# ---- plic_claim_ctrl ----
plic_claim_ctrl, cell classes on the final placement:
Scale: 4 px per um.
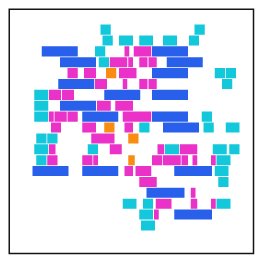

## config.mk

```make
export PLATFORM = sky130hd
export DESIGN_NAME = plic_claim_ctrl
export DESIGN_NICKNAME = d
export VERILOG_FILES = /design/src/rtl/plic_claim_ctrl.sv
export SDC_FILE = /design/constraint.sdc
export NUM_CORES = 1
export LEC_CHECK = 0
export CAP_MARGIN = 20
export CORE_MARGIN = 3
export CORE_UTILIZATION = 26
export DETAILED_ROUTE_END_ITERATION = 10
export PLACE_DENSITY = 0.51
export SLEW_MARGIN = 20
export SYNTH_ARGS = -nofsm -noshare
export SYNTH_HDL_FRONTEND = slang
export SYNTH_SLANG_ARGS = --single-unit
```

## constraint.sdc

```tcl
create_clock -name clk -period 1.8 [get_ports clk]
set_input_delay 0.36 -clock clk [delete_from_list [all_inputs] [get_ports clk]]
set_output_delay 0.36 -clock clk [all_outputs]
set_load 0.05 [all_outputs]
```

## src/rtl/plic_claim_ctrl.sv

```systemverilog
`default_nettype none
// ============================================================================
//  Module   : plic_claim_ctrl
//  Purpose  : Per-hart PLIC claim/complete sequencer with priority threshold
//             masking, one-hot claim pulse generation and in-service tracking.
//  Revision : 1.0  initial release
// ============================================================================
module plic_claim_ctrl #(
    parameter int PORTS  = 4,
    parameter int ID_W   = $clog2(PORTS),
    parameter int PRIO_W = 3
) (
    input  logic              clk,
    input  logic              rst_n,
    input  logic              plic_pending,
    input  logic [ID_W-1:0]   plic_id,
    input  logic [PRIO_W-1:0] plic_prio,
    output logic [PORTS-1:0]  int_claim,
    output logic              cpu_irq,
    input  logic              thresh_we,
    input  logic [PRIO_W-1:0] thresh_wdata,
    output logic [PRIO_W-1:0] threshold,
    input  logic              claim_req,
    output logic              claim_ack,
    output logic [ID_W:0]     claim_data,
    input  logic              complete_valid,
    input  logic [ID_W:0]     complete_data,
    output logic              busy,
    output logic              err
);

    typedef enum logic [0:0] {
        ST_IDLE    = 1'b0,
        ST_SERVICE = 1'b1
    } state_t;

    localparam logic [ID_W:0] C_ID_ONE = {{ID_W{1'b0}}, 1'b1};

    state_t              state_q, state_d;
    logic [ID_W:0]       sid_q, sid_d;
    logic [PORTS-1:0]    int_claim_q, int_claim_d;
    logic                cpu_irq_q, cpu_irq_d;
    logic                ack_q, ack_d;
    logic [ID_W:0]       data_q, data_d;
    logic [PRIO_W-1:0]   thresh_q, thresh_d;
    logic                err_q, err_d;

    logic                eligible;
    logic                cmpl_match;
    logic [ID_W:0]       claim_id;
    logic [PORTS-1:0]    claim_onehot;

    // Strictly greater: priority 0 and priority == threshold are both masked.
    assign eligible   = plic_pending && (plic_prio > thresh_q);
    assign claim_id   = {1'b0, plic_id} + C_ID_ONE;
    assign cmpl_match = (state_q == ST_SERVICE) && (complete_data == sid_q);

    for (genvar i = 0; i < PORTS; i++) begin : g_onehot
        assign claim_onehot[i] = (plic_id == ID_W'(i));
    end

    always_comb begin
        state_d     = state_q;
        sid_d       = sid_q;
        int_claim_d = '0;
        ack_d       = 1'b0;
        data_d      = data_q;
        thresh_d    = thresh_q;
        err_d       = err_q;
        cpu_irq_d   = (state_q == ST_IDLE) && eligible && !claim_req;

        if (thresh_we) begin
            thresh_d = thresh_wdata;
        end

        if (complete_valid) begin
            if (cmpl_match) begin
                state_d = ST_IDLE;
                sid_d   = '0;
            end else begin
                err_d = 1'b1;
            end
        end

        // Claims only succeed from IDLE; a claim colliding with completion
        // in SERVICE sees the old state and returns 0.
        if (claim_req) begin
            ack_d = 1'b1;
            if ((state_q == ST_IDLE) && eligible) begin
                state_d     = ST_SERVICE;
                sid_d       = claim_id;
                data_d      = claim_id;
                int_claim_d = claim_onehot;
            end else begin
                data_d = '0;
            end
        end
    end

    always_ff @(posedge clk or negedge rst_n) begin
        if (!rst_n) begin
            state_q     <= ST_IDLE;
            sid_q       <= '0;
            int_claim_q <= '0;
            cpu_irq_q   <= 1'b0;
            ack_q       <= 1'b0;
            data_q      <= '0;
            thresh_q    <= '0;
            err_q       <= 1'b0;
        end else begin
            state_q     <= state_d;
            sid_q       <= sid_d;
            int_claim_q <= int_claim_d;
            cpu_irq_q   <= cpu_irq_d;
            ack_q       <= ack_d;
            data_q      <= data_d;
            thresh_q    <= thresh_d;
            err_q       <= err_d;
        end
    end

    assign int_claim  = int_claim_q;
    assign cpu_irq    = cpu_irq_q;
    assign claim_ack  = ack_q;
    assign claim_data = data_q;
    assign threshold  = thresh_q;
    assign busy       = (state_q == ST_SERVICE);
    assign err        = err_q;

endmodule
`default_nettype wire

```

# ---- score_display_sched ----
--- src/rtl/blackjack_pkg.sv ---
// Shared types for the blackjack datapath: score width, bust threshold and
// display scheduler enums.
package blackjack_pkg;

  typedef logic [5:0] score_t;

  localparam score_t BUST_LIMIT = 6'd21;

  typedef enum logic {SRC_PLAYER, SRC_DEALER} src_e;

  typedef enum logic [1:0] {EMPTY, SHOW, SWITCH} disp_state_e;

  function automatic logic is_bust(score_t v);
    return v > BUST_LIMIT;
  endfunction

endpackage

--- src/rtl/mod_counter.sv ---
// Free-running modulo counter with enable, synchronous clear and a
// terminal-count flag that stays high while the count sits at MODULUS-1.
module mod_counter #(
  parameter int MODULUS = 2
) (
  input  logic clk,
  input  logic rst_n,
  input  logic en,
  input  logic clr,
  output logic tc
);

  localparam int W = (MODULUS > 1) ? $clog2(MODULUS) : 1;
  localparam logic [W-1:0] LAST = W'(MODULUS - 1);

  logic [W-1:0] count;

  always_ff @(posedge clk or negedge rst_n) begin
    if (!rst_n) begin
      count <= '0;
    end else if (clr) begin
      count <= '0;
    end else if (en) begin
      count <= (count == LAST) ? '0 : count + 1'b1;
    end
  end

  assign tc = (count == LAST);

endmodule

--- src/rtl/score_display_sched.sv ---
// Shares one two-digit display between the player and dealer scores,
// rotating between occupied slots on a dwell timer and blinking bust totals.
module score_display_sched
  import blackjack_pkg::*;
#(
  parameter int DWELL_CYCLES = 1000,
  parameter int BLINK_CYCLES = 250
) (
  input  logic       clk,
  input  logic       rst_n,
  input  logic       p_valid,
  input  logic [5:0] p_score,
  output logic       p_ready,
  input  logic       d_valid,
  input  logic [5:0] d_score,
  output logic       d_ready,
  input  logic       hold,
  input  logic       clr,
  output logic [5:0] mag_result,
  output logic       src_sel,
  output logic       blank,
  output logic       bust
);

  disp_state_e state;
  src_e        src_q;
  score_t      p_val, d_val, mag_q;
  logic        p_vld, d_vld, rdy_en, bust_q, blank_q;
  logic        p_xfer, d_xfer, sel_xfer, other_vld_nxt, switch_go;
  logic        dwell_tc, blink_tc;
  score_t      sel_score, other_score_nxt;

  // rdy_en keeps both readies low until the first edge after reset release
  assign p_ready = rdy_en && (state != SWITCH);
  assign d_ready = rdy_en && (state != SWITCH);
  assign p_xfer  = p_valid && p_ready && !clr;
  assign d_xfer  = d_valid && d_ready && !clr;

  // The other slot is judged after this cycle's writes so a rotation never shows stale data
  always_comb begin
    if (src_q == SRC_DEALER) begin
      sel_xfer        = d_xfer;
      sel_score       = d_score;
      other_vld_nxt   = p_vld || p_xfer;
      other_score_nxt = p_xfer ? p_score : p_val;
    end else begin
      sel_xfer        = p_xfer;
      sel_score       = p_score;
      other_vld_nxt   = d_vld || d_xfer;
      other_score_nxt = d_xfer ? d_score : d_val;
    end
  end

  assign switch_go = (state == SHOW) && dwell_tc && !hold && other_vld_nxt;

  mod_counter #(.MODULUS(DWELL_CYCLES)) u_dwell (
    .clk   (clk),
    .rst_n (rst_n),
    .en    ((state == SHOW) && !hold),
    .clr   (clr || (state != SHOW) || switch_go),
    .tc    (dwell_tc)
  );

  mod_counter #(.MODULUS(BLINK_CYCLES)) u_blink (
    .clk   (clk),
    .rst_n (rst_n),
    .en    (bust_q),
    .clr   (clr || (state != SHOW) || !bust_q || switch_go),
    .tc    (blink_tc)
  );

  always_ff @(posedge clk or negedge rst_n) begin
    if (!rst_n) begin
      p_vld <= 1'b0;
      d_vld <= 1'b0;
      p_val <= '0;
      d_val <= '0;
    end else if (clr) begin
      p_vld <= 1'b0;
      d_vld <= 1'b0;
    end else begin
      if (p_xfer) begin
        p_vld <= 1'b1;
        p_val <= p_score;
      end
      if (d_xfer) begin
        d_vld <= 1'b1;
        d_val <= d_score;
      end
    end
  end

  // Display FSM; a write that keeps an already-bust value bust continues the blink phase
  always_ff @(posedge clk or negedge rst_n) begin
    if (!rst_n) begin
      state   <= EMPTY;
      src_q   <= SRC_PLAYER;
      mag_q   <= '0;
      bust_q  <= 1'b0;
      blank_q <= 1'b1;
      rdy_en  <= 1'b0;
    end else begin
      rdy_en <= 1'b1;
      if (clr) begin
        state   <= EMPTY;
        src_q   <= SRC_PLAYER;
        bust_q  <= 1'b0;
        blank_q <= 1'b1;
      end else begin
        case (state)
          EMPTY: begin
            if (p_xfer || d_xfer) begin
              state   <= SHOW;
              src_q   <= p_xfer ? SRC_PLAYER : SRC_DEALER;
              mag_q   <= p_xfer ? p_score : d_score;
              bust_q  <= is_bust(p_xfer ? p_score : d_score);
              blank_q <= 1'b0;
            end
          end
          SHOW: begin
            if (switch_go) begin
              state   <= SWITCH;
              src_q   <= (src_q == SRC_PLAYER) ? SRC_DEALER : SRC_PLAYER;
              mag_q   <= other_score_nxt;
              bust_q  <= is_bust(other_score_nxt);
              blank_q <= 1'b0;
            end else if (sel_xfer && is_bust(sel_score)) begin
              mag_q   <= sel_score;
              bust_q  <= 1'b1;
              blank_q <= bust_q ? (blank_q ^ blink_tc) : 1'b0;
            end else if (sel_xfer) begin
              mag_q   <= sel_score;
              bust_q  <= 1'b0;
              blank_q <= 1'b0;
            end else if (bust_q && blink_tc) begin
              blank_q <= ~blank_q;
            end
          end
          SWITCH: state <= SHOW;
          default: state <= EMPTY;
        endcase
      end
    end
  end

  assign mag_result = mag_q;
  assign src_sel    = src_q;
  assign bust       = bust_q;
  assign blank      = blank_q;

endmodule

--- config.mk ---
export PLATFORM = sky130hd
export DESIGN_NAME = score_display_sched
export DESIGN_NICKNAME = d
export VERILOG_FILES = /design/src/rtl/blackjack_pkg.sv /design/src/rtl/mod_counter.sv /design/src/rtl/score_display_sched.sv
export SDC_FILE = /design/constraint.sdc
export NUM_CORES = 1
export LEC_CHECK = 0
export ABC_AREA = 1
export CELL_PAD_IN_SITES_DETAIL_PLACEMENT = 0
export CELL_PAD_IN_SITES_GLOBAL_PLACEMENT = 1
export CORE_MARGIN = 3
export CORE_UTILIZATION = 40
export DETAILED_ROUTE_END_ITERATION = 7
export PLACE_DENSITY_LB_ADDON = 0.1
export SLEW_MARGIN = 20
export SYNTH_ARGS = -nofsm -noshare
export SYNTH_HDL_FRONTEND = slang
export SYNTH_SLANG_ARGS = --single-unit
--- constraint.sdc ---
create_clock -name clk -period 4.65 [get_ports clk]
set_input_delay 1.1625 -clock clk [delete_from_list [all_inputs] [get_ports clk]]
set_output_delay 1.1625 -clock clk [all_outputs]
set_load 0.03 [all_outputs]
# ---- countdown_timer ----
<file path="config.mk">
export PLATFORM = sky130hd
export DESIGN_NAME = countdown_timer
export DESIGN_NICKNAME = d
export VERILOG_FILES = /design/src/rtl/countdown_pkg.sv /design/src/rtl/key_debounce.sv /design/src/rtl/sevenseg.sv /design/src/rtl/countdown_timer.sv
export SDC_FILE = /design/constraint.sdc
export NUM_CORES = 1
export LEC_CHECK = 0
export CORE_UTILIZATION = 50
export CTS_CLUSTER_SIZE = 16
export DETAILED_ROUTE_END_ITERATION = 6
export PLACE_DENSITY = 0.73
export SETUP_SLACK_MARGIN = 0.02
export SYNTH_ARGS = -nofsm -noshare
export SYNTH_HDL_FRONTEND = slang
export SYNTH_SLANG_ARGS = --single-unit
</file>
<file path="constraint.sdc">
create_clock -name clk -period 4.2 [get_ports clk]
set_clock_uncertainty 0.1 [all_clocks]
set_input_delay 0.84 -clock clk [delete_from_list [all_inputs] [get_ports clk]]
set_output_delay 0.84 -clock clk [all_outputs]
set_load 0.02 [all_outputs]
</file>
<file path="src/rtl/countdown_pkg.sv">
// Shared types and constants for the MM:SS:CC countdown timer.
package countdown_pkg;

  typedef enum logic [1:0] {
    IDLE,
    RUN,
    PAUSE,
    DONE
  } state_t;

  typedef logic [3:0] bcd_t;

  localparam logic [6:0] SEG_BLANK  = 7'b111_1111;
  localparam logic [6:0] SEG_ZERO   = 7'b100_0000;
  localparam int         BLINK_HALF = 25;

  // Upper limit of each digit, index 0 = cs_lo ... index 5 = m_hi
  localparam bcd_t [5:0] DIGIT_MAX = {4'd9, 4'd9, 4'd5, 4'd9, 4'd9, 4'd9};

  function automatic bcd_t bcd_clamp(input logic [3:0] nib);
    return (nib > 4'd9) ? 4'd9 : nib;
  endfunction

endpackage

</file>
<file path="src/rtl/key_debounce.sv">
// Two-flop synchroniser plus stability counter for an active-low push key.
// Emits a one-cycle press pulse when a low level has been stable long enough.
module key_debounce #(
  parameter int DEBOUNCE = 500000
) (
  input  logic clk,
  input  logic key_reset,
  input  logic key_n,
  output logic press
);

  localparam int CW = (DEBOUNCE > 0) ? $clog2(DEBOUNCE + 1) : 1;

  logic          r_sync1;
  logic          r_sync2;
  logic          r_stable;
  logic          r_press;
  logic [CW-1:0] r_cnt;

  always_ff @(posedge clk or negedge key_reset) begin
    if (!key_reset) begin
      r_sync1  <= 1'b1;
      r_sync2  <= 1'b1;
      r_stable <= 1'b1;
      r_press  <= 1'b0;
      r_cnt    <= '0;
    end else begin
      r_sync1 <= key_n;
      r_sync2 <= r_sync1;
      r_press <= 1'b0;
      // Any return to the accepted level restarts the stability window
      if (r_sync2 != r_stable) begin
        if (r_cnt == CW'(DEBOUNCE)) begin
          r_stable <= r_sync2;
          r_press  <= ~r_sync2;
          r_cnt    <= '0;
        end else begin
          r_cnt <= r_cnt + 1'b1;
        end
      end else begin
        r_cnt <= '0;
      end
    end
  end

  assign press = r_press;

endmodule

</file>
<file path="src/rtl/sevenseg.sv">
// BCD to active-low 7-segment decoder (gfedcba); non-BCD codes blank the digit.
module sevenseg
  import countdown_pkg::*;
(
  input  logic [3:0] i_bcd,
  output logic [6:0] o_seg
);

  always_comb begin
    o_seg = SEG_BLANK;
    case (i_bcd)
      4'd0: o_seg = SEG_ZERO;
      4'd1: o_seg = 7'b111_1001;
      4'd2: o_seg = 7'b010_0100;
      4'd3: o_seg = 7'b011_0000;
      4'd4: o_seg = 7'b001_1001;
      4'd5: o_seg = 7'b001_0010;
      4'd6: o_seg = 7'b000_0010;
      4'd7: o_seg = 7'b111_1000;
      4'd8: o_seg = 7'b000_0000;
      4'd9: o_seg = 7'b001_0000;
      default: o_seg = SEG_BLANK;
    endcase
  end

endmodule

</file>
<file path="src/rtl/countdown_timer.sv">
// DE1-SoC countdown timer: MM:SS:CC down-count in 10 ms ticks from a switch preset.
// Define COUNTDOWN_BLINK_EN to blink the displays and led2 while expired.
module countdown_timer
  import countdown_pkg::*;
#(
  parameter int TICK_DIV = 500000,
  parameter int DEBOUNCE = 500000
) (
  input  logic       clk,
  input  logic       key_reset,
  input  logic       key_start_pause,
  input  logic       key_load,
  input  logic [7:0] sw,
  output logic [6:0] hex0,
  output logic [6:0] hex1,
  output logic [6:0] hex2,
  output logic [6:0] hex3,
  output logic [6:0] hex4,
  output logic [6:0] hex5,
  output logic       led0,
  output logic       led1,
  output logic       led2
);

  localparam int PW = (TICK_DIV > 1) ? $clog2(TICK_DIV) : 1;

  logic w_press_start;
  logic w_press_load;

  key_debounce #(.DEBOUNCE(DEBOUNCE)) u_db_start (
    .clk       (clk),
    .key_reset (key_reset),
    .key_n     (key_start_pause),
    .press     (w_press_start)
  );

  key_debounce #(.DEBOUNCE(DEBOUNCE)) u_db_load (
    .clk       (clk),
    .key_reset (key_reset),
    .key_n     (key_load),
    .press     (w_press_load)
  );

  state_t          r_state;
  state_t          w_state_next;
  bcd_t   [5:0]    r_digits;
  bcd_t   [5:0]    w_digits_next;
  bcd_t   [5:0]    w_dec;
  bcd_t   [5:0]    w_preset;
  logic   [PW-1:0] r_presc;
  logic   [PW-1:0] w_presc_next;
  logic            w_count_en;
  logic            w_tick;
  logic            w_load;
  logic            w_dec_zero;
  logic            w_value_zero;
  logic            w_blank;

  assign w_preset     = {bcd_clamp(sw[7:4]), bcd_clamp(sw[3:0]), 16'h0000};
  assign w_value_zero = (r_digits == '0);
  assign w_dec_zero   = (w_dec == '0);

`ifdef COUNTDOWN_BLINK_EN
  assign w_count_en = (r_state == RUN) || (r_state == DONE);
`else
  assign w_count_en = (r_state == RUN);
`endif
  assign w_tick = w_count_en && (r_presc == PW'(TICK_DIV - 1));

  // One-centisecond decrement with borrow across all six digits
  always_comb begin : dec_chain
    logic borrow;
    borrow = 1'b1;
    w_dec  = r_digits;
    for (int i = 0; i < 6; i++) begin
      if (borrow) begin
        if (r_digits[i] == 4'd0) begin
          w_dec[i] = DIGIT_MAX[i];
        end else begin
          w_dec[i] = r_digits[i] - 4'd1;
          borrow   = 1'b0;
        end
      end
    end
  end

  always_comb begin
    w_state_next  = r_state;
    w_digits_next = r_digits;
    w_load        = 1'b0;
    case (r_state)
      IDLE: begin
        if (w_press_load) begin
          w_load = 1'b1;
        end else if (w_press_start && !w_value_zero) begin
          w_state_next = RUN;
        end
      end
      RUN: begin
        if (w_tick) begin
          w_digits_next = w_dec;
          if (w_dec_zero) w_state_next = DONE;
        end
        if (w_press_start && !(w_tick && w_dec_zero)) w_state_next = PAUSE;
      end
      PAUSE: begin
        if (w_press_load) begin
          w_load       = 1'b1;
          w_state_next = IDLE;
        end else if (w_press_start) begin
          w_state_next = RUN;
        end
      end
      DONE: begin
        if (w_press_load) begin
          w_load       = 1'b1;
          w_state_next = IDLE;
        end
      end
      default: w_state_next = IDLE;
    endcase
    if (w_load) w_digits_next = w_preset;
  end

  // Prescaler holds through PAUSE so a resume finishes the partial tick
  always_comb begin
    w_presc_next = r_presc;
    if (w_load || (r_state == IDLE) ||
        ((w_state_next == DONE) && (r_state != DONE))) begin
      w_presc_next = '0;
    end else if (w_count_en) begin
      w_presc_next = w_tick ? '0 : r_presc + 1'b1;
    end
  end

  always_ff @(posedge clk or negedge key_reset) begin
    if (!key_reset) begin
      r_state  <= IDLE;
      r_digits <= '0;
      r_presc  <= '0;
    end else begin
      r_state  <= w_state_next;
      r_digits <= w_digits_next;
      r_presc  <= w_presc_next;
    end
  end

`ifdef COUNTDOWN_BLINK_EN
  logic [4:0] r_blink_cnt;
  logic       r_blink_phase;

  always_ff @(posedge clk or negedge key_reset) begin
    if (!key_reset) begin
      r_blink_cnt   <= '0;
      r_blink_phase <= 1'b0;
    end else if (r_state != DONE) begin
      r_blink_cnt   <= '0;
      r_blink_phase <= 1'b0;
    end else if (w_tick) begin
      if (r_blink_cnt == 5'(BLINK_HALF - 1)) begin
        r_blink_cnt   <= '0;
        r_blink_phase <= ~r_blink_phase;
      end else begin
        r_blink_cnt <= r_blink_cnt + 5'd1;
      end
    end
  end

  assign w_blank = (r_state == DONE) && r_blink_phase;
  assign led2    = (r_state == DONE) && !r_blink_phase;
`else
  assign w_blank = 1'b0;
  assign led2    = (r_state == DONE);
`endif

  assign led0 = (r_state == RUN);
  assign led1 = (r_state == PAUSE);

  logic [6:0] w_seg_raw [6];
  logic [6:0] w_seg     [6];

  for (genvar gi = 0; gi < 6; gi++) begin : g_seg
    sevenseg u_seg (
      .i_bcd (r_digits[gi]),
      .o_seg (w_seg_raw[gi])
    );
    assign w_seg[gi] = w_blank ? SEG_BLANK : w_seg_raw[gi];
  end

  assign hex0 = w_seg[0];
  assign hex1 = w_seg[1];
  assign hex2 = w_seg[2];
  assign hex3 = w_seg[3];
  assign hex4 = w_seg[4];
  assign hex5 = w_seg[5];

endmodule

</file>

==> gallery <==
Where the registers sit.
panel A
Scale: 3 px per um. Other sequential cells in the stronger gray, the rest of the logic in the fainter gray.
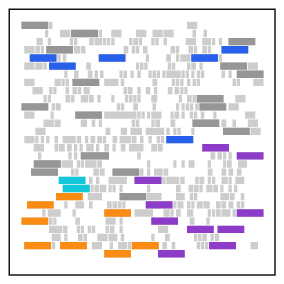
panel B
Scale: 4 px per um. Other sequential cells in the stronger gray, the rest of the logic in the fainter gray.
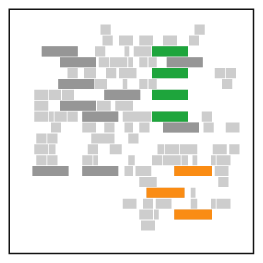
panel C
Scale: 2 px per um. Other sequential cells in the stronger gray, the rest of the logic in the fainter gray.
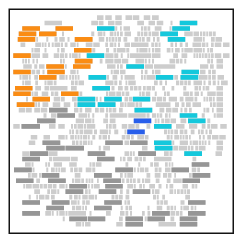
Panel C comes from countdown_timer.
Panel B comes from plic_claim_ctrl.
Panel A comes from score_display_sched.
The one with the most cells is panel C.
The one with the fewest cells is panel B.

Key to panel A:
legend:
  u_dwell.count:
    color: purple
    sequential_cells: 10
  state:
    color: cyan
    sequential_cells: 2
  p_val:
    color: blue
    sequential_cells: 6
  u_blink.count:
    color: orange
    sequential_cells: 8
    where: lower left
not colored: 18

plic_claim_ctrl, clock wires, drivers and flops:
Scale: 4 px per um.
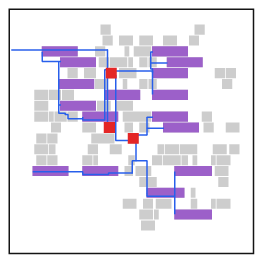
legend:
  clock wires:
    color: blue
    length: 216 um
  clock drivers:
    color: red
    count: 3
  flip-flops:
    color: purple
    count: 17
routed clock nets: 4
Worst Clk Skew: 0.00120 ns
Clock Latency Late Sink: 0.28 ns

Notes on 'cell classes on the final placement' of plic_claim_ctrl above:
legend:
  clock drivers and dummy loads:
    color: orange
    cells: 4
    share_of_their_area: 2.5%
  combinational and other logic:
    color: magenta
    cells: 45
    share_of_their_area: 32%
  sequential cells:
    color: blue
    cells: 17
    share_of_their_area: 38%
  remaining buffers and delay cells:
    color: cyan
    cells: 35
    share_of_their_area: 27%
fin area: 1160 um2
row count: 19
flop share of the area: 37.1%
Finished Core Util: 41.3%

==> CHANGELOG.md, plic_claim_ctrl <==
## Implementation

* GR met2 Demand/Resource at 16.0%
* Synthesized instance count at 62
* TritonCTS clock tree: built
* First-pass GRT wire length at 2770 um
* Reg2Reg Depth at 6
* Sw frac at 35.3%
* Distinct lib cells used at 23
* Met2 WL at 778 um
* Met3 usage at 2.55%
* Crit. path cell count at 6
* Startpoint Class: primary input
* Crit-path max FO at 5
* M1 WL at 779 um
* Simple-Gate Fraction of Synth Area at 11.9%
* Comb power frac at a little under two fifths
* Hold Worst Slack at 0.393 ns
* Outcome: completed
* Ys cells at 62
* OpenROAD warning count at 29
* Clock buffer cells at 3
* Initial Utilization at 27.7%
* Clk tree area frac at around 2.4%
* Placer congestion estimate at 0.700
* Largest net degree at the start of global routing at 18
* N_taps at 31
* Critical path startpoint: plic_prio[2]
* Tot GR Track Use at 10.3%
* Biggest area cells: dfrtp_1, ha_1, a21o_1
* Pre-CTS setup slack at -0.270 ns
* Adder-cell share of the synthesized area at 11.3%
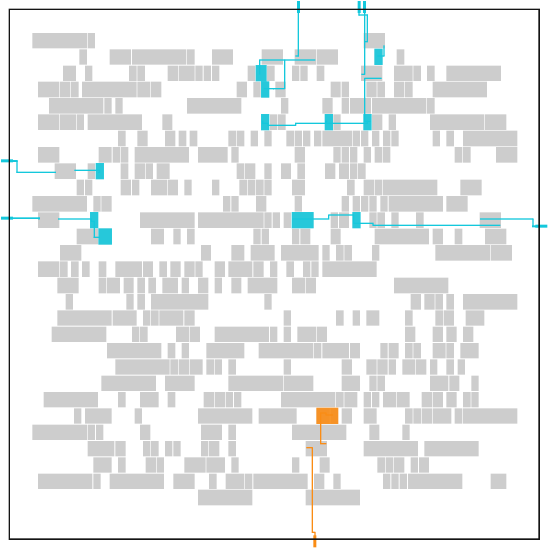
score_display_sched: nets reached from selected ports
Scale: 6 px per um.
legend:
  hold:
    color: orange
    bits: 1
    direction: input
    end_cells: 2
    buffers: 1
    wire: 24.5 um
  p_score:
    color: cyan
    bits: 6
    direction: input
    end_cells: 11
    buffers: 6
    wire: 154 um
Buffers on Ports: 28
Ports: 29

==> CHANGELOG.md, score_display_sched <==
## Implementation

* Final WL at 6520 um
* Fin area at 3130 um2
* Register area share after synthesis at 40.9%
* Biggest regs: u_dwell.count (10), u_blink.count (8)
* Met3 WL at roughly 270 um
* Final setup fails at 0
* Area growth from synthesis to layout at 16.2%
* Largest register FFs at 10
* Worst Clk Skew at 0.00689 ns
* R2r endpoint: u_dwell.count[9]$_DFFE_PN0P_
* # placed instances at 473
* Startpoint Class: primary input
* Critical path endpoint: mag_result[1]$_DFFE_PN0P_
* Async set-reset flop share out of synthesis at 100%
* Initial Utilization at approximately two fifths
* CTS Hold Bufs at 0
* Syn_nets at 397
* CP Capture Type: register
* Outcome: completed
* GRT busiest layer: met1
countdown_timer, nets reached from selected ports:
Scale: 4 px per um.
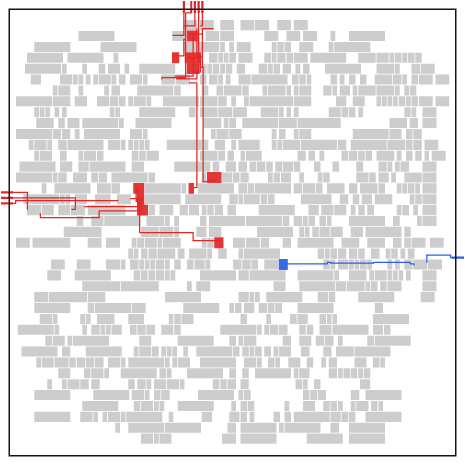
legend:
  led2:
    color: blue
    bits: 1
    direction: output
    end_cells: 1
    buffers: 1
    wire: 42.3 um
  sw:
    color: red
    bits: 8
    direction: input
    end_cells: 11
    buffers: 8
    wire: 327 um
Buffers on Ports: 56
Ports: 57

==> CHANGELOG.md, countdown_timer <==
## Implementation

* Ratio of cells with drive above 1 in the final layout at 6.52%
* Longest Clk Path Bufs at 2
* Met3 usage at 4.59%
* Clk tree area frac at between 4 and 5%
* Number of logic gates at between 500 and 600
* Die Y at approximately 110 um
* Fin crit period at between 3 and 4 ns
* Met3 WL at 701 um
* Least-Margin Pin Slew at 1.19 ns
* Inverters at 37
* Clock network power share at a little under half
* Worst hold endpoint: u_db_load.r_sync2$_DFF_PN1_
* Drc violations at 12
* Outcome: complete, but fails checks
* Failing checks: design-rule violations
* Crit path kind: register to register
* Die ar. at roughly 12000 um2
* Seq cells at 91

# ---- matmul_job_scheduler_flat ----
matmul_job_scheduler_flat, cell outlines without signal wires:
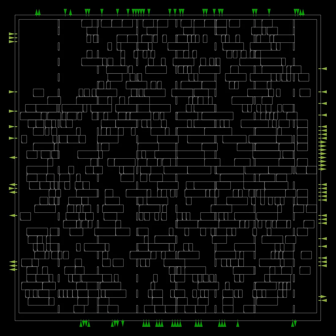

## config.mk

```make
export PLATFORM = sky130hd
export DESIGN_NAME = matmul_job_scheduler_flat
export DESIGN_NICKNAME = d
export VERILOG_FILES = /design/src/rtl/matmul_job_scheduler_if.sv /design/src/rtl/matmul_job_scheduler.sv /design/src/flat_wrapper.sv
export SDC_FILE = /design/constraint.sdc
export NUM_CORES = 1
export LEC_CHECK = 0
export CELL_PAD_IN_SITES_DETAIL_PLACEMENT = 0
export CELL_PAD_IN_SITES_GLOBAL_PLACEMENT = 1
export CORE_UTILIZATION = 35
export DETAILED_ROUTE_END_ITERATION = 10
export PLACE_DENSITY_LB_ADDON = 0.1
export SYNTH_ARGS = -nofsm -noshare
export SYNTH_HDL_FRONTEND = slang
export SYNTH_SLANG_ARGS = --single-unit
```

## constraint.sdc

```tcl
create_clock -name clk -period 3.8 [get_ports clk]
set_input_delay 0.57 -clock clk [delete_from_list [all_inputs] [get_ports clk]]
set_output_delay 0.57 -clock clk [all_outputs]
set_load 0.005 [all_outputs]
```

## src/rtl/matmul_job_scheduler_if.sv

```systemverilog
// Host-side stream, operand-memory write port and control/result signals of the matmul job
// scheduler, bundled so the scheduler and its host share one declaration.
interface matmul_job_scheduler_if;
    logic        cfg_reuse;
    logic        in_valid;
    logic [7:0]  in_data;
    logic        in_ready;
    logic        wr_en;
    logic [2:0]  wr_addr;
    logic [7:0]  wr_data;
    logic        enable;
    logic        stat_weights;
    logic        load_weights;
    logic [63:0] acc_in;
    logic        out_valid;
    logic [7:0]  out_data;
    logic        out_ready;
    logic        busy;
    logic        done;

    modport master (
        output cfg_reuse, in_valid, in_data, acc_in, out_ready,
        input  in_ready, wr_en, wr_addr, wr_data, enable, stat_weights, load_weights,
        input  out_valid, out_data, busy, done
    );

    modport slave (
        input  cfg_reuse, in_valid, in_data, acc_in, out_ready,
        output in_ready, wr_en, wr_addr, wr_data, enable, stat_weights, load_weights,
        output out_valid, out_data, busy, done
    );
endinterface

```

## src/rtl/matmul_job_scheduler.sv

```systemverilog
// Job sequencer for the 2x2 systolic matmul: loads operands from a byte stream, runs the
// engine for a fixed window, then streams the four 16-bit results back as bytes.
module matmul_job_scheduler #(
    parameter int unsigned COMPUTE_CYCLES = 6,
    parameter int unsigned RES_W          = 16
) (
    input logic             clk,
    input logic             rst,
    matmul_job_scheduler_if.slave bus
);

    typedef enum logic [1:0] {StIdle, StLoad, StCompute, StDrain} state_e;

    localparam logic [3:0] LastCnt = 4'(COMPUTE_CYCLES - 1);

    state_e               state;
    logic [2:0]           ptr;
    logic [2:0]           idx;
    logic [3:0]           cnt;
    logic                 wvalid;
    logic [4*RES_W-1:0]   res;
    logic                 reuse_hit;
    logic [2:0]           start_ptr;
    logic                 accept;

    // Reuse is honoured only when a previous job left valid weights in memory.
    assign reuse_hit = bus.cfg_reuse & wvalid;
    assign start_ptr = reuse_hit ? 3'd4 : 3'd0;
    assign accept    = bus.in_valid & bus.in_ready;

    assign bus.wr_en    = accept;
    assign bus.wr_addr  = (state == StIdle) ? start_ptr : ptr;
    assign bus.wr_data  = bus.in_data;
    assign bus.out_data = res[{idx, 3'b000} +: 8];

    always_ff @(posedge clk) begin
        if (rst) begin
            state            <= StIdle;
            ptr              <= 3'd0;
            idx              <= 3'd0;
            cnt              <= 4'd0;
            wvalid           <= 1'b0;
            res              <= '0;
            bus.in_ready     <= 1'b1;
            bus.enable       <= 1'b0;
            bus.out_valid    <= 1'b0;
            bus.busy         <= 1'b0;
            bus.done         <= 1'b0;
            bus.stat_weights <= 1'b0;
            bus.load_weights <= 1'b0;
        end else begin
            bus.done <= 1'b0;
            case (state)
                StIdle: begin
                    if (accept) begin
                        bus.stat_weights <= bus.cfg_reuse;
                        bus.load_weights <= ~reuse_hit;
                        if (!bus.cfg_reuse) wvalid <= 1'b0;
                        ptr      <= start_ptr + 3'd1;
                        bus.busy <= 1'b1;
                        state    <= StLoad;
                    end
                end
                StLoad: begin
                    if (accept) begin
                        if (ptr == 3'd7) begin
                            if (bus.load_weights) wvalid <= 1'b1;
                            ptr          <= 3'd0;
                            cnt          <= 4'd0;
                            bus.in_ready <= 1'b0;
                            bus.enable   <= 1'b1;
                            state        <= StCompute;
                        end else begin
                            ptr <= ptr + 3'd1;
                        end
                    end
                end
                StCompute: begin
                    cnt <= cnt + 4'd1;
                    if (cnt == LastCnt) begin
                        res           <= bus.acc_in;
                        idx           <= 3'd0;
                        bus.enable    <= 1'b0;
                        bus.out_valid <= 1'b1;
                        state         <= StDrain;
                    end
                end
                StDrain: begin
                    if (bus.out_ready) begin
                        idx <= idx + 3'd1;
                        if (idx == 3'd7) begin
                            bus.out_valid <= 1'b0;
                            bus.in_ready  <= 1'b1;
                            bus.busy      <= 1'b0;
                            bus.done      <= 1'b1;
                            state         <= StIdle;
                        end
                    end
                end
                default: state <= StIdle;
            endcase
        end
    end

endmodule
```

## src/flat_wrapper.sv

```systemverilog
// flat-port wrapper written by rule: the top's interface ports become plain ports
module matmul_job_scheduler_flat 
#(
    parameter int unsigned COMPUTE_CYCLES = 6,
    parameter int unsigned RES_W          = 16
)
  (clk, rst, bus_cfg_reuse, bus_in_valid, bus_in_data, bus_acc_in, bus_out_ready, bus_in_ready, bus_wr_en, bus_wr_addr, bus_wr_data, bus_enable, bus_stat_weights, bus_load_weights, bus_out_valid, bus_out_data, bus_busy, bus_done);
  matmul_job_scheduler_if bus_i ();
  input logic clk;
  input logic rst;
  input wire logic [$bits(bus_i.cfg_reuse)-1:0] bus_cfg_reuse;
  input wire logic [$bits(bus_i.in_valid)-1:0] bus_in_valid;
  input wire logic [$bits(bus_i.in_data)-1:0] bus_in_data;
  input wire logic [$bits(bus_i.acc_in)-1:0] bus_acc_in;
  input wire logic [$bits(bus_i.out_ready)-1:0] bus_out_ready;
  output wire logic [$bits(bus_i.in_ready)-1:0] bus_in_ready;
  output wire logic [$bits(bus_i.wr_en)-1:0] bus_wr_en;
  output wire logic [$bits(bus_i.wr_addr)-1:0] bus_wr_addr;
  output wire logic [$bits(bus_i.wr_data)-1:0] bus_wr_data;
  output wire logic [$bits(bus_i.enable)-1:0] bus_enable;
  output wire logic [$bits(bus_i.stat_weights)-1:0] bus_stat_weights;
  output wire logic [$bits(bus_i.load_weights)-1:0] bus_load_weights;
  output wire logic [$bits(bus_i.out_valid)-1:0] bus_out_valid;
  output wire logic [$bits(bus_i.out_data)-1:0] bus_out_data;
  output wire logic [$bits(bus_i.busy)-1:0] bus_busy;
  output wire logic [$bits(bus_i.done)-1:0] bus_done;
  assign bus_i.cfg_reuse = bus_cfg_reuse;
  assign bus_i.in_valid = bus_in_valid;
  assign bus_i.in_data = bus_in_data;
  assign bus_i.acc_in = bus_acc_in;
  assign bus_i.out_ready = bus_out_ready;
  assign bus_in_ready = bus_i.in_ready;
  assign bus_wr_en = bus_i.wr_en;
  assign bus_wr_addr = bus_i.wr_addr;
  assign bus_wr_data = bus_i.wr_data;
  assign bus_enable = bus_i.enable;
  assign bus_stat_weights = bus_i.stat_weights;
  assign bus_load_weights = bus_i.load_weights;
  assign bus_out_valid = bus_i.out_valid;
  assign bus_out_data = bus_i.out_data;
  assign bus_busy = bus_i.busy;
  assign bus_done = bus_i.done;
  matmul_job_scheduler #(.COMPUTE_CYCLES(COMPUTE_CYCLES), .RES_W(RES_W)) u_core (.clk(clk), .rst(rst), .bus(bus_i));
endmodule
```

# ---- if_id_pipe_reg ----
`config.mk`:
```
export PLATFORM = sky130hd
export DESIGN_NAME = if_id_pipe_reg
export DESIGN_NICKNAME = d
export VERILOG_FILES = /design/src/rtl/cpu_pkg.sv /design/src/rtl/pipe_slot.sv /design/src/rtl/if_id_pipe_reg.sv
export SDC_FILE = /design/constraint.sdc
export NUM_CORES = 1
export LEC_CHECK = 0
export ABC_AREA = 1
export ABC_CLOCK_PERIOD_IN_PS = 1750
export CORE_MARGIN = 2
export CORE_UTILIZATION = 40
export DETAILED_ROUTE_END_ITERATION = 6
export PLACE_DENSITY = 0.69
export SLEW_MARGIN = 20
export SYNTH_ARGS = -nofsm -noshare
export SYNTH_HDL_FRONTEND = slang
export SYNTH_SLANG_ARGS = --single-unit
```
`constraint.sdc`:
```
create_clock -name clk -period 1.75 [get_ports clk]
set_input_delay 0.175 -clock clk [delete_from_list [all_inputs] [get_ports clk]]
set_output_delay 0.175 -clock clk [all_outputs]
set_load 0.05 [all_outputs]
```
`src/rtl/cpu_pkg.sv`:
```
// Shared CPU definitions: instruction field positions, the default NOP word
// and the IF/ID register occupancy states.
package cpu_pkg;

  localparam int OPC_HI   = 31;
  localparam int OPC_LO   = 26;
  localparam int RS_HI    = 25;
  localparam int RS_LO    = 21;
  localparam int RT_HI    = 20;
  localparam int RT_LO    = 16;
  localparam int RD_HI    = 15;
  localparam int RD_LO    = 11;
  localparam int IMM16_HI = 15;
  localparam int IMM16_LO = 0;
  localparam int IMM26_HI = 25;
  localparam int IMM26_LO = 0;

  localparam logic [31:0] NOP_DEFAULT = 32'h0000_0000;

  // Occupancy of the IF/ID register: nothing, main slot only, main + skid.
  typedef enum logic [1:0] {
    EMPTY = 2'd0,
    ONE   = 2'd1,
    TWO   = 2'd2
  } state_e;

endpackage

```
`src/rtl/pipe_slot.sv`:
```
// One {valid, pc, ir} holding slot; clear wins over load and returns the
// slot to its empty value (pc 0, ir = NOP).
module pipe_slot
  import cpu_pkg::*;
#(
  parameter int                INSN_W   = 32,
  parameter int                PC_W     = 32,
  parameter logic [INSN_W-1:0] NOP_INSN = INSN_W'(NOP_DEFAULT)
) (
  input  logic              clk,
  input  logic              rst_n,
  input  logic              load,
  input  logic              clear,
  input  logic [PC_W-1:0]   d_pc,
  input  logic [INSN_W-1:0] d_ir,
  output logic              valid,
  output logic [PC_W-1:0]   pc,
  output logic [INSN_W-1:0] ir
);

  always_ff @(posedge clk or negedge rst_n) begin
    if (!rst_n) begin
      valid <= 1'b0;
      pc    <= '0;
      ir    <= NOP_INSN;
    end else if (clear) begin
      valid <= 1'b0;
      pc    <= '0;
      ir    <= NOP_INSN;
    end else if (load) begin
      valid <= 1'b1;
      pc    <= d_pc;
      ir    <= d_ir;
    end
  end

endmodule

```
`src/rtl/if_id_pipe_reg.sv`:
```
// IF->ID pipeline register: valid/ready on both sides, optional one-entry skid
// slot so if_ready is a registered signal, flush, and decode field slicing.
module if_id_pipe_reg
  import cpu_pkg::*;
#(
  parameter int                INSN_W   = 32,
  parameter int                PC_W     = 32,
  parameter logic [INSN_W-1:0] NOP_INSN = INSN_W'(NOP_DEFAULT),
  parameter bit                SKID_EN  = 1'b1
) (
  input  logic              clk,
  input  logic              rst_n,
  input  logic              if_valid,
  output logic              if_ready,
  input  logic [PC_W-1:0]   if_pc,
  input  logic [INSN_W-1:0] if_ir,
  input  logic              flush,
  output logic              id_valid,
  input  logic              id_ready,
  output logic [PC_W-1:0]   id_pc,
  output logic [INSN_W-1:0] id_ir,
  output logic [5:0]        id_opcode,
  output logic [4:0]        id_rs,
  output logic [4:0]        id_rt,
  output logic [4:0]        id_rd,
  output logic [15:0]       id_imm16,
  output logic [25:0]       id_imm26,
  output state_e            fsm_state
);

  // Handshake: a transfer happens on a rising edge where valid && ready are
  // both high on that side; valid never depends on ready of the same side.
  logic accept, consume;
  logic main_load, main_clear, skid_load, skid_clear;
  logic skid_valid;
  logic [PC_W-1:0]   skid_pc, main_d_pc;
  logic [INSN_W-1:0] skid_ir, main_d_ir;
  state_e state, next_state;
  logic if_ready_r;

  assign accept  = if_valid && if_ready;
  assign consume = id_valid && id_ready;

  always_comb begin
    main_load  = 1'b0;
    main_clear = 1'b0;
    skid_load  = 1'b0;
    skid_clear = 1'b0;
    next_state = state;
    if (flush) begin
      main_clear = 1'b1;
      skid_clear = 1'b1;
      next_state = EMPTY;
    end else begin
      case (state)
        EMPTY: if (accept) begin
          main_load  = 1'b1;
          next_state = ONE;
        end
        ONE: begin
          if (consume && accept) main_load = 1'b1;
          else if (consume) begin
            main_clear = 1'b1;
            next_state = EMPTY;
          end else if (accept) begin
            skid_load  = 1'b1;
            next_state = TWO;
          end
        end
        TWO: if (consume) begin
          main_load  = 1'b1;
          skid_clear = 1'b1;
          next_state = ONE;
        end
        default: next_state = EMPTY;
      endcase
    end
  end

  // Main refills from the skid slot whenever it holds the older instruction.
  assign main_d_pc = skid_valid ? skid_pc : if_pc;
  assign main_d_ir = skid_valid ? skid_ir : if_ir;

  always_ff @(posedge clk or negedge rst_n) begin
    if (!rst_n) begin
      state      <= EMPTY;
      if_ready_r <= 1'b1;
    end else begin
      state      <= next_state;
      if_ready_r <= (next_state != TWO);
    end
  end

  assign fsm_state = state;

  pipe_slot #(.INSN_W(INSN_W), .PC_W(PC_W), .NOP_INSN(NOP_INSN)) u_main (
    .clk(clk), .rst_n(rst_n), .load(main_load), .clear(main_clear),
    .d_pc(main_d_pc), .d_ir(main_d_ir),
    .valid(id_valid), .pc(id_pc), .ir(id_ir)
  );

  generate
    if (SKID_EN) begin : g_skid
      pipe_slot #(.INSN_W(INSN_W), .PC_W(PC_W), .NOP_INSN(NOP_INSN)) u_skid (
        .clk(clk), .rst_n(rst_n), .load(skid_load), .clear(skid_clear),
        .d_pc(if_pc), .d_ir(if_ir),
        .valid(skid_valid), .pc(skid_pc), .ir(skid_ir)
      );
      assign if_ready = if_ready_r;
    end else begin : g_no_skid
      assign skid_valid = 1'b0;
      assign skid_pc    = '0;
      assign skid_ir    = NOP_INSN;
      assign if_ready   = !id_valid || id_ready;
    end
  endgenerate

  assign id_opcode = id_ir[OPC_HI:OPC_LO];
  assign id_rs     = id_ir[RS_HI:RS_LO];
  assign id_rt     = id_ir[RT_HI:RT_LO];
  assign id_rd     = id_ir[RD_HI:RD_LO];
  assign id_imm16  = id_ir[IMM16_HI:IMM16_LO];
  assign id_imm26  = id_ir[IMM26_HI:IMM26_LO];

endmodule

```
# ---- spi_flash_reg_bank ----
==> config.mk <==
export PLATFORM = sky130hd
export DESIGN_NAME = spi_flash_reg_bank
export DESIGN_NICKNAME = d
export VERILOG_FILES = /design/src/rtl/spi_flash_reg_bank.sv
export SDC_FILE = /design/constraint.sdc
export NUM_CORES = 1
export LEC_CHECK = 0
export CAP_MARGIN = 20
export CORE_MARGIN = 2
export CORE_UTILIZATION = 48
export DETAILED_ROUTE_END_ITERATION = 10
export PLACE_DENSITY = 0.85
export SETUP_SLACK_MARGIN = 0.4
export SYNTH_ARGS = -nofsm -noshare
export SYNTH_HDL_FRONTEND = slang
export SYNTH_SLANG_ARGS = --single-unit
export TNS_END_PERCENT = 5
==> constraint.sdc <==
create_clock -name i_clk_ahb -period 1.9 [get_ports i_clk_ahb]
set_input_delay 0.19 -clock i_clk_ahb [delete_from_list [all_inputs] [get_ports i_clk_ahb]]
set_output_delay 0.19 -clock i_clk_ahb [all_outputs]
set_load 0.01 [all_outputs]
==> src/rtl/spi_flash_reg_bank.sv <==
// rtl/spi_flash_reg_bank.sv - AHB-side register bank for the SPI flash controller
//
// Purpose: configuration, data-buffer, status and interrupt registers between
// the AHB slave adapter and the SPI engine. Single clock domain (i_clk_ahb).
//
// Word map (byte address >> 2):
//   0 CTRL  1 FLASH_ADDR  2 XFER_LEN  3 CLK_DIV  4..4+NUM_DATA-1 DATA
//   4+NUM_DATA STATUS  5+NUM_DATA INT_STAT  6+NUM_DATA INT_EN
//
// Ports:
//   i_clk_ahb, i_rstn_ahb          clock, async active-low reset
//   i_valid/i_rd0_wr1/i_address    bus transaction (always accepted, o_ready=1)
//   i_wr_data/i_byte_en            write data and byte strobes
//   o_rd_data/o_rd_valid           registered read response (latency 1)
//   o_err                          one-cycle error response
//   o_mode/o_go                    transfer mode and start pulse to SPI engine
//   o_flash_addr/o_xfer_len        transfer address and length
//   o_clk_div                      SPI clock divider (never 0)
//   o_tx_data                      data buffer, word k at [32k+31:32k]
//   i_busy/i_done                  engine busy level, transfer-done pulse
//   i_rx_we/i_rx_idx/i_rx_data     engine write port into the data buffer
//   o_irq                          only when SPI_REG_BANK_IRQ_EN is defined

module spi_flash_reg_bank #(
  parameter int NUM_DATA = 4,
  parameter int LEN_W    = 24,
  parameter int DIV_W    = 8
) (
  input  logic                    i_clk_ahb,
  input  logic                    i_rstn_ahb,
  input  logic                    i_valid,
  input  logic                    i_rd0_wr1,
  input  logic [31:0]             i_address,
  input  logic [31:0]             i_wr_data,
  input  logic [3:0]              i_byte_en,
  output logic                    o_ready,
  output logic [31:0]             o_rd_data,
  output logic                    o_rd_valid,
  output logic                    o_err,
  output logic [3:0]              o_mode,
  output logic                    o_go,
  output logic [LEN_W-1:0]        o_flash_addr,
  output logic [LEN_W-1:0]        o_xfer_len,
  output logic [DIV_W-1:0]        o_clk_div,
  output logic [32*NUM_DATA-1:0]  o_tx_data,
  input  logic                    i_busy,
  input  logic                    i_done,
  input  logic                    i_rx_we,
  input  logic [3:0]              i_rx_idx,
  input  logic [31:0]             i_rx_data
`ifdef SPI_REG_BANK_IRQ_EN
  ,
  output logic                    o_irq
`endif
);

  localparam logic [29:0] IDX_CTRL     = 30'd0;
  localparam logic [29:0] IDX_DATA0    = 30'd4;
  localparam logic [29:0] IDX_STATUS   = 30'(4 + NUM_DATA);
  localparam logic [29:0] IDX_INT_STAT = 30'(5 + NUM_DATA);
  localparam logic [29:0] IDX_INT_EN   = 30'(6 + NUM_DATA);

  // Registers
  logic [3:0]        r_mode;
  logic [LEN_W-1:0]  r_flash_addr;
  logic [LEN_W-1:0]  r_xfer_len;
  logic [DIV_W-1:0]  r_clk_div;
  logic [31:0]       r_data [NUM_DATA];
  logic [1:0]        r_int_stat;
  logic [1:0]        r_int_en;
  logic [31:0]       r_rd_data;
  logic              r_rd_valid;
  logic              r_err;
  logic              r_go;

  // Decode
  logic [29:0]       w_idx;
  logic [29:0]       w_data_off;
  logic [3:0]        w_data_k;
  logic              w_wr;
  logic              w_rd;
  logic              w_oob;
  logic              w_cfg;
  logic              w_is_data;
  logic              w_cfg_wr_ok;
  logic              w_err;
  logic              w_go;
  logic [31:0]       w_bmask;
  logic [1:0]        w_w1c;
  logic [1:0]        w_int_stat_next;
  logic [1:0]        w_int_en_next;
  logic [LEN_W-1:0]  w_fa_merge;
  logic [LEN_W-1:0]  w_xl_merge;
  logic [DIV_W-1:0]  w_cd_merge;
  logic [DIV_W-1:0]  w_cd_next;
  logic [31:0]       w_rd_val;
  logic              w_unused_bits;

  assign w_idx      = i_address[31:2];
  assign w_data_off = w_idx - IDX_DATA0;
  assign w_data_k   = w_data_off[3:0];
  assign w_wr       = i_valid & i_rd0_wr1;
  assign w_rd       = i_valid & ~i_rd0_wr1;
  assign w_oob      = (w_idx > IDX_INT_EN);
  assign w_cfg      = (w_idx < IDX_DATA0);
  assign w_is_data  = (w_idx >= IDX_DATA0) && (w_idx < IDX_STATUS);

  assign w_unused_bits = ^{i_address[1:0], w_data_off[29:4]};

  // Config registers are frozen while the engine runs; touching them is an error.
  assign w_cfg_wr_ok = w_wr & w_cfg & ~i_busy;
  assign w_err       = ((w_wr | w_rd) & w_oob) | (w_wr & w_cfg & i_busy);
  // GO lives in byte 1, so its strobe must be set for the start to count.
  assign w_go        = w_cfg_wr_ok & (w_idx == IDX_CTRL) & i_byte_en[1] & i_wr_data[8];

  assign w_bmask = {{8{i_byte_en[3]}}, {8{i_byte_en[2]}},
                    {8{i_byte_en[1]}}, {8{i_byte_en[0]}}};

  assign w_fa_merge = LEN_W'((32'(r_flash_addr) & ~w_bmask) | (i_wr_data & w_bmask));
  assign w_xl_merge = LEN_W'((32'(r_xfer_len)   & ~w_bmask) | (i_wr_data & w_bmask));
  assign w_cd_merge = DIV_W'((32'(r_clk_div)    & ~w_bmask) | (i_wr_data & w_bmask));
  // A zero divider would stall the SPI clock; clamp it to the fastest legal value.
  assign w_cd_next  = (w_cd_merge == '0) ? DIV_W'(1) : w_cd_merge;

  // Set is OR-ed after the clear so a simultaneous event is never lost.
  assign w_w1c = (w_wr && (w_idx == IDX_INT_STAT) && i_byte_en[0]) ? i_wr_data[1:0] : 2'b00;
  assign w_int_stat_next = (r_int_stat & ~w_w1c) | {w_err, i_done};
  assign w_int_en_next   = (w_wr && (w_idx == IDX_INT_EN) && i_byte_en[0]) ? i_wr_data[1:0]
                                                                          : r_int_en;

  // Read mux; out-of-map words fall through to 0.
  always_comb begin
    w_rd_val = 32'd0;
    if (w_cfg) begin
      case (w_idx[1:0])
        2'd0:    w_rd_val = {28'd0, r_mode};
        2'd1:    w_rd_val = 32'(r_flash_addr);
        2'd2:    w_rd_val = 32'(r_xfer_len);
        default: w_rd_val = 32'(r_clk_div);
      endcase
    end else if (w_is_data) begin
      for (int k = 0; k < NUM_DATA; k++) begin
        if (w_data_k == 4'(k)) w_rd_val = r_data[k];
      end
    end else if (w_idx == IDX_STATUS) begin
      w_rd_val = {30'd0, r_go, i_busy};
    end else if (w_idx == IDX_INT_STAT) begin
      w_rd_val = {30'd0, r_int_stat};
    end else if (w_idx == IDX_INT_EN) begin
      w_rd_val = {30'd0, r_int_en};
    end
  end

  always_ff @(posedge i_clk_ahb or negedge i_rstn_ahb) begin
    if (!i_rstn_ahb) begin
      r_mode       <= '0;
      r_flash_addr <= '0;
      r_xfer_len   <= '0;
      r_clk_div    <= DIV_W'(1);
      for (int k = 0; k < NUM_DATA; k++) r_data[k] <= '0;
      r_int_stat   <= '0;
      r_int_en     <= '0;
      r_rd_data    <= '0;
      r_rd_valid   <= 1'b0;
      r_err        <= 1'b0;
      r_go         <= 1'b0;
    end else begin
      r_rd_valid <= w_rd;
      if (w_rd) r_rd_data <= w_rd_val;
      r_err <= w_err;
      r_go  <= w_go;

      if (w_cfg_wr_ok) begin
        case (w_idx[1:0])
          2'd0:    if (i_byte_en[0]) r_mode <= i_wr_data[3:0];
          2'd1:    r_flash_addr <= w_fa_merge;
          2'd2:    r_xfer_len   <= w_xl_merge;
          default: r_clk_div    <= w_cd_next;
        endcase
      end

      // Engine write has priority over a bus write to the same word.
      for (int k = 0; k < NUM_DATA; k++) begin
        if (i_rx_we && (i_rx_idx == 4'(k))) begin
          r_data[k] <= i_rx_data;
        end else if (w_wr && w_is_data && (w_data_k == 4'(k))) begin
          r_data[k] <= (r_data[k] & ~w_bmask) | (i_wr_data & w_bmask);
        end
      end

      r_int_stat <= w_int_stat_next;
      r_int_en   <= w_int_en_next;
    end
  end

`ifdef SPI_REG_BANK_IRQ_EN
  logic r_irq;
  // Built from next-state values so o_irq tracks INT_STAT/INT_EN without extra lag.
  always_ff @(posedge i_clk_ahb or negedge i_rstn_ahb) begin
    if (!i_rstn_ahb) r_irq <= 1'b0;
    else             r_irq <= |(w_int_stat_next & w_int_en_next);
  end
  assign o_irq = r_irq;
`endif

  assign o_ready      = 1'b1;
  assign o_rd_data    = r_rd_data;
  assign o_rd_valid   = r_rd_valid;
  assign o_err        = r_err;
  assign o_go         = r_go;
  assign o_mode       = r_mode;
  assign o_flash_addr = r_flash_addr;
  assign o_xfer_len   = r_xfer_len;
  assign o_clk_div    = r_clk_div;

  for (genvar g = 0; g < NUM_DATA; g++) begin : g_tx
    assign o_tx_data[32*g +: 32] = r_data[g];
  end

endmodule

# ---- stack_sequencer ----
File: src/rtl/stack_seq_pkg.sv
// stack_seq_pkg
// Shared types for the stack sequencer: FSM state encoding, the operation
// being sequenced, and the write-data select encodings that the data-memory
// stage understands.
package stack_seq_pkg;

  // Sequencer states. The CCR states only become reachable when the
  // interrupt path is built.
  typedef enum logic [2:0] {
    IDLE     = 3'd0,
    PUSH_CCR = 3'd1,
    PUSH_HI  = 3'd2,
    PUSH_LO  = 3'd3,
    POP_LO   = 3'd4,
    POP_HI   = 3'd5,
    POP_CCR  = 3'd6,
    DONE     = 3'd7
  } state_e;

  // Operation accepted in IDLE; it selects the PC source in DONE.
  typedef enum logic [1:0] {
    CALL = 2'd0,
    RET  = 2'd1,
    INT  = 2'd2,
    RTI  = 2'd3
  } op_e;

  // Write-data select (sel1) encodings.
  localparam logic [1:0] SEL_ALU  = 2'b00;
  localparam logic [1:0] SEL_PCLO = 2'b01;
  localparam logic [1:0] SEL_PCHI = 2'b10;
  localparam logic [1:0] SEL_CCR  = 2'b11;

endpackage

File: src/rtl/stack_sequencer.sv
// stack_sequencer
// Turns CALL / RET / INT / RTI into 16-bit push and pop sequences on the
// data-memory stage, captures popped words, and hands the restored PC (and
// flags) back to fetch and the flag register. Fetch/decode stall while a
// sequence runs.
//
// Build option: define STACK_SEQ_INT_EN to build the INT/RTI paths, the
// PUSH_CCR/POP_CCR states and the ccr_load/ccr_out logic. Without it only
// CALL/RET are sequenced, int_req/rti_req are ignored and ccr_* are tied 0.
//
// Ports:
//   clk, rst          rising-edge clock, synchronous active-high reset
//   call_req, ret_req, int_req, rti_req
//                     requests, sampled only in IDLE (int > call > ret > rti)
//   target            CALL destination PC, latched when CALL is accepted
//   ccr_in            current flags (pushed via the data-memory CCR path)
//   mem_rdata         data-memory read data, captured at the end of each pop
//   MR, MW            memory read / write strobes
//   sel1              write-data select (ALU / PC low / PC high / CCR)
//   sel2              selects the stack-pointer address (MR | MW)
//   stall             freezes fetch/decode
//   pc_load, pc_out   one-cycle PC load pulse and the PC to load
//   ccr_load, ccr_out one-cycle flag load pulse and the restored flags
module stack_sequencer
  import stack_seq_pkg::*;
#(
  parameter logic [31:0] INT_VECTOR = 32'h0000_0000
) (
  input  logic        clk,
  input  logic        rst,
  input  logic        call_req,
  input  logic        ret_req,
  input  logic        int_req,
  input  logic        rti_req,
  input  logic [31:0] target,
  input  logic [2:0]  ccr_in,
  input  logic [15:0] mem_rdata,
  output logic        MR,
  output logic        MW,
  output logic [1:0]  sel1,
  output logic        sel2,
  output logic        stall,
  output logic        pc_load,
  output logic [31:0] pc_out,
  output logic        ccr_load,
  output logic [2:0]  ccr_out
);

  state_e      state_q, state_d;
  op_e         op_q, op_d;
  logic [31:0] target_q, target_d;
  logic [15:0] lo_q, lo_d;
  logic [15:0] hi_q, hi_d;
  logic        req_s;

`ifdef STACK_SEQ_INT_EN
  logic [2:0]  ccr_q, ccr_d;
  logic        unused_s;

  // Any request the sequencer is able to act on.
  assign req_s    = int_req | call_req | ret_req | rti_req;
  // Flags are pushed through the data-memory path, not from this port.
  assign unused_s = ^ccr_in;
`else
  logic        unused_s;

  assign req_s    = call_req | ret_req;
  // Interrupt inputs and the vector have no function in this build.
  assign unused_s = ^{ccr_in, int_req, rti_req, INT_VECTOR};
`endif

  // State and capture registers.
  always_ff @(posedge clk) begin
    if (rst) begin
      state_q  <= IDLE;
      op_q     <= CALL;
      target_q <= 32'h0000_0000;
      lo_q     <= 16'h0000;
      hi_q     <= 16'h0000;
`ifdef STACK_SEQ_INT_EN
      ccr_q    <= 3'b000;
`endif
    end else begin
      state_q  <= state_d;
      op_q     <= op_d;
      target_q <= target_d;
      lo_q     <= lo_d;
      hi_q     <= hi_d;
`ifdef STACK_SEQ_INT_EN
      ccr_q    <= ccr_d;
`endif
    end
  end

  // Next-state, request arbitration and pop-data capture.
  always_comb begin
    state_d  = state_q;
    op_d     = op_q;
    target_d = target_q;
    lo_d     = lo_q;
    hi_d     = hi_q;
`ifdef STACK_SEQ_INT_EN
    ccr_d    = ccr_q;
`endif
    case (state_q)
      IDLE: begin
`ifdef STACK_SEQ_INT_EN
        if (int_req) begin
          state_d = PUSH_CCR;
          op_d    = INT;
        end else
`endif
        if (call_req) begin
          state_d  = PUSH_HI;
          op_d     = CALL;
          target_d = target;
        end else if (ret_req) begin
          state_d = POP_LO;
          op_d    = RET;
`ifdef STACK_SEQ_INT_EN
        end else if (rti_req) begin
          state_d = POP_LO;
          op_d    = RTI;
`endif
        end else begin
          state_d = IDLE;
        end
      end
`ifdef STACK_SEQ_INT_EN
      PUSH_CCR: state_d = PUSH_HI;
`endif
      PUSH_HI:  state_d = PUSH_LO;
      PUSH_LO:  state_d = DONE;
      POP_LO: begin
        lo_d    = mem_rdata;
        state_d = POP_HI;
      end
      POP_HI: begin
        hi_d = mem_rdata;
`ifdef STACK_SEQ_INT_EN
        if (op_q == RTI) begin
          state_d = POP_CCR;
        end else begin
          state_d = DONE;
        end
`else
        state_d = DONE;
`endif
      end
`ifdef STACK_SEQ_INT_EN
      POP_CCR: begin
        // Only the three flag bits of the popped word are meaningful.
        ccr_d   = mem_rdata[2:0];
        state_d = DONE;
      end
`endif
      DONE:     state_d = IDLE;
      default:  state_d = IDLE;
    endcase
  end

  // Output decode; strobes are purely state-driven, stall also sees requests in IDLE.
  always_comb begin
    stall    = 1'b0;
    MR       = 1'b0;
    MW       = 1'b0;
    sel1     = SEL_ALU;
    pc_load  = 1'b0;
    pc_out   = 32'h0000_0000;
    ccr_load = 1'b0;
    ccr_out  = 3'b000;
    case (state_q)
      IDLE:     stall = req_s;
`ifdef STACK_SEQ_INT_EN
      PUSH_CCR: begin
        stall = 1'b1;
        MW    = 1'b1;
        sel1  = SEL_CCR;
      end
      POP_CCR: begin
        stall = 1'b1;
        MR    = 1'b1;
      end
`endif
      PUSH_HI: begin
        stall = 1'b1;
        MW    = 1'b1;
        sel1  = SEL_PCHI;
      end
      PUSH_LO: begin
        stall = 1'b1;
        MW    = 1'b1;
        sel1  = SEL_PCLO;
      end
      POP_LO, POP_HI: begin
        stall = 1'b1;
        MR    = 1'b1;
      end
      DONE: begin
        pc_load = 1'b1;
        case (op_q)
          CALL: pc_out = target_q;
          RET:  pc_out = {hi_q, lo_q};
`ifdef STACK_SEQ_INT_EN
          INT:  pc_out = INT_VECTOR;
          RTI: begin
            pc_out   = {hi_q, lo_q};
            ccr_load = 1'b1;
            ccr_out  = ccr_q;
          end
`endif
          default: pc_out = 32'h0000_0000;
        endcase
      end
      default: stall = 1'b0;
    endcase
    // The stack address is used exactly when a stack access is in flight.
    sel2 = MR | MW;
  end

endmodule

File: config.mk
export PLATFORM = sky130hd
export DESIGN_NAME = stack_sequencer
export DESIGN_NICKNAME = d
export VERILOG_FILES = /design/src/rtl/stack_seq_pkg.sv /design/src/rtl/stack_sequencer.sv
export SDC_FILE = /design/constraint.sdc
export NUM_CORES = 1
export LEC_CHECK = 0
export CAP_MARGIN = 25
export CORE_ASPECT_RATIO = 1.75
export CORE_MARGIN = 2
export CORE_UTILIZATION = 35
export CTS_CLUSTER_SIZE = 14
export DETAILED_ROUTE_END_ITERATION = 8
export PLACE_DENSITY = 0.75
export RECOVER_POWER = 25
export SLEW_MARGIN = 20
export SYNTH_ARGS = -nofsm -noshare
export SYNTH_HDL_FRONTEND = slang
export SYNTH_SLANG_ARGS = --single-unit
File: constraint.sdc
create_clock -name clk -period 1.5 [get_ports clk]
set_input_delay 0.3 -clock clk [delete_from_list [all_inputs] [get_ports clk]]
set_output_delay 0.3 -clock clk [all_outputs]
set_load 0.05 [all_outputs]
spi_flash_reg_bank, clock wires, drivers and flops:
Scale: 1.5 px per um.
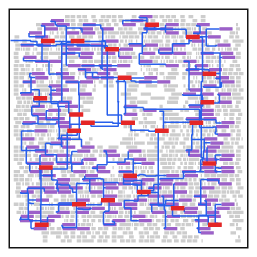
legend:
  clock drivers:
    color: red
    count: 24
  flip-flops:
    color: purple
    count: 227
  clock wires:
    color: blue
    length: 2930 um
flops lie: all over the die
routed clock nets: 25
clock network power share: 33.3%
clock group total power: 4.89 mW
Clock Latency Late Sink: 0.52 ns
Worst Clk Skew: 0.0118 ns

==> CHANGELOG.md, spi_flash_reg_bank <==
## Implementation

* Ratio of cells with drive above 1 in the final layout at 21.2%
* VDD IR max at 639 uV
* Startpoint Class: register
* EDFF count, synth at 0
* Reg power frac at 41.9%
* Slew margin rel. at 62.5%
* Sw frac at 28.8%
* CTS clk-pin slew, worst paths at 0.07 ns
* Setup TNS at 0 ns
* Yosys top cell by instances: dfrtp_1
* Outcome: completed
* Net Sw Power at roughly 4.2 mW
* CTS buffer count at 24
* Synth Cell Area at 11400 um2
* Pins Over Slew Limit at 0
* Post CTS Setup Buffer Count at 1
* Crit path kind: register to output pin
* Post-synth top cells: dfrtp_1, mux2i_1, nor2_1
* Leakage at 7.32 nW
* Synthesized instance count at 1009
* Comb power frac at between 20% and 30%
* RSZ-0062 raised after global routing: true
* Ys cells at 1009
* AO/OA Area Share at 11.5%
* Clock buffer cells at 34
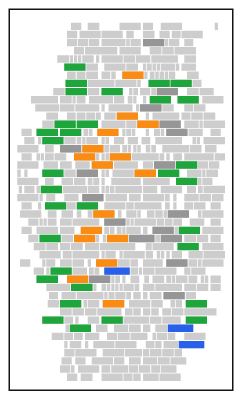
stack_sequencer: where the registers sit
Scale: 3 px per um. Other sequential cells in the stronger gray, the rest of the logic in the fainter gray.
legend:
  hi_q:
    color: orange
    sequential_cells: 16
  target_q:
    color: green
    sequential_cells: 32
    where: all over the die
  state_q:
    color: blue
    sequential_cells: 3
flop share of the area: 22.5%
Finished Core Util: 73.6%
Flop area: 1380 um2
Seq. pwr: 2.07 mW

stack_sequencer, clock wires, drivers and flops:
Scale: 3 px per um.
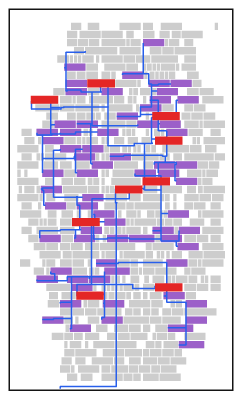
legend:
  flip-flops:
    color: purple
    count: 68
  clock drivers:
    color: red
    count: 9
  clock wires:
    color: blue
    length: 878 um
routed clock nets: 10
clock network power share: 39.5%
Clock Latency Late Sink: 0.33 ns
Worst Clk Skew: 0.00340 ns
clock group total power: 2.35 mW

==> CHANGELOG.md, stack_sequencer <==
## Implementation

* Outcome: complete, but fails checks
* Failing checks: negative setup slack
* Clk tree area frac at 5.50%
* CTS buffer count at 9
* Avg Inst Size Synth at between 7 and 8 um2
* DR vias at approximately 3200
* GR met2 Demand/Resource at 37.9%
* GRT busiest layer: met2
* Dominant kind of combinational cell: simple AND/OR/NAND/NOR gates
* Synth Cell Area at 3000 um2
* Placeable core region at 8310 um2
* Critical path endpoint: pc_out[30]
* Comb group at about 1.5 mW
* Synthesized instance count at 386
* Post-synth top area cell: dfxtp_1
* Crit-path cells: nand3_4 > buf_12 > clkbuf_16 > nor2_4 > buf_12
* Uppermost routed layer: met4
* Commonest non-fill, non-tap cells in the layout: nand2_1, dfxtp_1, clkdlybuf4s50_1
* Longest Clk Path Bufs at 2
* Final antenna diode count at 0
* HP Start: rst
* Kind of cell adding the most delay to the critical path: buffers and inverters
* Hpwl dp at 6250 um
* Yosys xor share at 0%
* OpenROAD warning count at 34
* Sw frac at 28.1%
* Initial antenna violation count at 0
* Crit. path cell count at 5
* Final setup fails at approximately 72
* Total number of yosys warnings at 0
* Setup TNS at -14.64 ns
* Fin worst setup slack at -0.268 ns
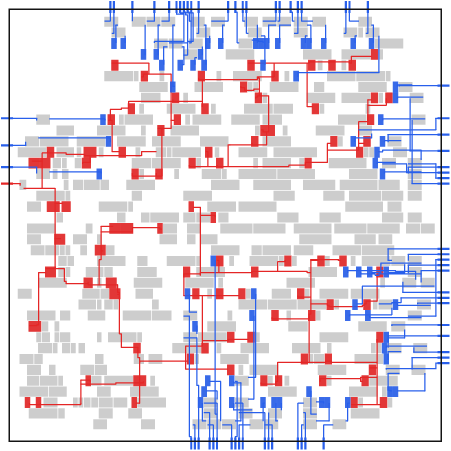
matmul_job_scheduler_flat: nets reached from selected ports
Scale: 4 px per um.
legend:
  bus_acc_in:
    color: blue
    bits: 64
    direction: input
    end_cells: 64
    buffers: 64
    wire: 1210 um
  rst:
    color: red
    bits: 1
    direction: input
    end_cells: 89
    buffers: 2
    wire: 817 um
Ports: 104
Buffers on Ports: 87

matmul_job_scheduler_flat, where the registers sit:
Scale: 2 px per um. Other sequential cells in the stronger gray, the rest of the logic in the fainter gray.
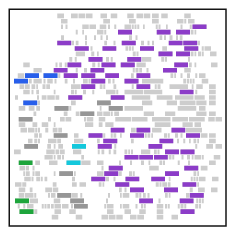
legend:
  u_core.cnt:
    color: blue
    sequential_cells: 4
  u_core.res:
    color: purple
    sequential_cells: 64
  u_core.ptr:
    color: green
    sequential_cells: 3
  u_core.state:
    color: cyan
    sequential_cells: 2
not colored: 11
flop share of the area: 33.9%
Flop area: 1680 um2
Seq. pwr: 0.944 mW

About 'cell outlines without signal wires' of matmul_job_scheduler_flat:
row count: 38
non-filler cells, final: 652

==> CHANGELOG.md, matmul_job_scheduler_flat <==
## Implementation

* Area-dominant class: multi-input combinational cells
* CTS sink count at between 80 and 90
* Signal buffers at 92
* TritonCTS clock tree: built
* Biggest area cells: dfxtp_1, nand2_1, a21oi_1
* Met3 usage at 2.97%
* Fmax at 307 MHz
* Slowest-stage cell, CP: dfxtp_1
* NumNets Final at 596
* Crit path kind: register to output pin
* Post-synth top cells: nand2_1, dfxtp_1, a21oi_1
* Synthesized instance count at between 400 and 500
* Critical path endpoint: bus_out_data[1]
* Clock network power share at 32.1%
* Final Hold Vio Count at 0
* Biggest regs: u_core.res (64), u_core.cnt (4)
* GR met2 Demand/Resource at about a third
* CTS buffer count at 9
* Routing usage on met1 at 23.6%
* Uppermost routed layer: met4
* Crit-path cells: mux4_1 > mux2_4 > clkdlybuf4s50_1
* Yosys stat area at 3910 um2
* Crit path largest cell delay at 0.94 ns
* Critical path startpoint: u_core.idx[0]$_SDFFE_PP0P_
* Outcome: completed
* HP Start: u_core.res[40]$_SDFFE_PP0P_
if_id_pipe_reg, cell outlines without signal wires:
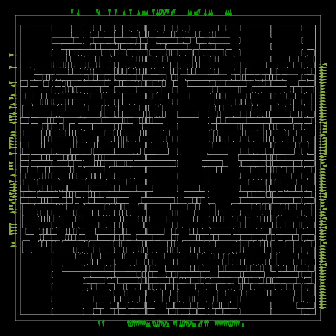
non-filler cells, final: 1184
Finished Core Util: 54.3%
fillcell total: 1583
n_taps: 220

if_id_pipe_reg, nets reached from selected ports:
Scale: 4 px per um.
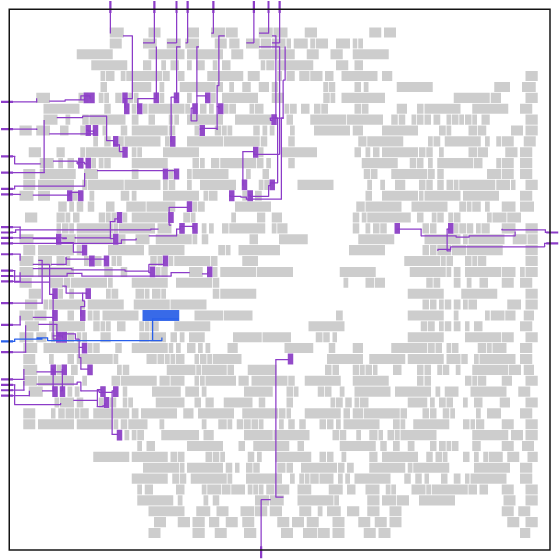
legend:
  id_valid:
    color: blue
    bits: 1
    direction: output
    end_cells: 1
    buffers: 1
    wire: 52.6 um
  if_pc:
    color: purple
    bits: 32
    direction: input
    end_cells: 60
    buffers: 32
    wire: 1130 um
Ports: 200
Buffers on Ports: 199

==> CHANGELOG.md, if_id_pipe_reg <==
## Implementation

* Area growth from synthesis to layout at 31.9%
* Outcome: completed
* Clock network power share at a little over a third
* WP data arrival at 1.37 ns
* GR met2 Demand/Resource at ~33%
* CP Capture Type: output pin
* RSZ-0062 raised after global routing: false
* GRT busiest layer: met2
* Crit path kind: register to output pin
* Initial Utilization at 41.1%
* Final antenna diode count at 0
* CTS Hold Bufs at 1
* Avg Inst Size Synth at 8.17 um2
* Initial antenna violation count at 0
* Yosys stat area at around 7000 um2
* Grt total ovfl at 0
* Post-synth top cells: nand2_1, dfrtp_1, nand3_1
* Synth Cell Area at 6850 um2
* Async set-reset flop share out of synthesis at 100%
* Clock group total power at 3.56 mW
* Placer congestion estimate at 0.788
* Fmax at approximately 650 MHz
* Largest net degree at the start of global routing at 76
* Final Hold Vio Count at 0
* Final WL at 18500 um
* Clock Latency Late Sink at 0.42 ns
* Synthesized instance count at 838
* Sw frac at 35.6%
* Seq cells post-synth at 133
* Net Sw Power at 3.48 mW
* Worst reg2reg setup slack at 0.22 ns
* Final setup fails at 0
* Critical path endpoint: id_rd[1]

==> screenshots <==
Cell classes on the final placement.
picture 1
Scale: 3 px per um.
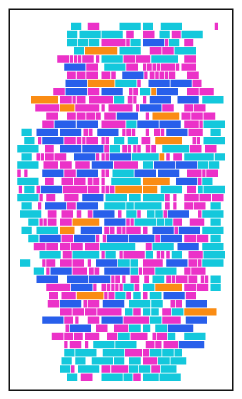
picture 2
Scale: 2 px per um.
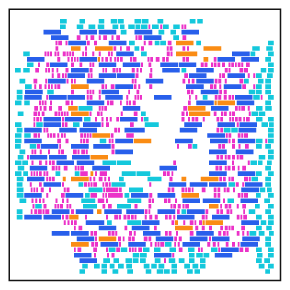
picture 3
Scale: 2 px per um.
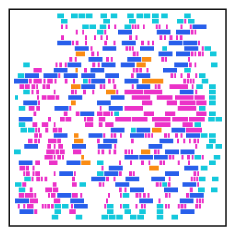
picture 4
Scale: 1.5 px per um.
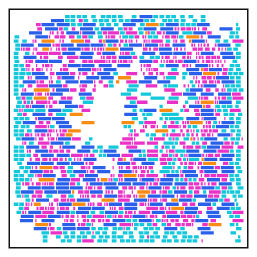
- picture 1 = stack_sequencer
- picture 3 = matmul_job_scheduler_flat
- picture 4 = spi_flash_reg_bank
- picture 2 = if_id_pipe_reg
The one with the lowest utilization is picture 3.


# ---- uart_rx_deser ----
uart_rx_deser, nets reached from selected ports:
Scale: 6 px per um.
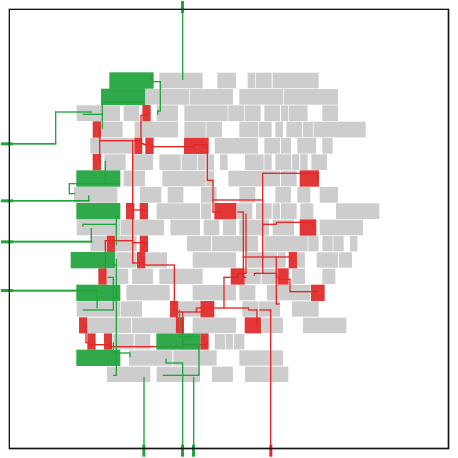

### config.mk
export PLATFORM = sky130hd
export DESIGN_NAME = uart_rx_deser
export DESIGN_NICKNAME = d
export VERILOG_FILES = /design/src/rtl/uart_pkg.sv /design/src/rtl/uart_rx_sync.sv /design/src/rtl/uart_rx_deser.sv
export SDC_FILE = /design/constraint.sdc
export NUM_CORES = 1
export LEC_CHECK = 0
export CAP_MARGIN = 20
export CORE_MARGIN = 10
export CORE_UTILIZATION = 46
export CTS_BUF_LIST = sky130_fd_sc_hd__clkbuf_4 sky130_fd_sc_hd__clkbuf_8
export CTS_CLUSTER_DIAMETER = 40
export DETAILED_ROUTE_END_ITERATION = 7
export PLACE_DENSITY_LB_ADDON = 0.25
export SLEW_MARGIN = 20
export SYNTH_ARGS = -nofsm -noshare
export SYNTH_HDL_FRONTEND = slang
export SYNTH_HIERARCHICAL = 1
export SYNTH_SLANG_ARGS = --single-unit
### constraint.sdc
create_clock -name clk -period 1.5 [get_ports clk]
set_input_delay 0.3 -clock clk [delete_from_list [all_inputs] [get_ports clk]]
set_output_delay 0.3 -clock clk [all_outputs]
set_load 0.05 [all_outputs]
### src/rtl/uart_pkg.sv
// Shared UART package: default framing constants and the receiver state encoding.
package uart_pkg;

  // Default oversampling ratio and data width, shared by transmitter and receiver.
  localparam int UART_CLKS_PER_BIT = 16;
  localparam int UART_DATA_BITS    = 8;

  // Receiver FSM states.
  typedef enum logic [2:0] {
    IDLE  = 3'd0,
    START = 3'd1,
    DATA  = 3'd2,
    STOP  = 3'd3,
    BREAK = 3'd4
  } rx_state_e;

endpackage

### src/rtl/uart_rx_sync.sv
// Two-flop synchronizer for the asynchronous rx line; both stages reset to the idle level (1).
module uart_rx_sync (
  input  logic clk,
  input  logic rst,
  input  logic d,
  output logic q
);

  logic meta_r;
  logic sync_r;

  // Two-stage resynchronization of the serial line into the clk domain.
  always_ff @(posedge clk) begin
    if (rst) begin
      meta_r <= 1'b1;
      sync_r <= 1'b1;
    end else begin
      meta_r <= d;
      sync_r <= meta_r;
    end
  end

  assign q = sync_r;

endmodule

### src/rtl/uart_rx_deser.sv
// UART receiver: oversampled start detection, LSB-first deserialization, stop check,
// valid/ready output handshake with framing-error pulse and sticky overrun flag.
module uart_rx_deser
  import uart_pkg::*;
#(
  parameter int CLKS_PER_BIT = UART_CLKS_PER_BIT,
  parameter int DATA_BITS    = UART_DATA_BITS
) (
  input  logic                 clk,
  input  logic                 rst,
  input  logic                 rx,
  output logic [DATA_BITS-1:0] rx_data,
  output logic                 rx_valid,
  input  logic                 rx_ready,
  output logic                 frame_err,
  output logic                 overrun
);

  localparam int CW = $clog2(CLKS_PER_BIT);
  localparam int BW = $clog2(DATA_BITS + 1);

  localparam logic [CW-1:0] CNT_ZERO = CW'(0);
  localparam logic [CW-1:0] CNT_ONE  = CW'(1);
  localparam logic [CW-1:0] CNT_HALF = CW'(CLKS_PER_BIT / 2 - 1);
  localparam logic [CW-1:0] CNT_FULL = CW'(CLKS_PER_BIT - 1);
  localparam logic [BW-1:0] IDX_ZERO = BW'(0);
  localparam logic [BW-1:0] IDX_ONE  = BW'(1);
  localparam logic [BW-1:0] IDX_LAST = BW'(DATA_BITS - 1);

  rx_state_e              state_r;
  logic [CW-1:0]          cnt_r;
  logic [BW-1:0]          bit_idx_r;
  logic [DATA_BITS-1:0]   shreg_r;
  logic [DATA_BITS-1:0]   rx_data_r;
  logic                   rx_valid_r;
  logic                   frame_err_r;
  logic                   overrun_r;
  logic                   rx_s;

  uart_rx_sync u_sync (
    .clk (clk),
    .rst (rst),
    .d   (rx),
    .q   (rx_s)
  );

  // Frame FSM, sample counter, shift register and registered handshake outputs.
  // The consumer-side clear is applied first so that a byte completing in the same
  // cycle as an accept wins and keeps rx_valid high without flagging overrun.
  always_ff @(posedge clk) begin
    if (rst) begin
      state_r     <= IDLE;
      cnt_r       <= CNT_ZERO;
      bit_idx_r   <= IDX_ZERO;
      shreg_r     <= {DATA_BITS{1'b0}};
      rx_data_r   <= {DATA_BITS{1'b0}};
      rx_valid_r  <= 1'b0;
      frame_err_r <= 1'b0;
      overrun_r   <= 1'b0;
    end else begin
      frame_err_r <= 1'b0;
      if (rx_valid_r && rx_ready) begin
        rx_valid_r <= 1'b0;
        overrun_r  <= 1'b0;
      end
      case (state_r)
        IDLE: begin
          cnt_r <= CNT_ZERO;
          if (!rx_s) begin
            state_r <= START;
          end
        end
        START: begin
          if (cnt_r == CNT_HALF) begin
            cnt_r <= CNT_ZERO;
            if (!rx_s) begin
              state_r   <= DATA;
              bit_idx_r <= IDX_ZERO;
            end else begin
              state_r <= IDLE;
            end
          end else begin
            cnt_r <= cnt_r + CNT_ONE;
          end
        end
        DATA: begin
          if (cnt_r == CNT_FULL) begin
            cnt_r     <= CNT_ZERO;
            shreg_r   <= {rx_s, shreg_r[DATA_BITS-1:1]};
            bit_idx_r <= bit_idx_r + IDX_ONE;
            if (bit_idx_r == IDX_LAST) begin
              state_r <= STOP;
            end
          end else begin
            cnt_r <= cnt_r + CNT_ONE;
          end
        end
        STOP: begin
          if (cnt_r == CNT_FULL) begin
            cnt_r <= CNT_ZERO;
            if (rx_s) begin
              rx_data_r  <= shreg_r;
              rx_valid_r <= 1'b1;
              if (rx_valid_r && !rx_ready) begin
                overrun_r <= 1'b1;
              end
              state_r <= IDLE;
            end else begin
              frame_err_r <= 1'b1;
              state_r     <= BREAK;
            end
          end else begin
            cnt_r <= cnt_r + CNT_ONE;
          end
        end
        BREAK: begin
          cnt_r <= CNT_ZERO;
          if (rx_s) begin
            state_r <= IDLE;
          end
        end
        default: begin
          cnt_r   <= CNT_ZERO;
          state_r <= IDLE;
        end
      endcase
    end
  end

  assign rx_data   = rx_data_r;
  assign rx_valid  = rx_valid_r;
  assign frame_err = frame_err_r;
  assign overrun   = overrun_r;

endmodule

# ---- run_host_ctrl ----
### src/rtl/run_host_ctrl.sv
// Host-side sequencer for the core's req/done run: preload, core reset, req, wait, drain.
// Optional HOST_CHECKSUM_EN: XOR of drained result bytes on checksum; otherwise tied to zero.
module run_host_ctrl #(
  parameter int AW        = 8,
  parameter int NLOAD     = 64,
  parameter int LOAD_BASE = 0,
  parameter int NREAD     = 64,
  parameter int READ_BASE = 64,
  parameter int TMO       = 4095
) (
  input  logic          clk,
  input  logic          reset,
  input  logic          start,
  input  logic          in_valid,
  input  logic [7:0]    in_data,
  output logic          in_ready,
  output logic          core_reset,
  output logic          core_req,
  input  logic          core_done,
  output logic          mem_sel,
  output logic          mem_wr_en,
  output logic [AW-1:0] mem_addr,
  output logic [7:0]    mem_wdata,
  input  logic [7:0]    mem_rdata,
  output logic          out_valid,
  output logic [7:0]    out_data,
  input  logic          out_ready,
  output logic          busy,
  output logic          timeout,
  output logic [15:0]   cycles,
  output logic [7:0]    checksum
);
  localparam int NMAX = (NLOAD > NREAD) ? NLOAD : NREAD;
  localparam int IW   = $clog2(NMAX + 1);

  typedef enum logic [2:0] {S_IDLE, S_LOAD, S_RST, S_RUN, S_DRAIN} state_t;

  state_t        state, state_nx;
  logic [IW-1:0] idx;
  logic          rst_ph;
  logic [15:0]   cyc_inc;
  logic          load_xfer, drain_xfer, last_load, last_read, done_hit, tmo_hit;

  assign cyc_inc    = (cycles == 16'hFFFF) ? cycles : cycles + 16'd1;
  assign load_xfer  = (state == S_LOAD) && in_valid;
  assign drain_xfer = (state == S_DRAIN) && out_ready;
  assign last_load  = (idx == IW'(NLOAD - 1));
  assign last_read  = (idx == IW'(NREAD - 1));
  // cycles==0 marks the req cycle, where a stale done must not end the run
  assign done_hit   = (state == S_RUN) && (cycles != 16'd0) && core_done;
  assign tmo_hit    = (state == S_RUN) && !done_hit && (cyc_inc == 16'(TMO));

  always_comb begin
    state_nx   = state;
    in_ready   = 1'b0;
    core_reset = 1'b0;
    core_req   = 1'b0;
    mem_sel    = 1'b0;
    mem_wr_en  = 1'b0;
    mem_addr   = '0;
    mem_wdata  = 8'h00;
    out_valid  = 1'b0;
    out_data   = 8'h00;
    busy       = (state != S_IDLE);
    case (state)
      S_IDLE:  if (start) state_nx = S_LOAD;
      S_LOAD: begin
        in_ready  = 1'b1;
        mem_sel   = 1'b1;
        mem_wr_en = in_valid;
        mem_addr  = AW'(LOAD_BASE) + AW'(idx);
        mem_wdata = in_data;
        if (load_xfer && last_load) state_nx = S_RST;
      end
      S_RST: begin
        core_reset = 1'b1;
        mem_sel    = 1'b1;
        if (rst_ph) state_nx = S_RUN;
      end
      S_RUN: begin
        core_req = (cycles == 16'd0);
        if (done_hit || tmo_hit) state_nx = S_DRAIN;
      end
      S_DRAIN: begin
        mem_sel   = 1'b1;
        mem_addr  = AW'(READ_BASE) + AW'(idx);
        out_valid = 1'b1;
        out_data  = mem_rdata;
        if (drain_xfer && last_read) state_nx = S_IDLE;
      end
      default: state_nx = S_IDLE;
    endcase
  end

  always_ff @(posedge clk) begin
    if (reset) begin
      state   <= S_IDLE;
      idx     <= '0;
      rst_ph  <= 1'b0;
      timeout <= 1'b0;
      cycles  <= 16'd0;
    end else begin
      state <= state_nx;
      case (state)
        S_IDLE: if (start) begin
          idx     <= '0;
          rst_ph  <= 1'b0;
          timeout <= 1'b0;
          cycles  <= 16'd0;
        end
        S_LOAD:  if (load_xfer) idx <= last_load ? '0 : idx + IW'(1);
        S_RST:   rst_ph <= ~rst_ph;
        S_RUN: begin
          cycles <= cyc_inc;
          if (tmo_hit) timeout <= 1'b1;
        end
        S_DRAIN: if (drain_xfer) idx <= idx + IW'(1);
        default: ;
      endcase
    end
  end

`ifdef HOST_CHECKSUM_EN
  logic [7:0] csum;
  always_ff @(posedge clk) begin
    if (reset)                       csum <= 8'h00;
    else if (state == S_IDLE && start) csum <= 8'h00;
    else if (drain_xfer)             csum <= csum ^ mem_rdata;
  end
  assign checksum = csum;
`else
  assign checksum = 8'h00;
`endif
endmodule

### config.mk
export PLATFORM = sky130hd
export DESIGN_NAME = run_host_ctrl
export DESIGN_NICKNAME = d
export VERILOG_FILES = /design/src/rtl/run_host_ctrl.sv
export SDC_FILE = /design/constraint.sdc
export NUM_CORES = 1
export LEC_CHECK = 0
export CAP_MARGIN = 10
export CORE_ASPECT_RATIO = 1.1
export CORE_UTILIZATION = 45
export CTS_CLUSTER_SIZE = 16
export DETAILED_ROUTE_END_ITERATION = 8
export GPL_ROUTABILITY_DRIVEN = 0
export GPL_TIMING_DRIVEN = 0
export PLACE_DENSITY = 0.85
export REMOVE_ABC_BUFFERS = 1
export SYNTH_ARGS = -nofsm -noshare
export SYNTH_HDL_FRONTEND = slang
export SYNTH_SLANG_ARGS = --single-unit
### constraint.sdc
create_clock -name clk -period 3.31 [get_ports clk]
set_input_delay 0.662 -clock clk [delete_from_list [all_inputs] [get_ports clk]]
set_output_delay 0.662 -clock clk [all_outputs]
set_load 0.005 [all_outputs]
# ---- fetch_stage_ctrl_flat ----
[src/rtl/fetch_stage_ctrl_if.sv]
// Hazard-unit / ID-side handshake bundle for the fetch stage: control in, PC and IF/ID latch out.
// The slave modport is the fetch stage itself; the master side drives control and observes outputs.
interface fetch_stage_ctrl_if;
  logic        PCWrite;
  logic        IF_ID_Write;
  logic        IF_ID_flush;
  logic        Redirect;
  logic [31:0] RedirectTarget;
  logic [31:0] Instruction;
  logic [31:0] PC;
  logic [31:0] IF_ID_Instruction;
  logic [31:0] IF_ID_PCPlus4;
  logic        IF_ID_Valid;
  logic [1:0]  FetchState;
  logic        StallTimeout;
  logic [31:0] StallCount;
  logic [31:0] FlushCount;

  modport master (
    output PCWrite, IF_ID_Write, IF_ID_flush, Redirect, RedirectTarget, Instruction,
    input  PC, IF_ID_Instruction, IF_ID_PCPlus4, IF_ID_Valid, FetchState,
           StallTimeout, StallCount, FlushCount
  );

  modport slave (
    input  PCWrite, IF_ID_Write, IF_ID_flush, Redirect, RedirectTarget, Instruction,
    output PC, IF_ID_Instruction, IF_ID_PCPlus4, IF_ID_Valid, FetchState,
           StallTimeout, StallCount, FlushCount
  );
endinterface

[src/rtl/fetch_stage_ctrl.sv]
// Fetch stage control: PC register, IF/ID latch, RUN/STALL/FLUSH tracking and a sticky stall watchdog.
// Latency: one edge for every output. Optional perf counters are enabled by defining FETCH_PERF_CNT_EN.
module fetch_stage_ctrl #(
  parameter logic [31:0] RESET_PC  = 32'h0000_0000,
  parameter int unsigned MAX_STALL = 16
) (
  input logic             Clk,
  input logic             Rst,
  fetch_stage_ctrl_if.slave bus
);

  typedef enum logic [1:0] {
    ST_RUN   = 2'd0,
    ST_STALL = 2'd1,
    ST_FLUSH = 2'd2
  } state_t;

  localparam logic [7:0] STALL_LIMIT = 8'(MAX_STALL);

  state_t      state_q, state_d;
  logic [31:0] pc_q, pc_d;
  logic [31:0] pc_plus4;
  logic [31:0] ifid_instr_q, ifid_pcp4_q;
  logic        ifid_valid_q;
  logic [7:0]  stall_run_q, stall_run_d;
  logic        timeout_q;

  assign pc_plus4 = pc_q + 32'd4;

  always_ff @(posedge Clk or negedge Rst) begin
    if (!Rst) begin
      state_q <= ST_RUN;
    end else begin
      state_q <= state_d;
    end
  end

  // Next state depends only on this cycle's hazard inputs, so encoding 3 can never persist.
  always_comb begin
    state_d     = ST_RUN;
    stall_run_d = 8'd0;
    pc_d        = pc_q;
    if (bus.IF_ID_flush) begin
      state_d = ST_FLUSH;
    end else if (!bus.PCWrite) begin
      state_d = ST_STALL;
    end
    if (state_d == ST_STALL) begin
      stall_run_d = (stall_run_q == 8'hFF) ? 8'hFF : stall_run_q + 8'd1;
    end
    if (bus.PCWrite) begin
      pc_d = bus.Redirect ? {bus.RedirectTarget[31:2], 2'b00} : pc_plus4;
    end
  end

  always_ff @(posedge Clk or negedge Rst) begin
    if (!Rst) begin
      pc_q         <= RESET_PC;
      ifid_instr_q <= 32'h0;
      ifid_pcp4_q  <= 32'h0;
      ifid_valid_q <= 1'b0;
      stall_run_q  <= 8'd0;
      timeout_q    <= 1'b0;
    end else begin
      pc_q        <= pc_d;
      stall_run_q <= stall_run_d;
      if (stall_run_d >= STALL_LIMIT) begin
        timeout_q <= 1'b1;
      end
      if (bus.IF_ID_flush) begin
        ifid_instr_q <= 32'h0;
        ifid_pcp4_q  <= 32'h0;
        ifid_valid_q <= 1'b0;
      end else if (bus.IF_ID_Write) begin
        ifid_instr_q <= bus.Instruction;
        ifid_pcp4_q  <= pc_plus4;
        ifid_valid_q <= 1'b1;
      end
    end
  end

`ifdef FETCH_PERF_CNT_EN
  logic [31:0] stall_total_q, flush_total_q;

  always_ff @(posedge Clk or negedge Rst) begin
    if (!Rst) begin
      stall_total_q <= 32'h0;
      flush_total_q <= 32'h0;
    end else begin
      if (!bus.PCWrite) begin
        stall_total_q <= stall_total_q + 32'd1;
      end
      if (bus.IF_ID_flush) begin
        flush_total_q <= flush_total_q + 32'd1;
      end
    end
  end

  assign bus.StallCount = stall_total_q;
  assign bus.FlushCount = flush_total_q;
`else
  assign bus.StallCount = 32'h0;
  assign bus.FlushCount = 32'h0;
`endif

  assign bus.PC                = pc_q;
  assign bus.IF_ID_Instruction = ifid_instr_q;
  assign bus.IF_ID_PCPlus4     = ifid_pcp4_q;
  assign bus.IF_ID_Valid       = ifid_valid_q;
  assign bus.FetchState        = state_q;
  assign bus.StallTimeout      = timeout_q;

endmodule

[src/flat_wrapper.sv]
// flat-port wrapper written by rule: the top's interface ports become plain ports
module fetch_stage_ctrl_flat 
#(
  parameter logic [31:0] RESET_PC  = 32'h0000_0000,
  parameter int unsigned MAX_STALL = 16
)
  (Clk, Rst, bus_PCWrite, bus_IF_ID_Write, bus_IF_ID_flush, bus_Redirect, bus_RedirectTarget, bus_Instruction, bus_PC, bus_IF_ID_Instruction, bus_IF_ID_PCPlus4, bus_IF_ID_Valid, bus_FetchState, bus_StallTimeout, bus_StallCount, bus_FlushCount);
  fetch_stage_ctrl_if bus_i ();
  input logic Clk;
  input logic Rst;
  input wire logic [$bits(bus_i.PCWrite)-1:0] bus_PCWrite;
  input wire logic [$bits(bus_i.IF_ID_Write)-1:0] bus_IF_ID_Write;
  input wire logic [$bits(bus_i.IF_ID_flush)-1:0] bus_IF_ID_flush;
  input wire logic [$bits(bus_i.Redirect)-1:0] bus_Redirect;
  input wire logic [$bits(bus_i.RedirectTarget)-1:0] bus_RedirectTarget;
  input wire logic [$bits(bus_i.Instruction)-1:0] bus_Instruction;
  output wire logic [$bits(bus_i.PC)-1:0] bus_PC;
  output wire logic [$bits(bus_i.IF_ID_Instruction)-1:0] bus_IF_ID_Instruction;
  output wire logic [$bits(bus_i.IF_ID_PCPlus4)-1:0] bus_IF_ID_PCPlus4;
  output wire logic [$bits(bus_i.IF_ID_Valid)-1:0] bus_IF_ID_Valid;
  output wire logic [$bits(bus_i.FetchState)-1:0] bus_FetchState;
  output wire logic [$bits(bus_i.StallTimeout)-1:0] bus_StallTimeout;
  output wire logic [$bits(bus_i.StallCount)-1:0] bus_StallCount;
  output wire logic [$bits(bus_i.FlushCount)-1:0] bus_FlushCount;
  assign bus_i.PCWrite = bus_PCWrite;
  assign bus_i.IF_ID_Write = bus_IF_ID_Write;
  assign bus_i.IF_ID_flush = bus_IF_ID_flush;
  assign bus_i.Redirect = bus_Redirect;
  assign bus_i.RedirectTarget = bus_RedirectTarget;
  assign bus_i.Instruction = bus_Instruction;
  assign bus_PC = bus_i.PC;
  assign bus_IF_ID_Instruction = bus_i.IF_ID_Instruction;
  assign bus_IF_ID_PCPlus4 = bus_i.IF_ID_PCPlus4;
  assign bus_IF_ID_Valid = bus_i.IF_ID_Valid;
  assign bus_FetchState = bus_i.FetchState;
  assign bus_StallTimeout = bus_i.StallTimeout;
  assign bus_StallCount = bus_i.StallCount;
  assign bus_FlushCount = bus_i.FlushCount;
  fetch_stage_ctrl #(.RESET_PC(RESET_PC), .MAX_STALL(MAX_STALL)) u_core (.Clk(Clk), .Rst(Rst), .bus(bus_i));
endmodule
[config.mk]
export PLATFORM = sky130hd
export DESIGN_NAME = fetch_stage_ctrl_flat
export DESIGN_NICKNAME = d
export VERILOG_FILES = /design/src/rtl/fetch_stage_ctrl_if.sv /design/src/rtl/fetch_stage_ctrl.sv /design/src/flat_wrapper.sv
export SDC_FILE = /design/constraint.sdc
export NUM_CORES = 1
export LEC_CHECK = 0
export CAP_MARGIN = 20
export CORE_AREA = 2 2 120 133
export CTS_CLUSTER_DIAMETER = 50
export DETAILED_ROUTE_END_ITERATION = 10
export DIE_AREA = 0 0 122 135
export GPL_TIMING_DRIVEN = 0
export PLACE_DENSITY = 0.76
export SLEW_MARGIN = 20
export SYNTH_ARGS = -nofsm -noshare
export SYNTH_HDL_FRONTEND = slang
export SYNTH_SLANG_ARGS = --single-unit
[constraint.sdc]
create_clock -name Clk -period 2.1 [get_ports Clk]
set_input_delay 0.525 -clock Clk [delete_from_list [all_inputs] [get_ports Clk]]
set_output_delay 0.525 -clock Clk [all_outputs]
set_load 0.01 [all_outputs]
# ---- regload_sequencer ----
**config.mk**
```make
export PLATFORM = sky130hd
export DESIGN_NAME = regload_sequencer
export DESIGN_NICKNAME = d
export VERILOG_FILES = /design/src/rtl/regload_sequencer_pkg.sv /design/src/rtl/regload_sequencer_fall_edge.sv /design/src/rtl/regload_sequencer.sv
export SDC_FILE = /design/constraint.sdc
export NUM_CORES = 1
export LEC_CHECK = 0
export CAP_MARGIN = 20
export CORE_MARGIN = 2
export CORE_UTILIZATION = 52
export DETAILED_ROUTE_END_ITERATION = 10
export GPL_TIMING_DRIVEN = 0
export PLACE_DENSITY = 0.79
export REMOVE_ABC_BUFFERS = 1
export SYNTH_ARGS = -nofsm -noshare
export SYNTH_HDL_FRONTEND = slang
export SYNTH_SLANG_ARGS = --single-unit
export TNS_END_PERCENT = 20
```
**constraint.sdc**
```tcl
create_clock -name regload_sequencer_CLOCK_50 -period 1.6 [get_ports regload_sequencer_CLOCK_50]
set_input_delay 0.32 -clock regload_sequencer_CLOCK_50 [delete_from_list [all_inputs] [get_ports regload_sequencer_CLOCK_50]]
set_output_delay 0.32 -clock regload_sequencer_CLOCK_50 [all_outputs]
set_load 0.1 [all_outputs]
```
**src/rtl/regload_sequencer_pkg.sv**
```systemverilog
// rtl/regload_sequencer_pkg.sv - shared state encoding for the register-load sequencer
// Purpose : FSM state type and state width used by regload_sequencer.
// Ports   : none (package).
package regload_sequencer_pkg;

   localparam int STATE_W = 3;

   typedef enum logic [STATE_W-1:0] {
      ST_IDLE     = 3'd0,
      ST_CLEAR    = 3'd1,
      ST_LOAD     = 3'd2,
      ST_HOLDOFF  = 3'd3,
      ST_WAIT_REL = 3'd4
   } state_e;

endpackage

```
**src/rtl/regload_sequencer_fall_edge.sv**
```systemverilog
// rtl/regload_sequencer_fall_edge.sv - falling-edge press detector for one debounced button
// Purpose : registers an active-low button and flags a one-cycle press on its falling edge.
// Ports   : clk        in   system clock, rising edge
//           rst_n      in   asynchronous active-low reset
//           btn_in_low in   debounced button, 0 = pressed
//           level_out  out  registered button level (1 = released)
//           press_out  out  high for one cycle after the registered level falls
module sc_fall_edge
   import regload_sequencer_pkg::*;
(
   input  logic clk,
   input  logic rst_n,
   input  logic btn_in_low,
   output logic level_out,
   output logic press_out
);

   logic sample_q, sample_d;
   logic delay_q,  delay_d;
   logic armed_q,  armed_d;

   // armed only sets once the raw button has been seen released after reset,
   // so a button held through reset never turns into a press when reset lifts.
   always_comb begin
      sample_d = btn_in_low;
      delay_d  = sample_q;
      armed_d  = armed_q | btn_in_low;
   end

   always_ff @(posedge clk or negedge rst_n) begin
      if (!rst_n) begin
         sample_q <= 1'b1;
         delay_q  <= 1'b1;
         armed_q  <= 1'b0;
      end else begin
         sample_q <= sample_d;
         delay_q  <= delay_d;
         armed_q  <= armed_d;
      end
   end

   assign level_out = sample_q;
   assign press_out = delay_q & ~sample_q & armed_q;

endmodule

```
**src/rtl/regload_sequencer.sv**
```systemverilog
// rtl/regload_sequencer.sv - turns clear/load button presses into single register strobes
// Purpose : one press gives one active-low one-cycle strobe; clear wins over load;
//           hold-off and release wait between actions; counts accepted loads.
//           Optional macro REGSEQ_AUTOLOAD_EN adds a periodic automatic load from IDLE.
// Ports   : regload_sequencer_CLOCK_50         in   system clock, rising edge
//           regload_sequencer_RESET_InLow      in   asynchronous active-low reset
//           regload_sequencer_clear_InLow      in   debounced clear button, 0 = pressed
//           regload_sequencer_load_InLow       in   debounced load button, 0 = pressed
//           regload_sequencer_clear_OutLow     out  clear strobe, low for one cycle
//           regload_sequencer_load_OutLow      out  load strobe, low for one cycle
//           regload_sequencer_busy_Out         out  1 whenever the FSM is not IDLE
//           regload_sequencer_loadcount_OutBUS out  loads issued since last clear/reset
module regload_sequencer
   import regload_sequencer_pkg::*;
#(
   parameter int HOLDOFF_CYCLES = 4,
   parameter int CNT_WIDTH      = 8,
   parameter int AUTO_PERIOD    = 50000000,
   parameter int AUTO_CNT_WIDTH = 26
) (
   input  logic                 regload_sequencer_CLOCK_50,
   input  logic                 regload_sequencer_RESET_InLow,
   input  logic                 regload_sequencer_clear_InLow,
   input  logic                 regload_sequencer_load_InLow,
   output logic                 regload_sequencer_clear_OutLow,
   output logic                 regload_sequencer_load_OutLow,
   output logic                 regload_sequencer_busy_Out,
   output logic [CNT_WIDTH-1:0] regload_sequencer_loadcount_OutBUS
);

   localparam int HOLD_W = (HOLDOFF_CYCLES > 1) ? $clog2(HOLDOFF_CYCLES) : 1;
   localparam logic [HOLD_W-1:0] HOLD_LOAD = HOLD_W'(HOLDOFF_CYCLES - 1);

   if (HOLDOFF_CYCLES < 1) begin : g_chk_holdoff
      $error("HOLDOFF_CYCLES must be at least 1");
   end
   if ((AUTO_PERIOD < 1) || (AUTO_CNT_WIDTH < $clog2(AUTO_PERIOD))) begin : g_chk_auto
      $error("AUTO_CNT_WIDTH too narrow for AUTO_PERIOD");
   end

   logic clk, rst_n;
   assign clk   = regload_sequencer_CLOCK_50;
   assign rst_n = regload_sequencer_RESET_InLow;

   logic clr_level, clr_press;
   logic ld_level,  ld_press;

   sc_fall_edge u_clear_edge (
      .clk        (clk),
      .rst_n      (rst_n),
      .btn_in_low (regload_sequencer_clear_InLow),
      .level_out  (clr_level),
      .press_out  (clr_press)
   );

   sc_fall_edge u_load_edge (
      .clk        (clk),
      .rst_n      (rst_n),
      .btn_in_low (regload_sequencer_load_InLow),
      .level_out  (ld_level),
      .press_out  (ld_press)
   );

   state_e                state_q, state_d;
   logic [CNT_WIDTH-1:0]  cnt_q,   cnt_d;
   logic [HOLD_W-1:0]     hold_q,  hold_d;
   logic                  clear_n_q, clear_n_d;
   logic                  load_n_q,  load_n_d;
   logic                  busy_q,    busy_d;

`ifdef REGSEQ_AUTOLOAD_EN
   localparam logic [AUTO_CNT_WIDTH-1:0] AUTO_LAST = AUTO_CNT_WIDTH'(AUTO_PERIOD - 1);
   logic [AUTO_CNT_WIDTH-1:0] timer_q, timer_d;
   logic                      auto_fire;
   assign auto_fire = (timer_q == AUTO_LAST);
`endif

   always_comb begin
      state_d = state_q;
      cnt_d   = cnt_q;
      hold_d  = hold_q;
      case (state_q)
         ST_IDLE: begin
            if (clr_press)     state_d = ST_CLEAR;
            else if (ld_press) state_d = ST_LOAD;
`ifdef REGSEQ_AUTOLOAD_EN
            else if (auto_fire) state_d = ST_LOAD;
`endif
         end
         ST_CLEAR: begin
            cnt_d   = '0;
            hold_d  = HOLD_LOAD;
            state_d = ST_HOLDOFF;
         end
         ST_LOAD: begin
            cnt_d   = cnt_q + CNT_WIDTH'(1);
            hold_d  = HOLD_LOAD;
            state_d = ST_HOLDOFF;
         end
         ST_HOLDOFF: begin
            if (hold_q == '0) state_d = ST_WAIT_REL;
            else              hold_d  = hold_q - HOLD_W'(1);
         end
         ST_WAIT_REL: begin
            if (clr_level && ld_level) state_d = ST_IDLE;
         end
         default: state_d = ST_IDLE;
      endcase

      // Outputs are decoded from the next state so each strobe is low exactly
      // for the one cycle the FSM sits in CLEAR or LOAD.
      clear_n_d = (state_d != ST_CLEAR);
      load_n_d  = (state_d != ST_LOAD);
      busy_d    = (state_d != ST_IDLE);
   end

`ifdef REGSEQ_AUTOLOAD_EN
   // Timer advances only while the FSM stays in IDLE; any exit (press or auto
   // load) returns it to zero.
   always_comb begin
      timer_d = '0;
      if (state_q == ST_IDLE && state_d == ST_IDLE) timer_d = timer_q + AUTO_CNT_WIDTH'(1);
   end

   always_ff @(posedge clk or negedge rst_n) begin
      if (!rst_n) timer_q <= '0;
      else        timer_q <= timer_d;
   end
`endif

   always_ff @(posedge clk or negedge rst_n) begin
      if (!rst_n) begin
         state_q   <= ST_IDLE;
         cnt_q     <= '0;
         hold_q    <= '0;
         clear_n_q <= 1'b1;
         load_n_q  <= 1'b1;
         busy_q    <= 1'b0;
      end else begin
         state_q   <= state_d;
         cnt_q     <= cnt_d;
         hold_q    <= hold_d;
         clear_n_q <= clear_n_d;
         load_n_q  <= load_n_d;
         busy_q    <= busy_d;
      end
   end

   assign regload_sequencer_clear_OutLow     = clear_n_q;
   assign regload_sequencer_load_OutLow      = load_n_q;
   assign regload_sequencer_busy_Out         = busy_q;
   assign regload_sequencer_loadcount_OutBUS = cnt_q;

endmodule

```

==> screenshots <==
Clock wires, drivers and flops.
image #1
Scale: 4 px per um.
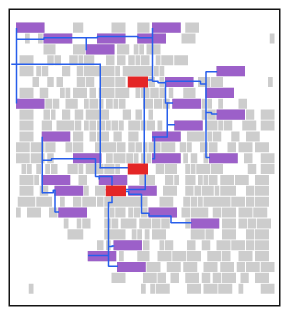
image #2
Scale: 2 px per um.
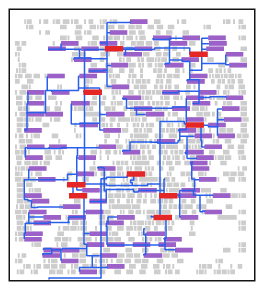
image #3
Scale: 6 px per um.
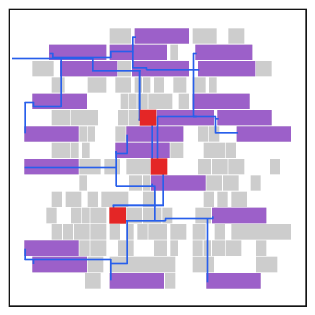
image #4
Scale: 4 px per um.
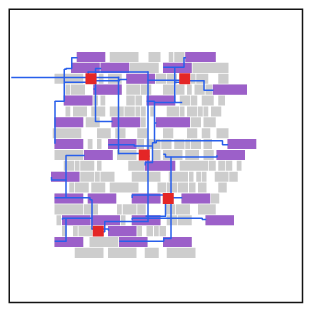
Run_host_ctrl is image #1.
fetch_stage_ctrl_flat is image #2.
regload_sequencer is image #3.
uart_rx_deser is image #4.
Of these, smallest die: image #3
Of these, fewest sequential cells: image #3

uart_rx_deser, where the registers sit:
Scale: 4 px per um. Other sequential cells in the stronger gray, the rest of the logic in the fainter gray.
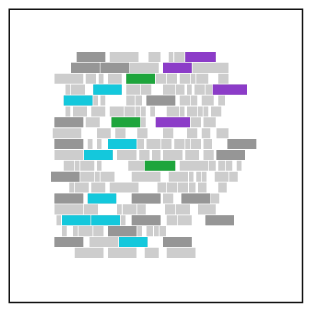
legend:
  shreg_r:
    color: cyan
    sequential_cells: 8
  state_r:
    color: green
    sequential_cells: 3
  cnt_r:
    color: purple
    sequential_cells: 4
    where: top center
not colored: 17
Finished Core Util: 65.9%
flop share of the area: 36.4%
Flop area: 651 um2

uart_rx_deser, cell classes on the final placement:
Scale: 4 px per um.
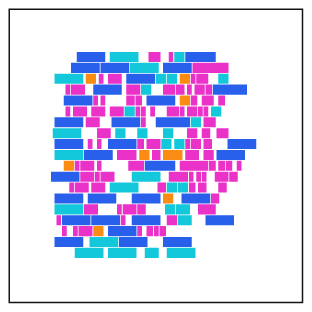
legend:
  clock drivers and dummy loads:
    color: orange
    cells: 8
    share_of_their_area: 3.8%
  combinational and other logic:
    color: magenta
    cells: 93
    share_of_their_area: 37%
  remaining buffers and delay cells:
    color: cyan
    cells: 31
    share_of_their_area: 22%
  sequential cells:
    color: blue
    cells: 32
    share_of_their_area: 37%
fin area: 1790 um2
row count: 19

About 'nets reached from selected ports' of uart_rx_deser:
legend:
  rx_data:
    color: green
    bits: 8
    direction: output
    end_cells: 8
    buffers: 8
    wire: 220 um
  rst:
    color: red
    bits: 1
    direction: input
    end_cells: 28
    buffers: 3
    wire: 278 um
Ports: 15
Buffers on Ports: 14

==> CHANGELOG.md, uart_rx_deser <==
## Implementation

* Outcome: complete, but fails checks
* Failing checks: negative setup slack
* Initial DRC count at 75
* CTS Hold Bufs at 0
* CTS sink count at 32
* Post CTS Setup Buffer Count at 1
* RSZ-0062 raised after global routing: true
* Reg power frac at 58.6%
* Net Sw Power at 0.317 mW
* Final setup fails at 2
* Distinct lib cells used at 37
* Uppermost routed layer: met4
* Fin worst setup slack at -0.0280 ns
* Placeable core region at 2710 um2
* Clock group total power at 0.554 mW
fetch_stage_ctrl_flat, nets reached from selected ports:
Scale: 4 px per um.
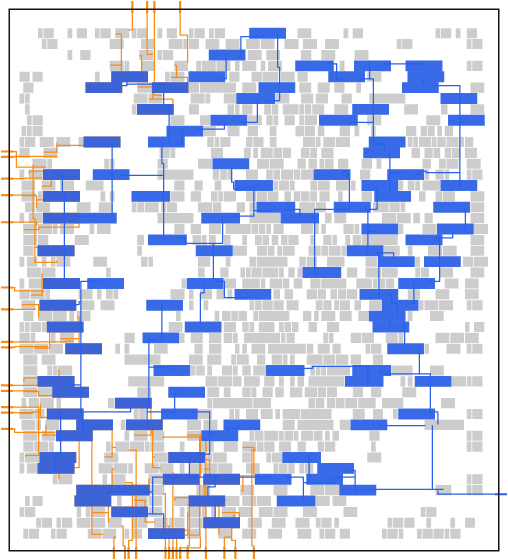
legend:
  Rst:
    color: blue
    bits: 1
    direction: input
    end_cells: 105
    buffers: 2
    wire: 899 um
  bus_IF_ID_Instruction:
    color: orange
    bits: 32
    direction: output
    end_cells: 32
    buffers: 32
    wire: 905 um
Buffers on Ports: 164
Ports: 234

fetch_stage_ctrl_flat, cell outlines without signal wires:
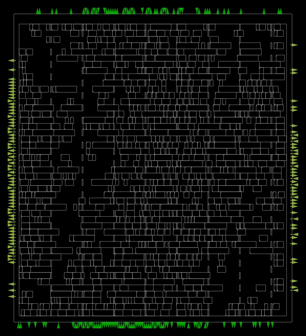
non-filler cells, final: 1098
Finished Core Util: 58.6%
Seq cells: 105
flop share of the area: 30.1%
placeable core region: 15000 um2

==> CHANGELOG.md, fetch_stage_ctrl_flat <==
## Implementation

* Least-Margin Pin Slew at 0.705 ns
* CP Capture Type: register
* Adder-cell share of the synthesized area at 0.422%
* Pre-CTS setup slack at -0.474 ns
* Initial antenna violation count at 0
* Initial Utilization at 39.5%
* Total number of yosys warnings at 0
* Fin worst setup slack at -0.0436 ns
* Met3 usage at 6.46%
* Routed Antenna Nets at 0
* RSZ-0062 raised after global routing: true
* Final antenna diode count at 0
* Number of logic gates at 470
* Most used DFF post-synth: dfrtp_1
* Wirelength per Cell at 17.3 um
* N_taps at between 150 and 200
* Die ar. at ~16000 um2
* Failing checks: negative setup slack
* CTS sink count at between 100 and 150
* Outcome: complete, but fails checks
* Hpwl dp at about 13000 um
* Post CTS Setup Buffer Count at 16
* R2r endpoint: u_core.bus.IF_ID_PCPlus4[18]$_DFFE_PN0P_
* Commonest non-fill, non-tap cells in the layout: clkdlybuf4s50_1, buf_4, dfrtp_1
* Critical path startpoint: bus_Redirect
* Placer congestion estimate at between 0.9 and 1
* Final setup fails at 1
* TritonCTS clock tree: built
* Logic share of the area at 34.1%
* Seq cells post-synth at 105
* CTS Hold Bufs at 0
* Pwr top: registers
* Crit-path cells: clkdlybuf4s50_1 > and2_1 > clkbuf_1 > clkbuf_2 > nand2_1 > o2111ai_1
* Startpoint Class: primary input
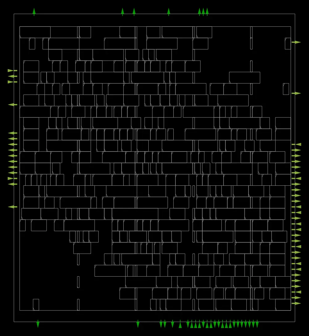
Run_host_ctrl: cell outlines without signal wires
row count: 25
Finished Core Util: 63.9%
flop share of the area: 19.9%
fillcell total: 396

==> CHANGELOG.md, run_host_ctrl <==
## Implementation

* Slowest-stage cell, CP: nor3b_2
* Logic share of the area at around half
* Area growth from synthesis to layout at 33.7%
* Number of logic gates at 222
* WP data arrival at 2.42 ns
* CP Capture Type: output pin
* Total power at 1.21 mW
* Flop area at about 560 um2
* Outcome: completed
* Synth Cell Area at approximately 2100 um2
* Clk tree area frac at 2.53%
* Worst reg2reg setup slack at 0.32 ns
* Avg Inst Size Synth at 7.66 um2
* Dominant kind of combinational cell: simple AND/OR/NAND/NOR gates
* TritonCTS clock tree: built
* Worst hold endpoint: timeout$_SDFFE_PP0P_
* Met3 WL at 398 um
* NumNets Final at 358
* NonClk Buf Share at between 20% and 30%
* Comb group at ~0.54 mW
* Hpwl dp at 3970 um
* Net Sw Power at 0.417 mW
* Initial DRC count at around 110
* R2r endpoint: state[2]$_SDFFE_PP0P_
* Largest register FFs at 16
* Yosys xor share at 3.68%
* Clock network power share at approximately 22%
* Crit. path cell count at 4
* Worst Clk Skew at between 0.004 and 0.005 ns
* WP buf/inv at 1
* Setup TNS at 0 ns
* Area-dominant class: multi-input combinational cells
* Worst Hold Depth at 2
* TritonRoute pass-1 iters at 4
* Inverters at 9
* CTS-repair resized insts at 2
* Initial antenna violation count at 0
* R2r startpoint: cycles[0]$_SDFFE_PP0P_
* Register area share after synthesis at 26.6%
* Slew margin rel. at about 43%
* Biggest regs: cycles (16), idx (7), state (3)
regload_sequencer, nets reached from selected ports:
Scale: 10 px per um.
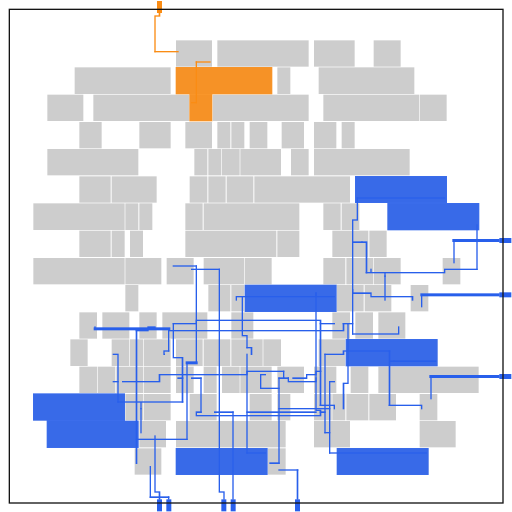
legend:
  regload_sequencer_load_InLow:
    color: orange
    bits: 1
    direction: input
    end_cells: 2
    buffers: 1
    wire: 12.6 um
  regload_sequencer_loadcount_OutBUS:
    color: blue
    bits: 8
    direction: output
    end_cells: 8
    buffers: 8
    wire: 423 um
Buffers on Ports: 14
Ports: 15

regload_sequencer, where the registers sit:
Scale: 6 px per um. Other sequential cells in the stronger gray, the rest of the logic in the fainter gray.
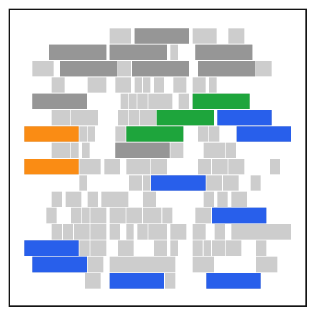
legend:
  state_q:
    color: green
    sequential_cells: 3
  hold_q:
    color: orange
    sequential_cells: 2
  regload_sequencer_loadcount_OutBUS:
    color: blue
    sequential_cells: 8
not colored: 9
Flop area: 562 um2
Seq. pwr: 0.837 mW
flop share of the area: 44.6%
Finished Core Util: 64.9%

==> CHANGELOG.md, regload_sequencer <==
## Implementation

* Reg2Reg Depth at 3
* GRT busiest layer: met2
* Pre-CTS setup slack at -0.360 ns
* Number of logic gates at 71
* M1 WL at 911 um
* Initial antenna violation count at 0
* Grt total ovfl at 0
* Logic share of the area at between 30 and 40%
* Total power at 1.98 mW
* Row count at 16
* Fillcell total at 169
* Hold Worst Slack at between 0.2 and 0.3 ns
* Root Buffer: clkbuf_4
* N_taps at 27
* Setup TNS at 0 ns
* Crit-path max FO at 6
* OpenROAD warning count at 27
* Placeable core region at 1940 um2
* # placed instances at 140
* Slew margin rel. at between 60% and 70%
* Startpoint Class: register
* Kind of cell adding the most delay to the critical path: buffers and inverters
* Outcome: completed
* Placed instance area at around 1200 um2
* Register area share after synthesis at 52.5%
* Distinct lib cells used at 31
* VDD IR max at 1270 uV
* Vias/cell at 5.81
* CP Capture Type: output pin
* Die ar. at 2420 um2
* Final setup fails at 0
* Routing usage on met1 at 25.6%
* Die Y at 49.2 um
* Vias in the first global route at 795
* Comb area at 455 um2
* Non-filler cells, final at 145
* Crit. path cell count at 1
* Commonest non-fill, non-tap cells in the layout: dfrtp_1, nand3_1, o21ai_0, clkbuf_4
* Post-synth top cells: dfrtp_1, nand3_1, o21ai_0
* Largest net degree at the start of global routing at 23
* Adder-cell share of the synthesized area at 2.35%
* Leakage at 0.529 nW
* Crit-path cells: buf_2

# ---- alu ----
alu, clock wires, drivers and flops:
Scale: 1.5 px per um.
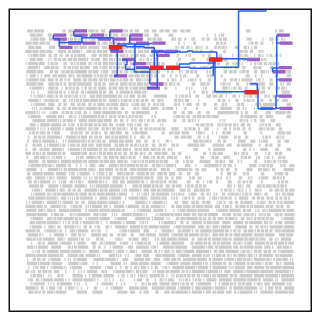
### src/rtl/neocore_pkg.sv
// Shared neocore type definitions: ALU operation encodings.
package neocore_pkg;

  // Encodings 9..15 are undefined and behave like ALU_NOP in the ALU.
  typedef enum logic [3:0] {
    ALU_NOP = 4'd0,
    ALU_ADD = 4'd1,
    ALU_SUB = 4'd2,
    ALU_MUL = 4'd3,
    ALU_AND = 4'd4,
    ALU_OR  = 4'd5,
    ALU_XOR = 4'd6,
    ALU_LSH = 4'd7,
    ALU_RSH = 4'd8
  } alu_op_e;

endpackage

### src/rtl/alu.sv
// Registered 16-bit unsigned integer ALU for the neocore execute stage.
// One operation per cycle, 1-cycle latency, 32-bit result with zero and
// overflow flags. NOP and undefined encodings hold the output registers.
module alu
  import neocore_pkg::*;
(
  input  logic        clk,
  input  logic        rst,        // asynchronous, active-low
  input  logic [15:0] operand_a,
  input  logic [15:0] operand_b,
  input  alu_op_e     alu_op,
  output logic [31:0] result,
  output logic        z_flag,
  output logic        v_flag
);

  logic [31:0] a_ext;
  logic [31:0] b_ext;
  logic        shift_oob;   // shift amount of 32 or more clears the result
  logic [31:0] result_next;
  logic        v_next;
  logic        load_next;   // 0 for NOP / undefined encodings: hold outputs

  logic [31:0] result_reg;
  logic        z_reg;
  logic        v_reg;

  assign a_ext     = {16'h0, operand_a};
  assign b_ext     = {16'h0, operand_b};
  assign shift_oob = |operand_b[15:5];

  // Combinational datapath: select the operation result and its overflow flag.
  always_comb begin
    result_next = result_reg;
    v_next      = v_reg;
    load_next   = 1'b1;
    case (alu_op)
      ALU_ADD: begin
        result_next = a_ext + b_ext;
        v_next      = result_next[16];
      end
      ALU_SUB: begin
        // Unsigned subtract saturates at zero; borrow is reported in V.
        if (operand_a >= operand_b) begin
          result_next = a_ext - b_ext;
          v_next      = 1'b0;
        end else begin
          result_next = 32'h0;
          v_next      = 1'b1;
        end
      end
      ALU_MUL: begin
        // Single-cycle 16x16 multiply; this is the critical path.
        result_next = a_ext * b_ext;
        v_next      = |result_next[31:16];
      end
      ALU_AND: begin
        result_next = a_ext & b_ext;
        v_next      = 1'b0;
      end
      ALU_OR: begin
        result_next = a_ext | b_ext;
        v_next      = 1'b0;
      end
      ALU_XOR: begin
        result_next = a_ext ^ b_ext;
        v_next      = 1'b0;
      end
      ALU_LSH: begin
        result_next = shift_oob ? 32'h0 : (a_ext << operand_b[4:0]);
        v_next      = |result_next[31:16];
      end
      ALU_RSH: begin
        result_next = shift_oob ? 32'h0 : (a_ext >> operand_b[4:0]);
        v_next      = 1'b0;
      end
      default: begin
        load_next = 1'b0;
      end
    endcase
  end

  // Output registers: asynchronous clear, load on every defined operation.
  always_ff @(posedge clk or negedge rst) begin
    if (!rst) begin
      result_reg <= 32'h0;
      z_reg      <= 1'b0;
      v_reg      <= 1'b0;
    end else if (load_next) begin
      result_reg <= result_next;
      z_reg      <= (result_next == 32'h0);
      v_reg      <= v_next;
    end
  end

  assign result = result_reg;
  assign z_flag = z_reg;
  assign v_flag = v_reg;

endmodule

### config.mk
export PLATFORM = sky130hd
export DESIGN_NAME = alu
export DESIGN_NICKNAME = d
export VERILOG_FILES = /design/src/rtl/neocore_pkg.sv /design/src/rtl/alu.sv
export SDC_FILE = /design/constraint.sdc
export NUM_CORES = 1
export LEC_CHECK = 0
export CORE_MARGIN = 10
export CORE_UTILIZATION = 45
export CTS_CLUSTER_SIZE = 28
export DETAILED_ROUTE_END_ITERATION = 12
export HOLD_SLACK_MARGIN = 0.08
export MAX_ROUTING_LAYER = met4
export SYNTH_ARGS = -nofsm -noshare
export SYNTH_HDL_FRONTEND = slang
export SYNTH_SLANG_ARGS = --single-unit
### constraint.sdc
create_clock -name clk -period 2.3 [get_ports clk]
set_input_delay 0.46 -clock clk [delete_from_list [all_inputs] [get_ports clk]]
set_output_delay 0.46 -clock clk [all_outputs]
set_load 0.005 [all_outputs]
==> CHANGELOG.md <==
## Implementation

* Setup TNS at -105.72 ns
* Kind of cell adding the most delay to the critical path: adder cells
* Met2 WL at 35700 um
* R2r startpoint: result[4]$_DFFE_PN0P_
* Failing checks: negative setup slack
* Row count at roughly 65
* Distinct lib cells used at 79
* Final setup fails at 34
* Die Y at 200 um
* Seq cells post-synth at 34
* Simple-Gate Fraction of Synth Area at 18.0%
* Number of logic gates at 1446
* Uppermost routed layer: met4
* RSZ-0062 raised after global routing: true
* Tot GR Track Use at 36.9%
* Fin worst setup slack at -4.42 ns
* Pins Over Slew Limit at 0
* Total number of yosys warnings at 0
* Worst reg2reg setup slack at -0.16 ns
* Ys cells at 1867
* Pre-CTS setup slack at -5.27 ns
* Least-Margin Pin Slew at 0.853 ns
* H-tree depth at 2
* Fin area at roughly 24000 um2
* Outcome: complete, but fails checks
* Die ar. at 40100 um2
* Placed instance area at 20000 um2
* Root Buffer: clkbuf_16
* Longest Clk Path Bufs at 2
* Vias/cell at between 6 and 7
* MUX share of area at roughly 4.9%
* EDFF count, synth at 0
## Picture notes: 'clock wires, drivers and flops' of alu
legend:
  clock wires:
    color: blue
    length: 677 um
  flip-flops:
    color: purple
    count: 34
  clock drivers:
    color: red
    count: 5
routed clock nets: 6
Clock Latency Late Sink: 0.30 ns



## Gallery

Where the registers sit.
shot_01.png
Scale: 4 px per um. Other sequential cells in the stronger gray, the rest of the logic in the fainter gray.
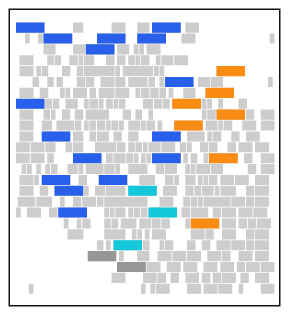
shot_02.png
Scale: 2 px per um. Other sequential cells in the stronger gray, the rest of the logic in the fainter gray.
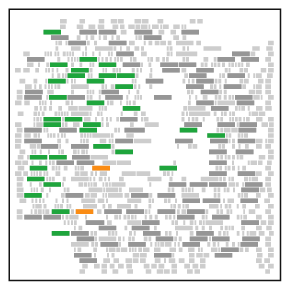
shot_03.png
Scale: 2 px per um. Other sequential cells in the stronger gray, the rest of the logic in the fainter gray.
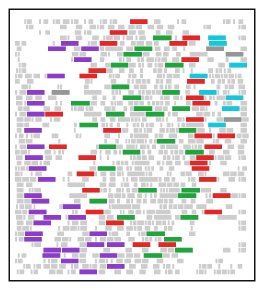
- smallest die: shot_01.png
- fewest cells: shot_01.png
if_id_pipe_reg -> shot_02.png
fetch_stage_ctrl_flat -> shot_03.png
run_host_ctrl -> shot_01.png

Key to shot_03.png:
legend:
  u_core.stall_run_q:
    color: cyan
    sequential_cells: 8
  u_core.bus.IF_ID_Instruction:
    color: purple
    sequential_cells: 32
  u_core.bus.PC:
    color: green
    sequential_cells: 30
  u_core.bus.IF_ID_PCPlus4:
    color: red
    sequential_cells: 31


## Gallery

Nets reached from selected ports.
Plate I
Scale: 3 px per um.
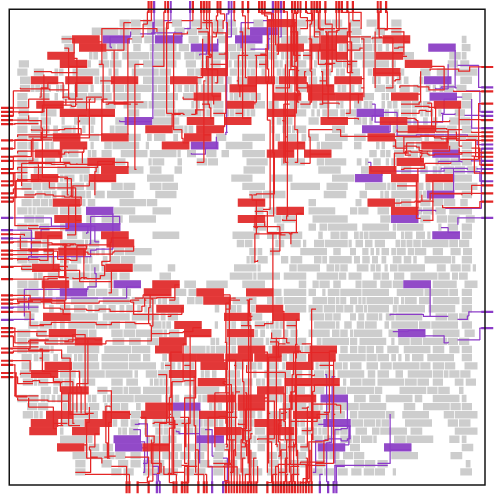
Plate II
Scale: 8 px per um.
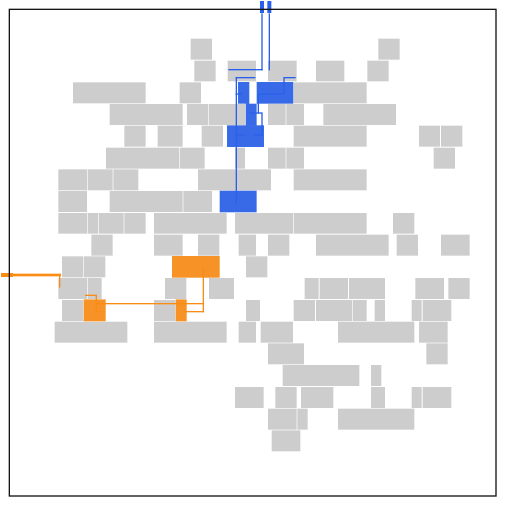
Plate III
Scale: 6 px per um.
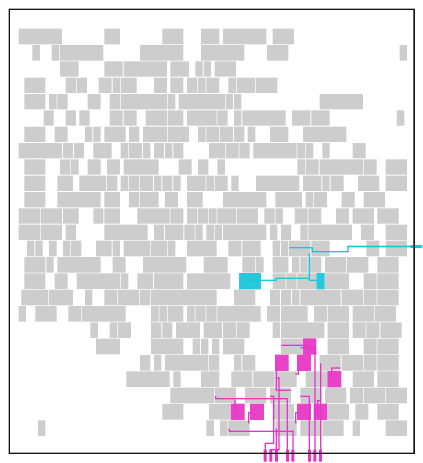
Plate IV
Scale: 4 px per um.
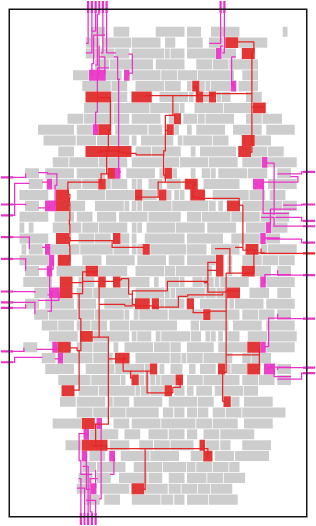
Plate V
Scale: 2 px per um.
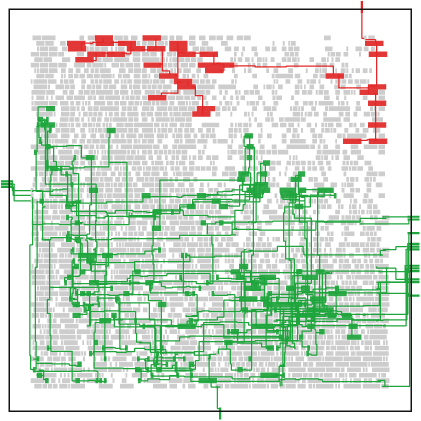
For stack_sequencer, see Plate IV.
For spi_flash_reg_bank, see Plate I.
For run_host_ctrl, see Plate III.
For alu, see Plate V.
For plic_claim_ctrl, see Plate II.
Of these, smallest die: Plate II
Of these, most cells: Plate V

Key to Plate I:
legend:
  o_tx_data:
    color: red
    bits: 128
    direction: output
    end_cells: 128
    buffers: 128
    wire: 6570 um
  o_rd_data:
    color: purple
    bits: 32
    direction: output
    end_cells: 32
    buffers: 32
    wire: 1180 um

Power is estimated from default activity; no workload was simulated.
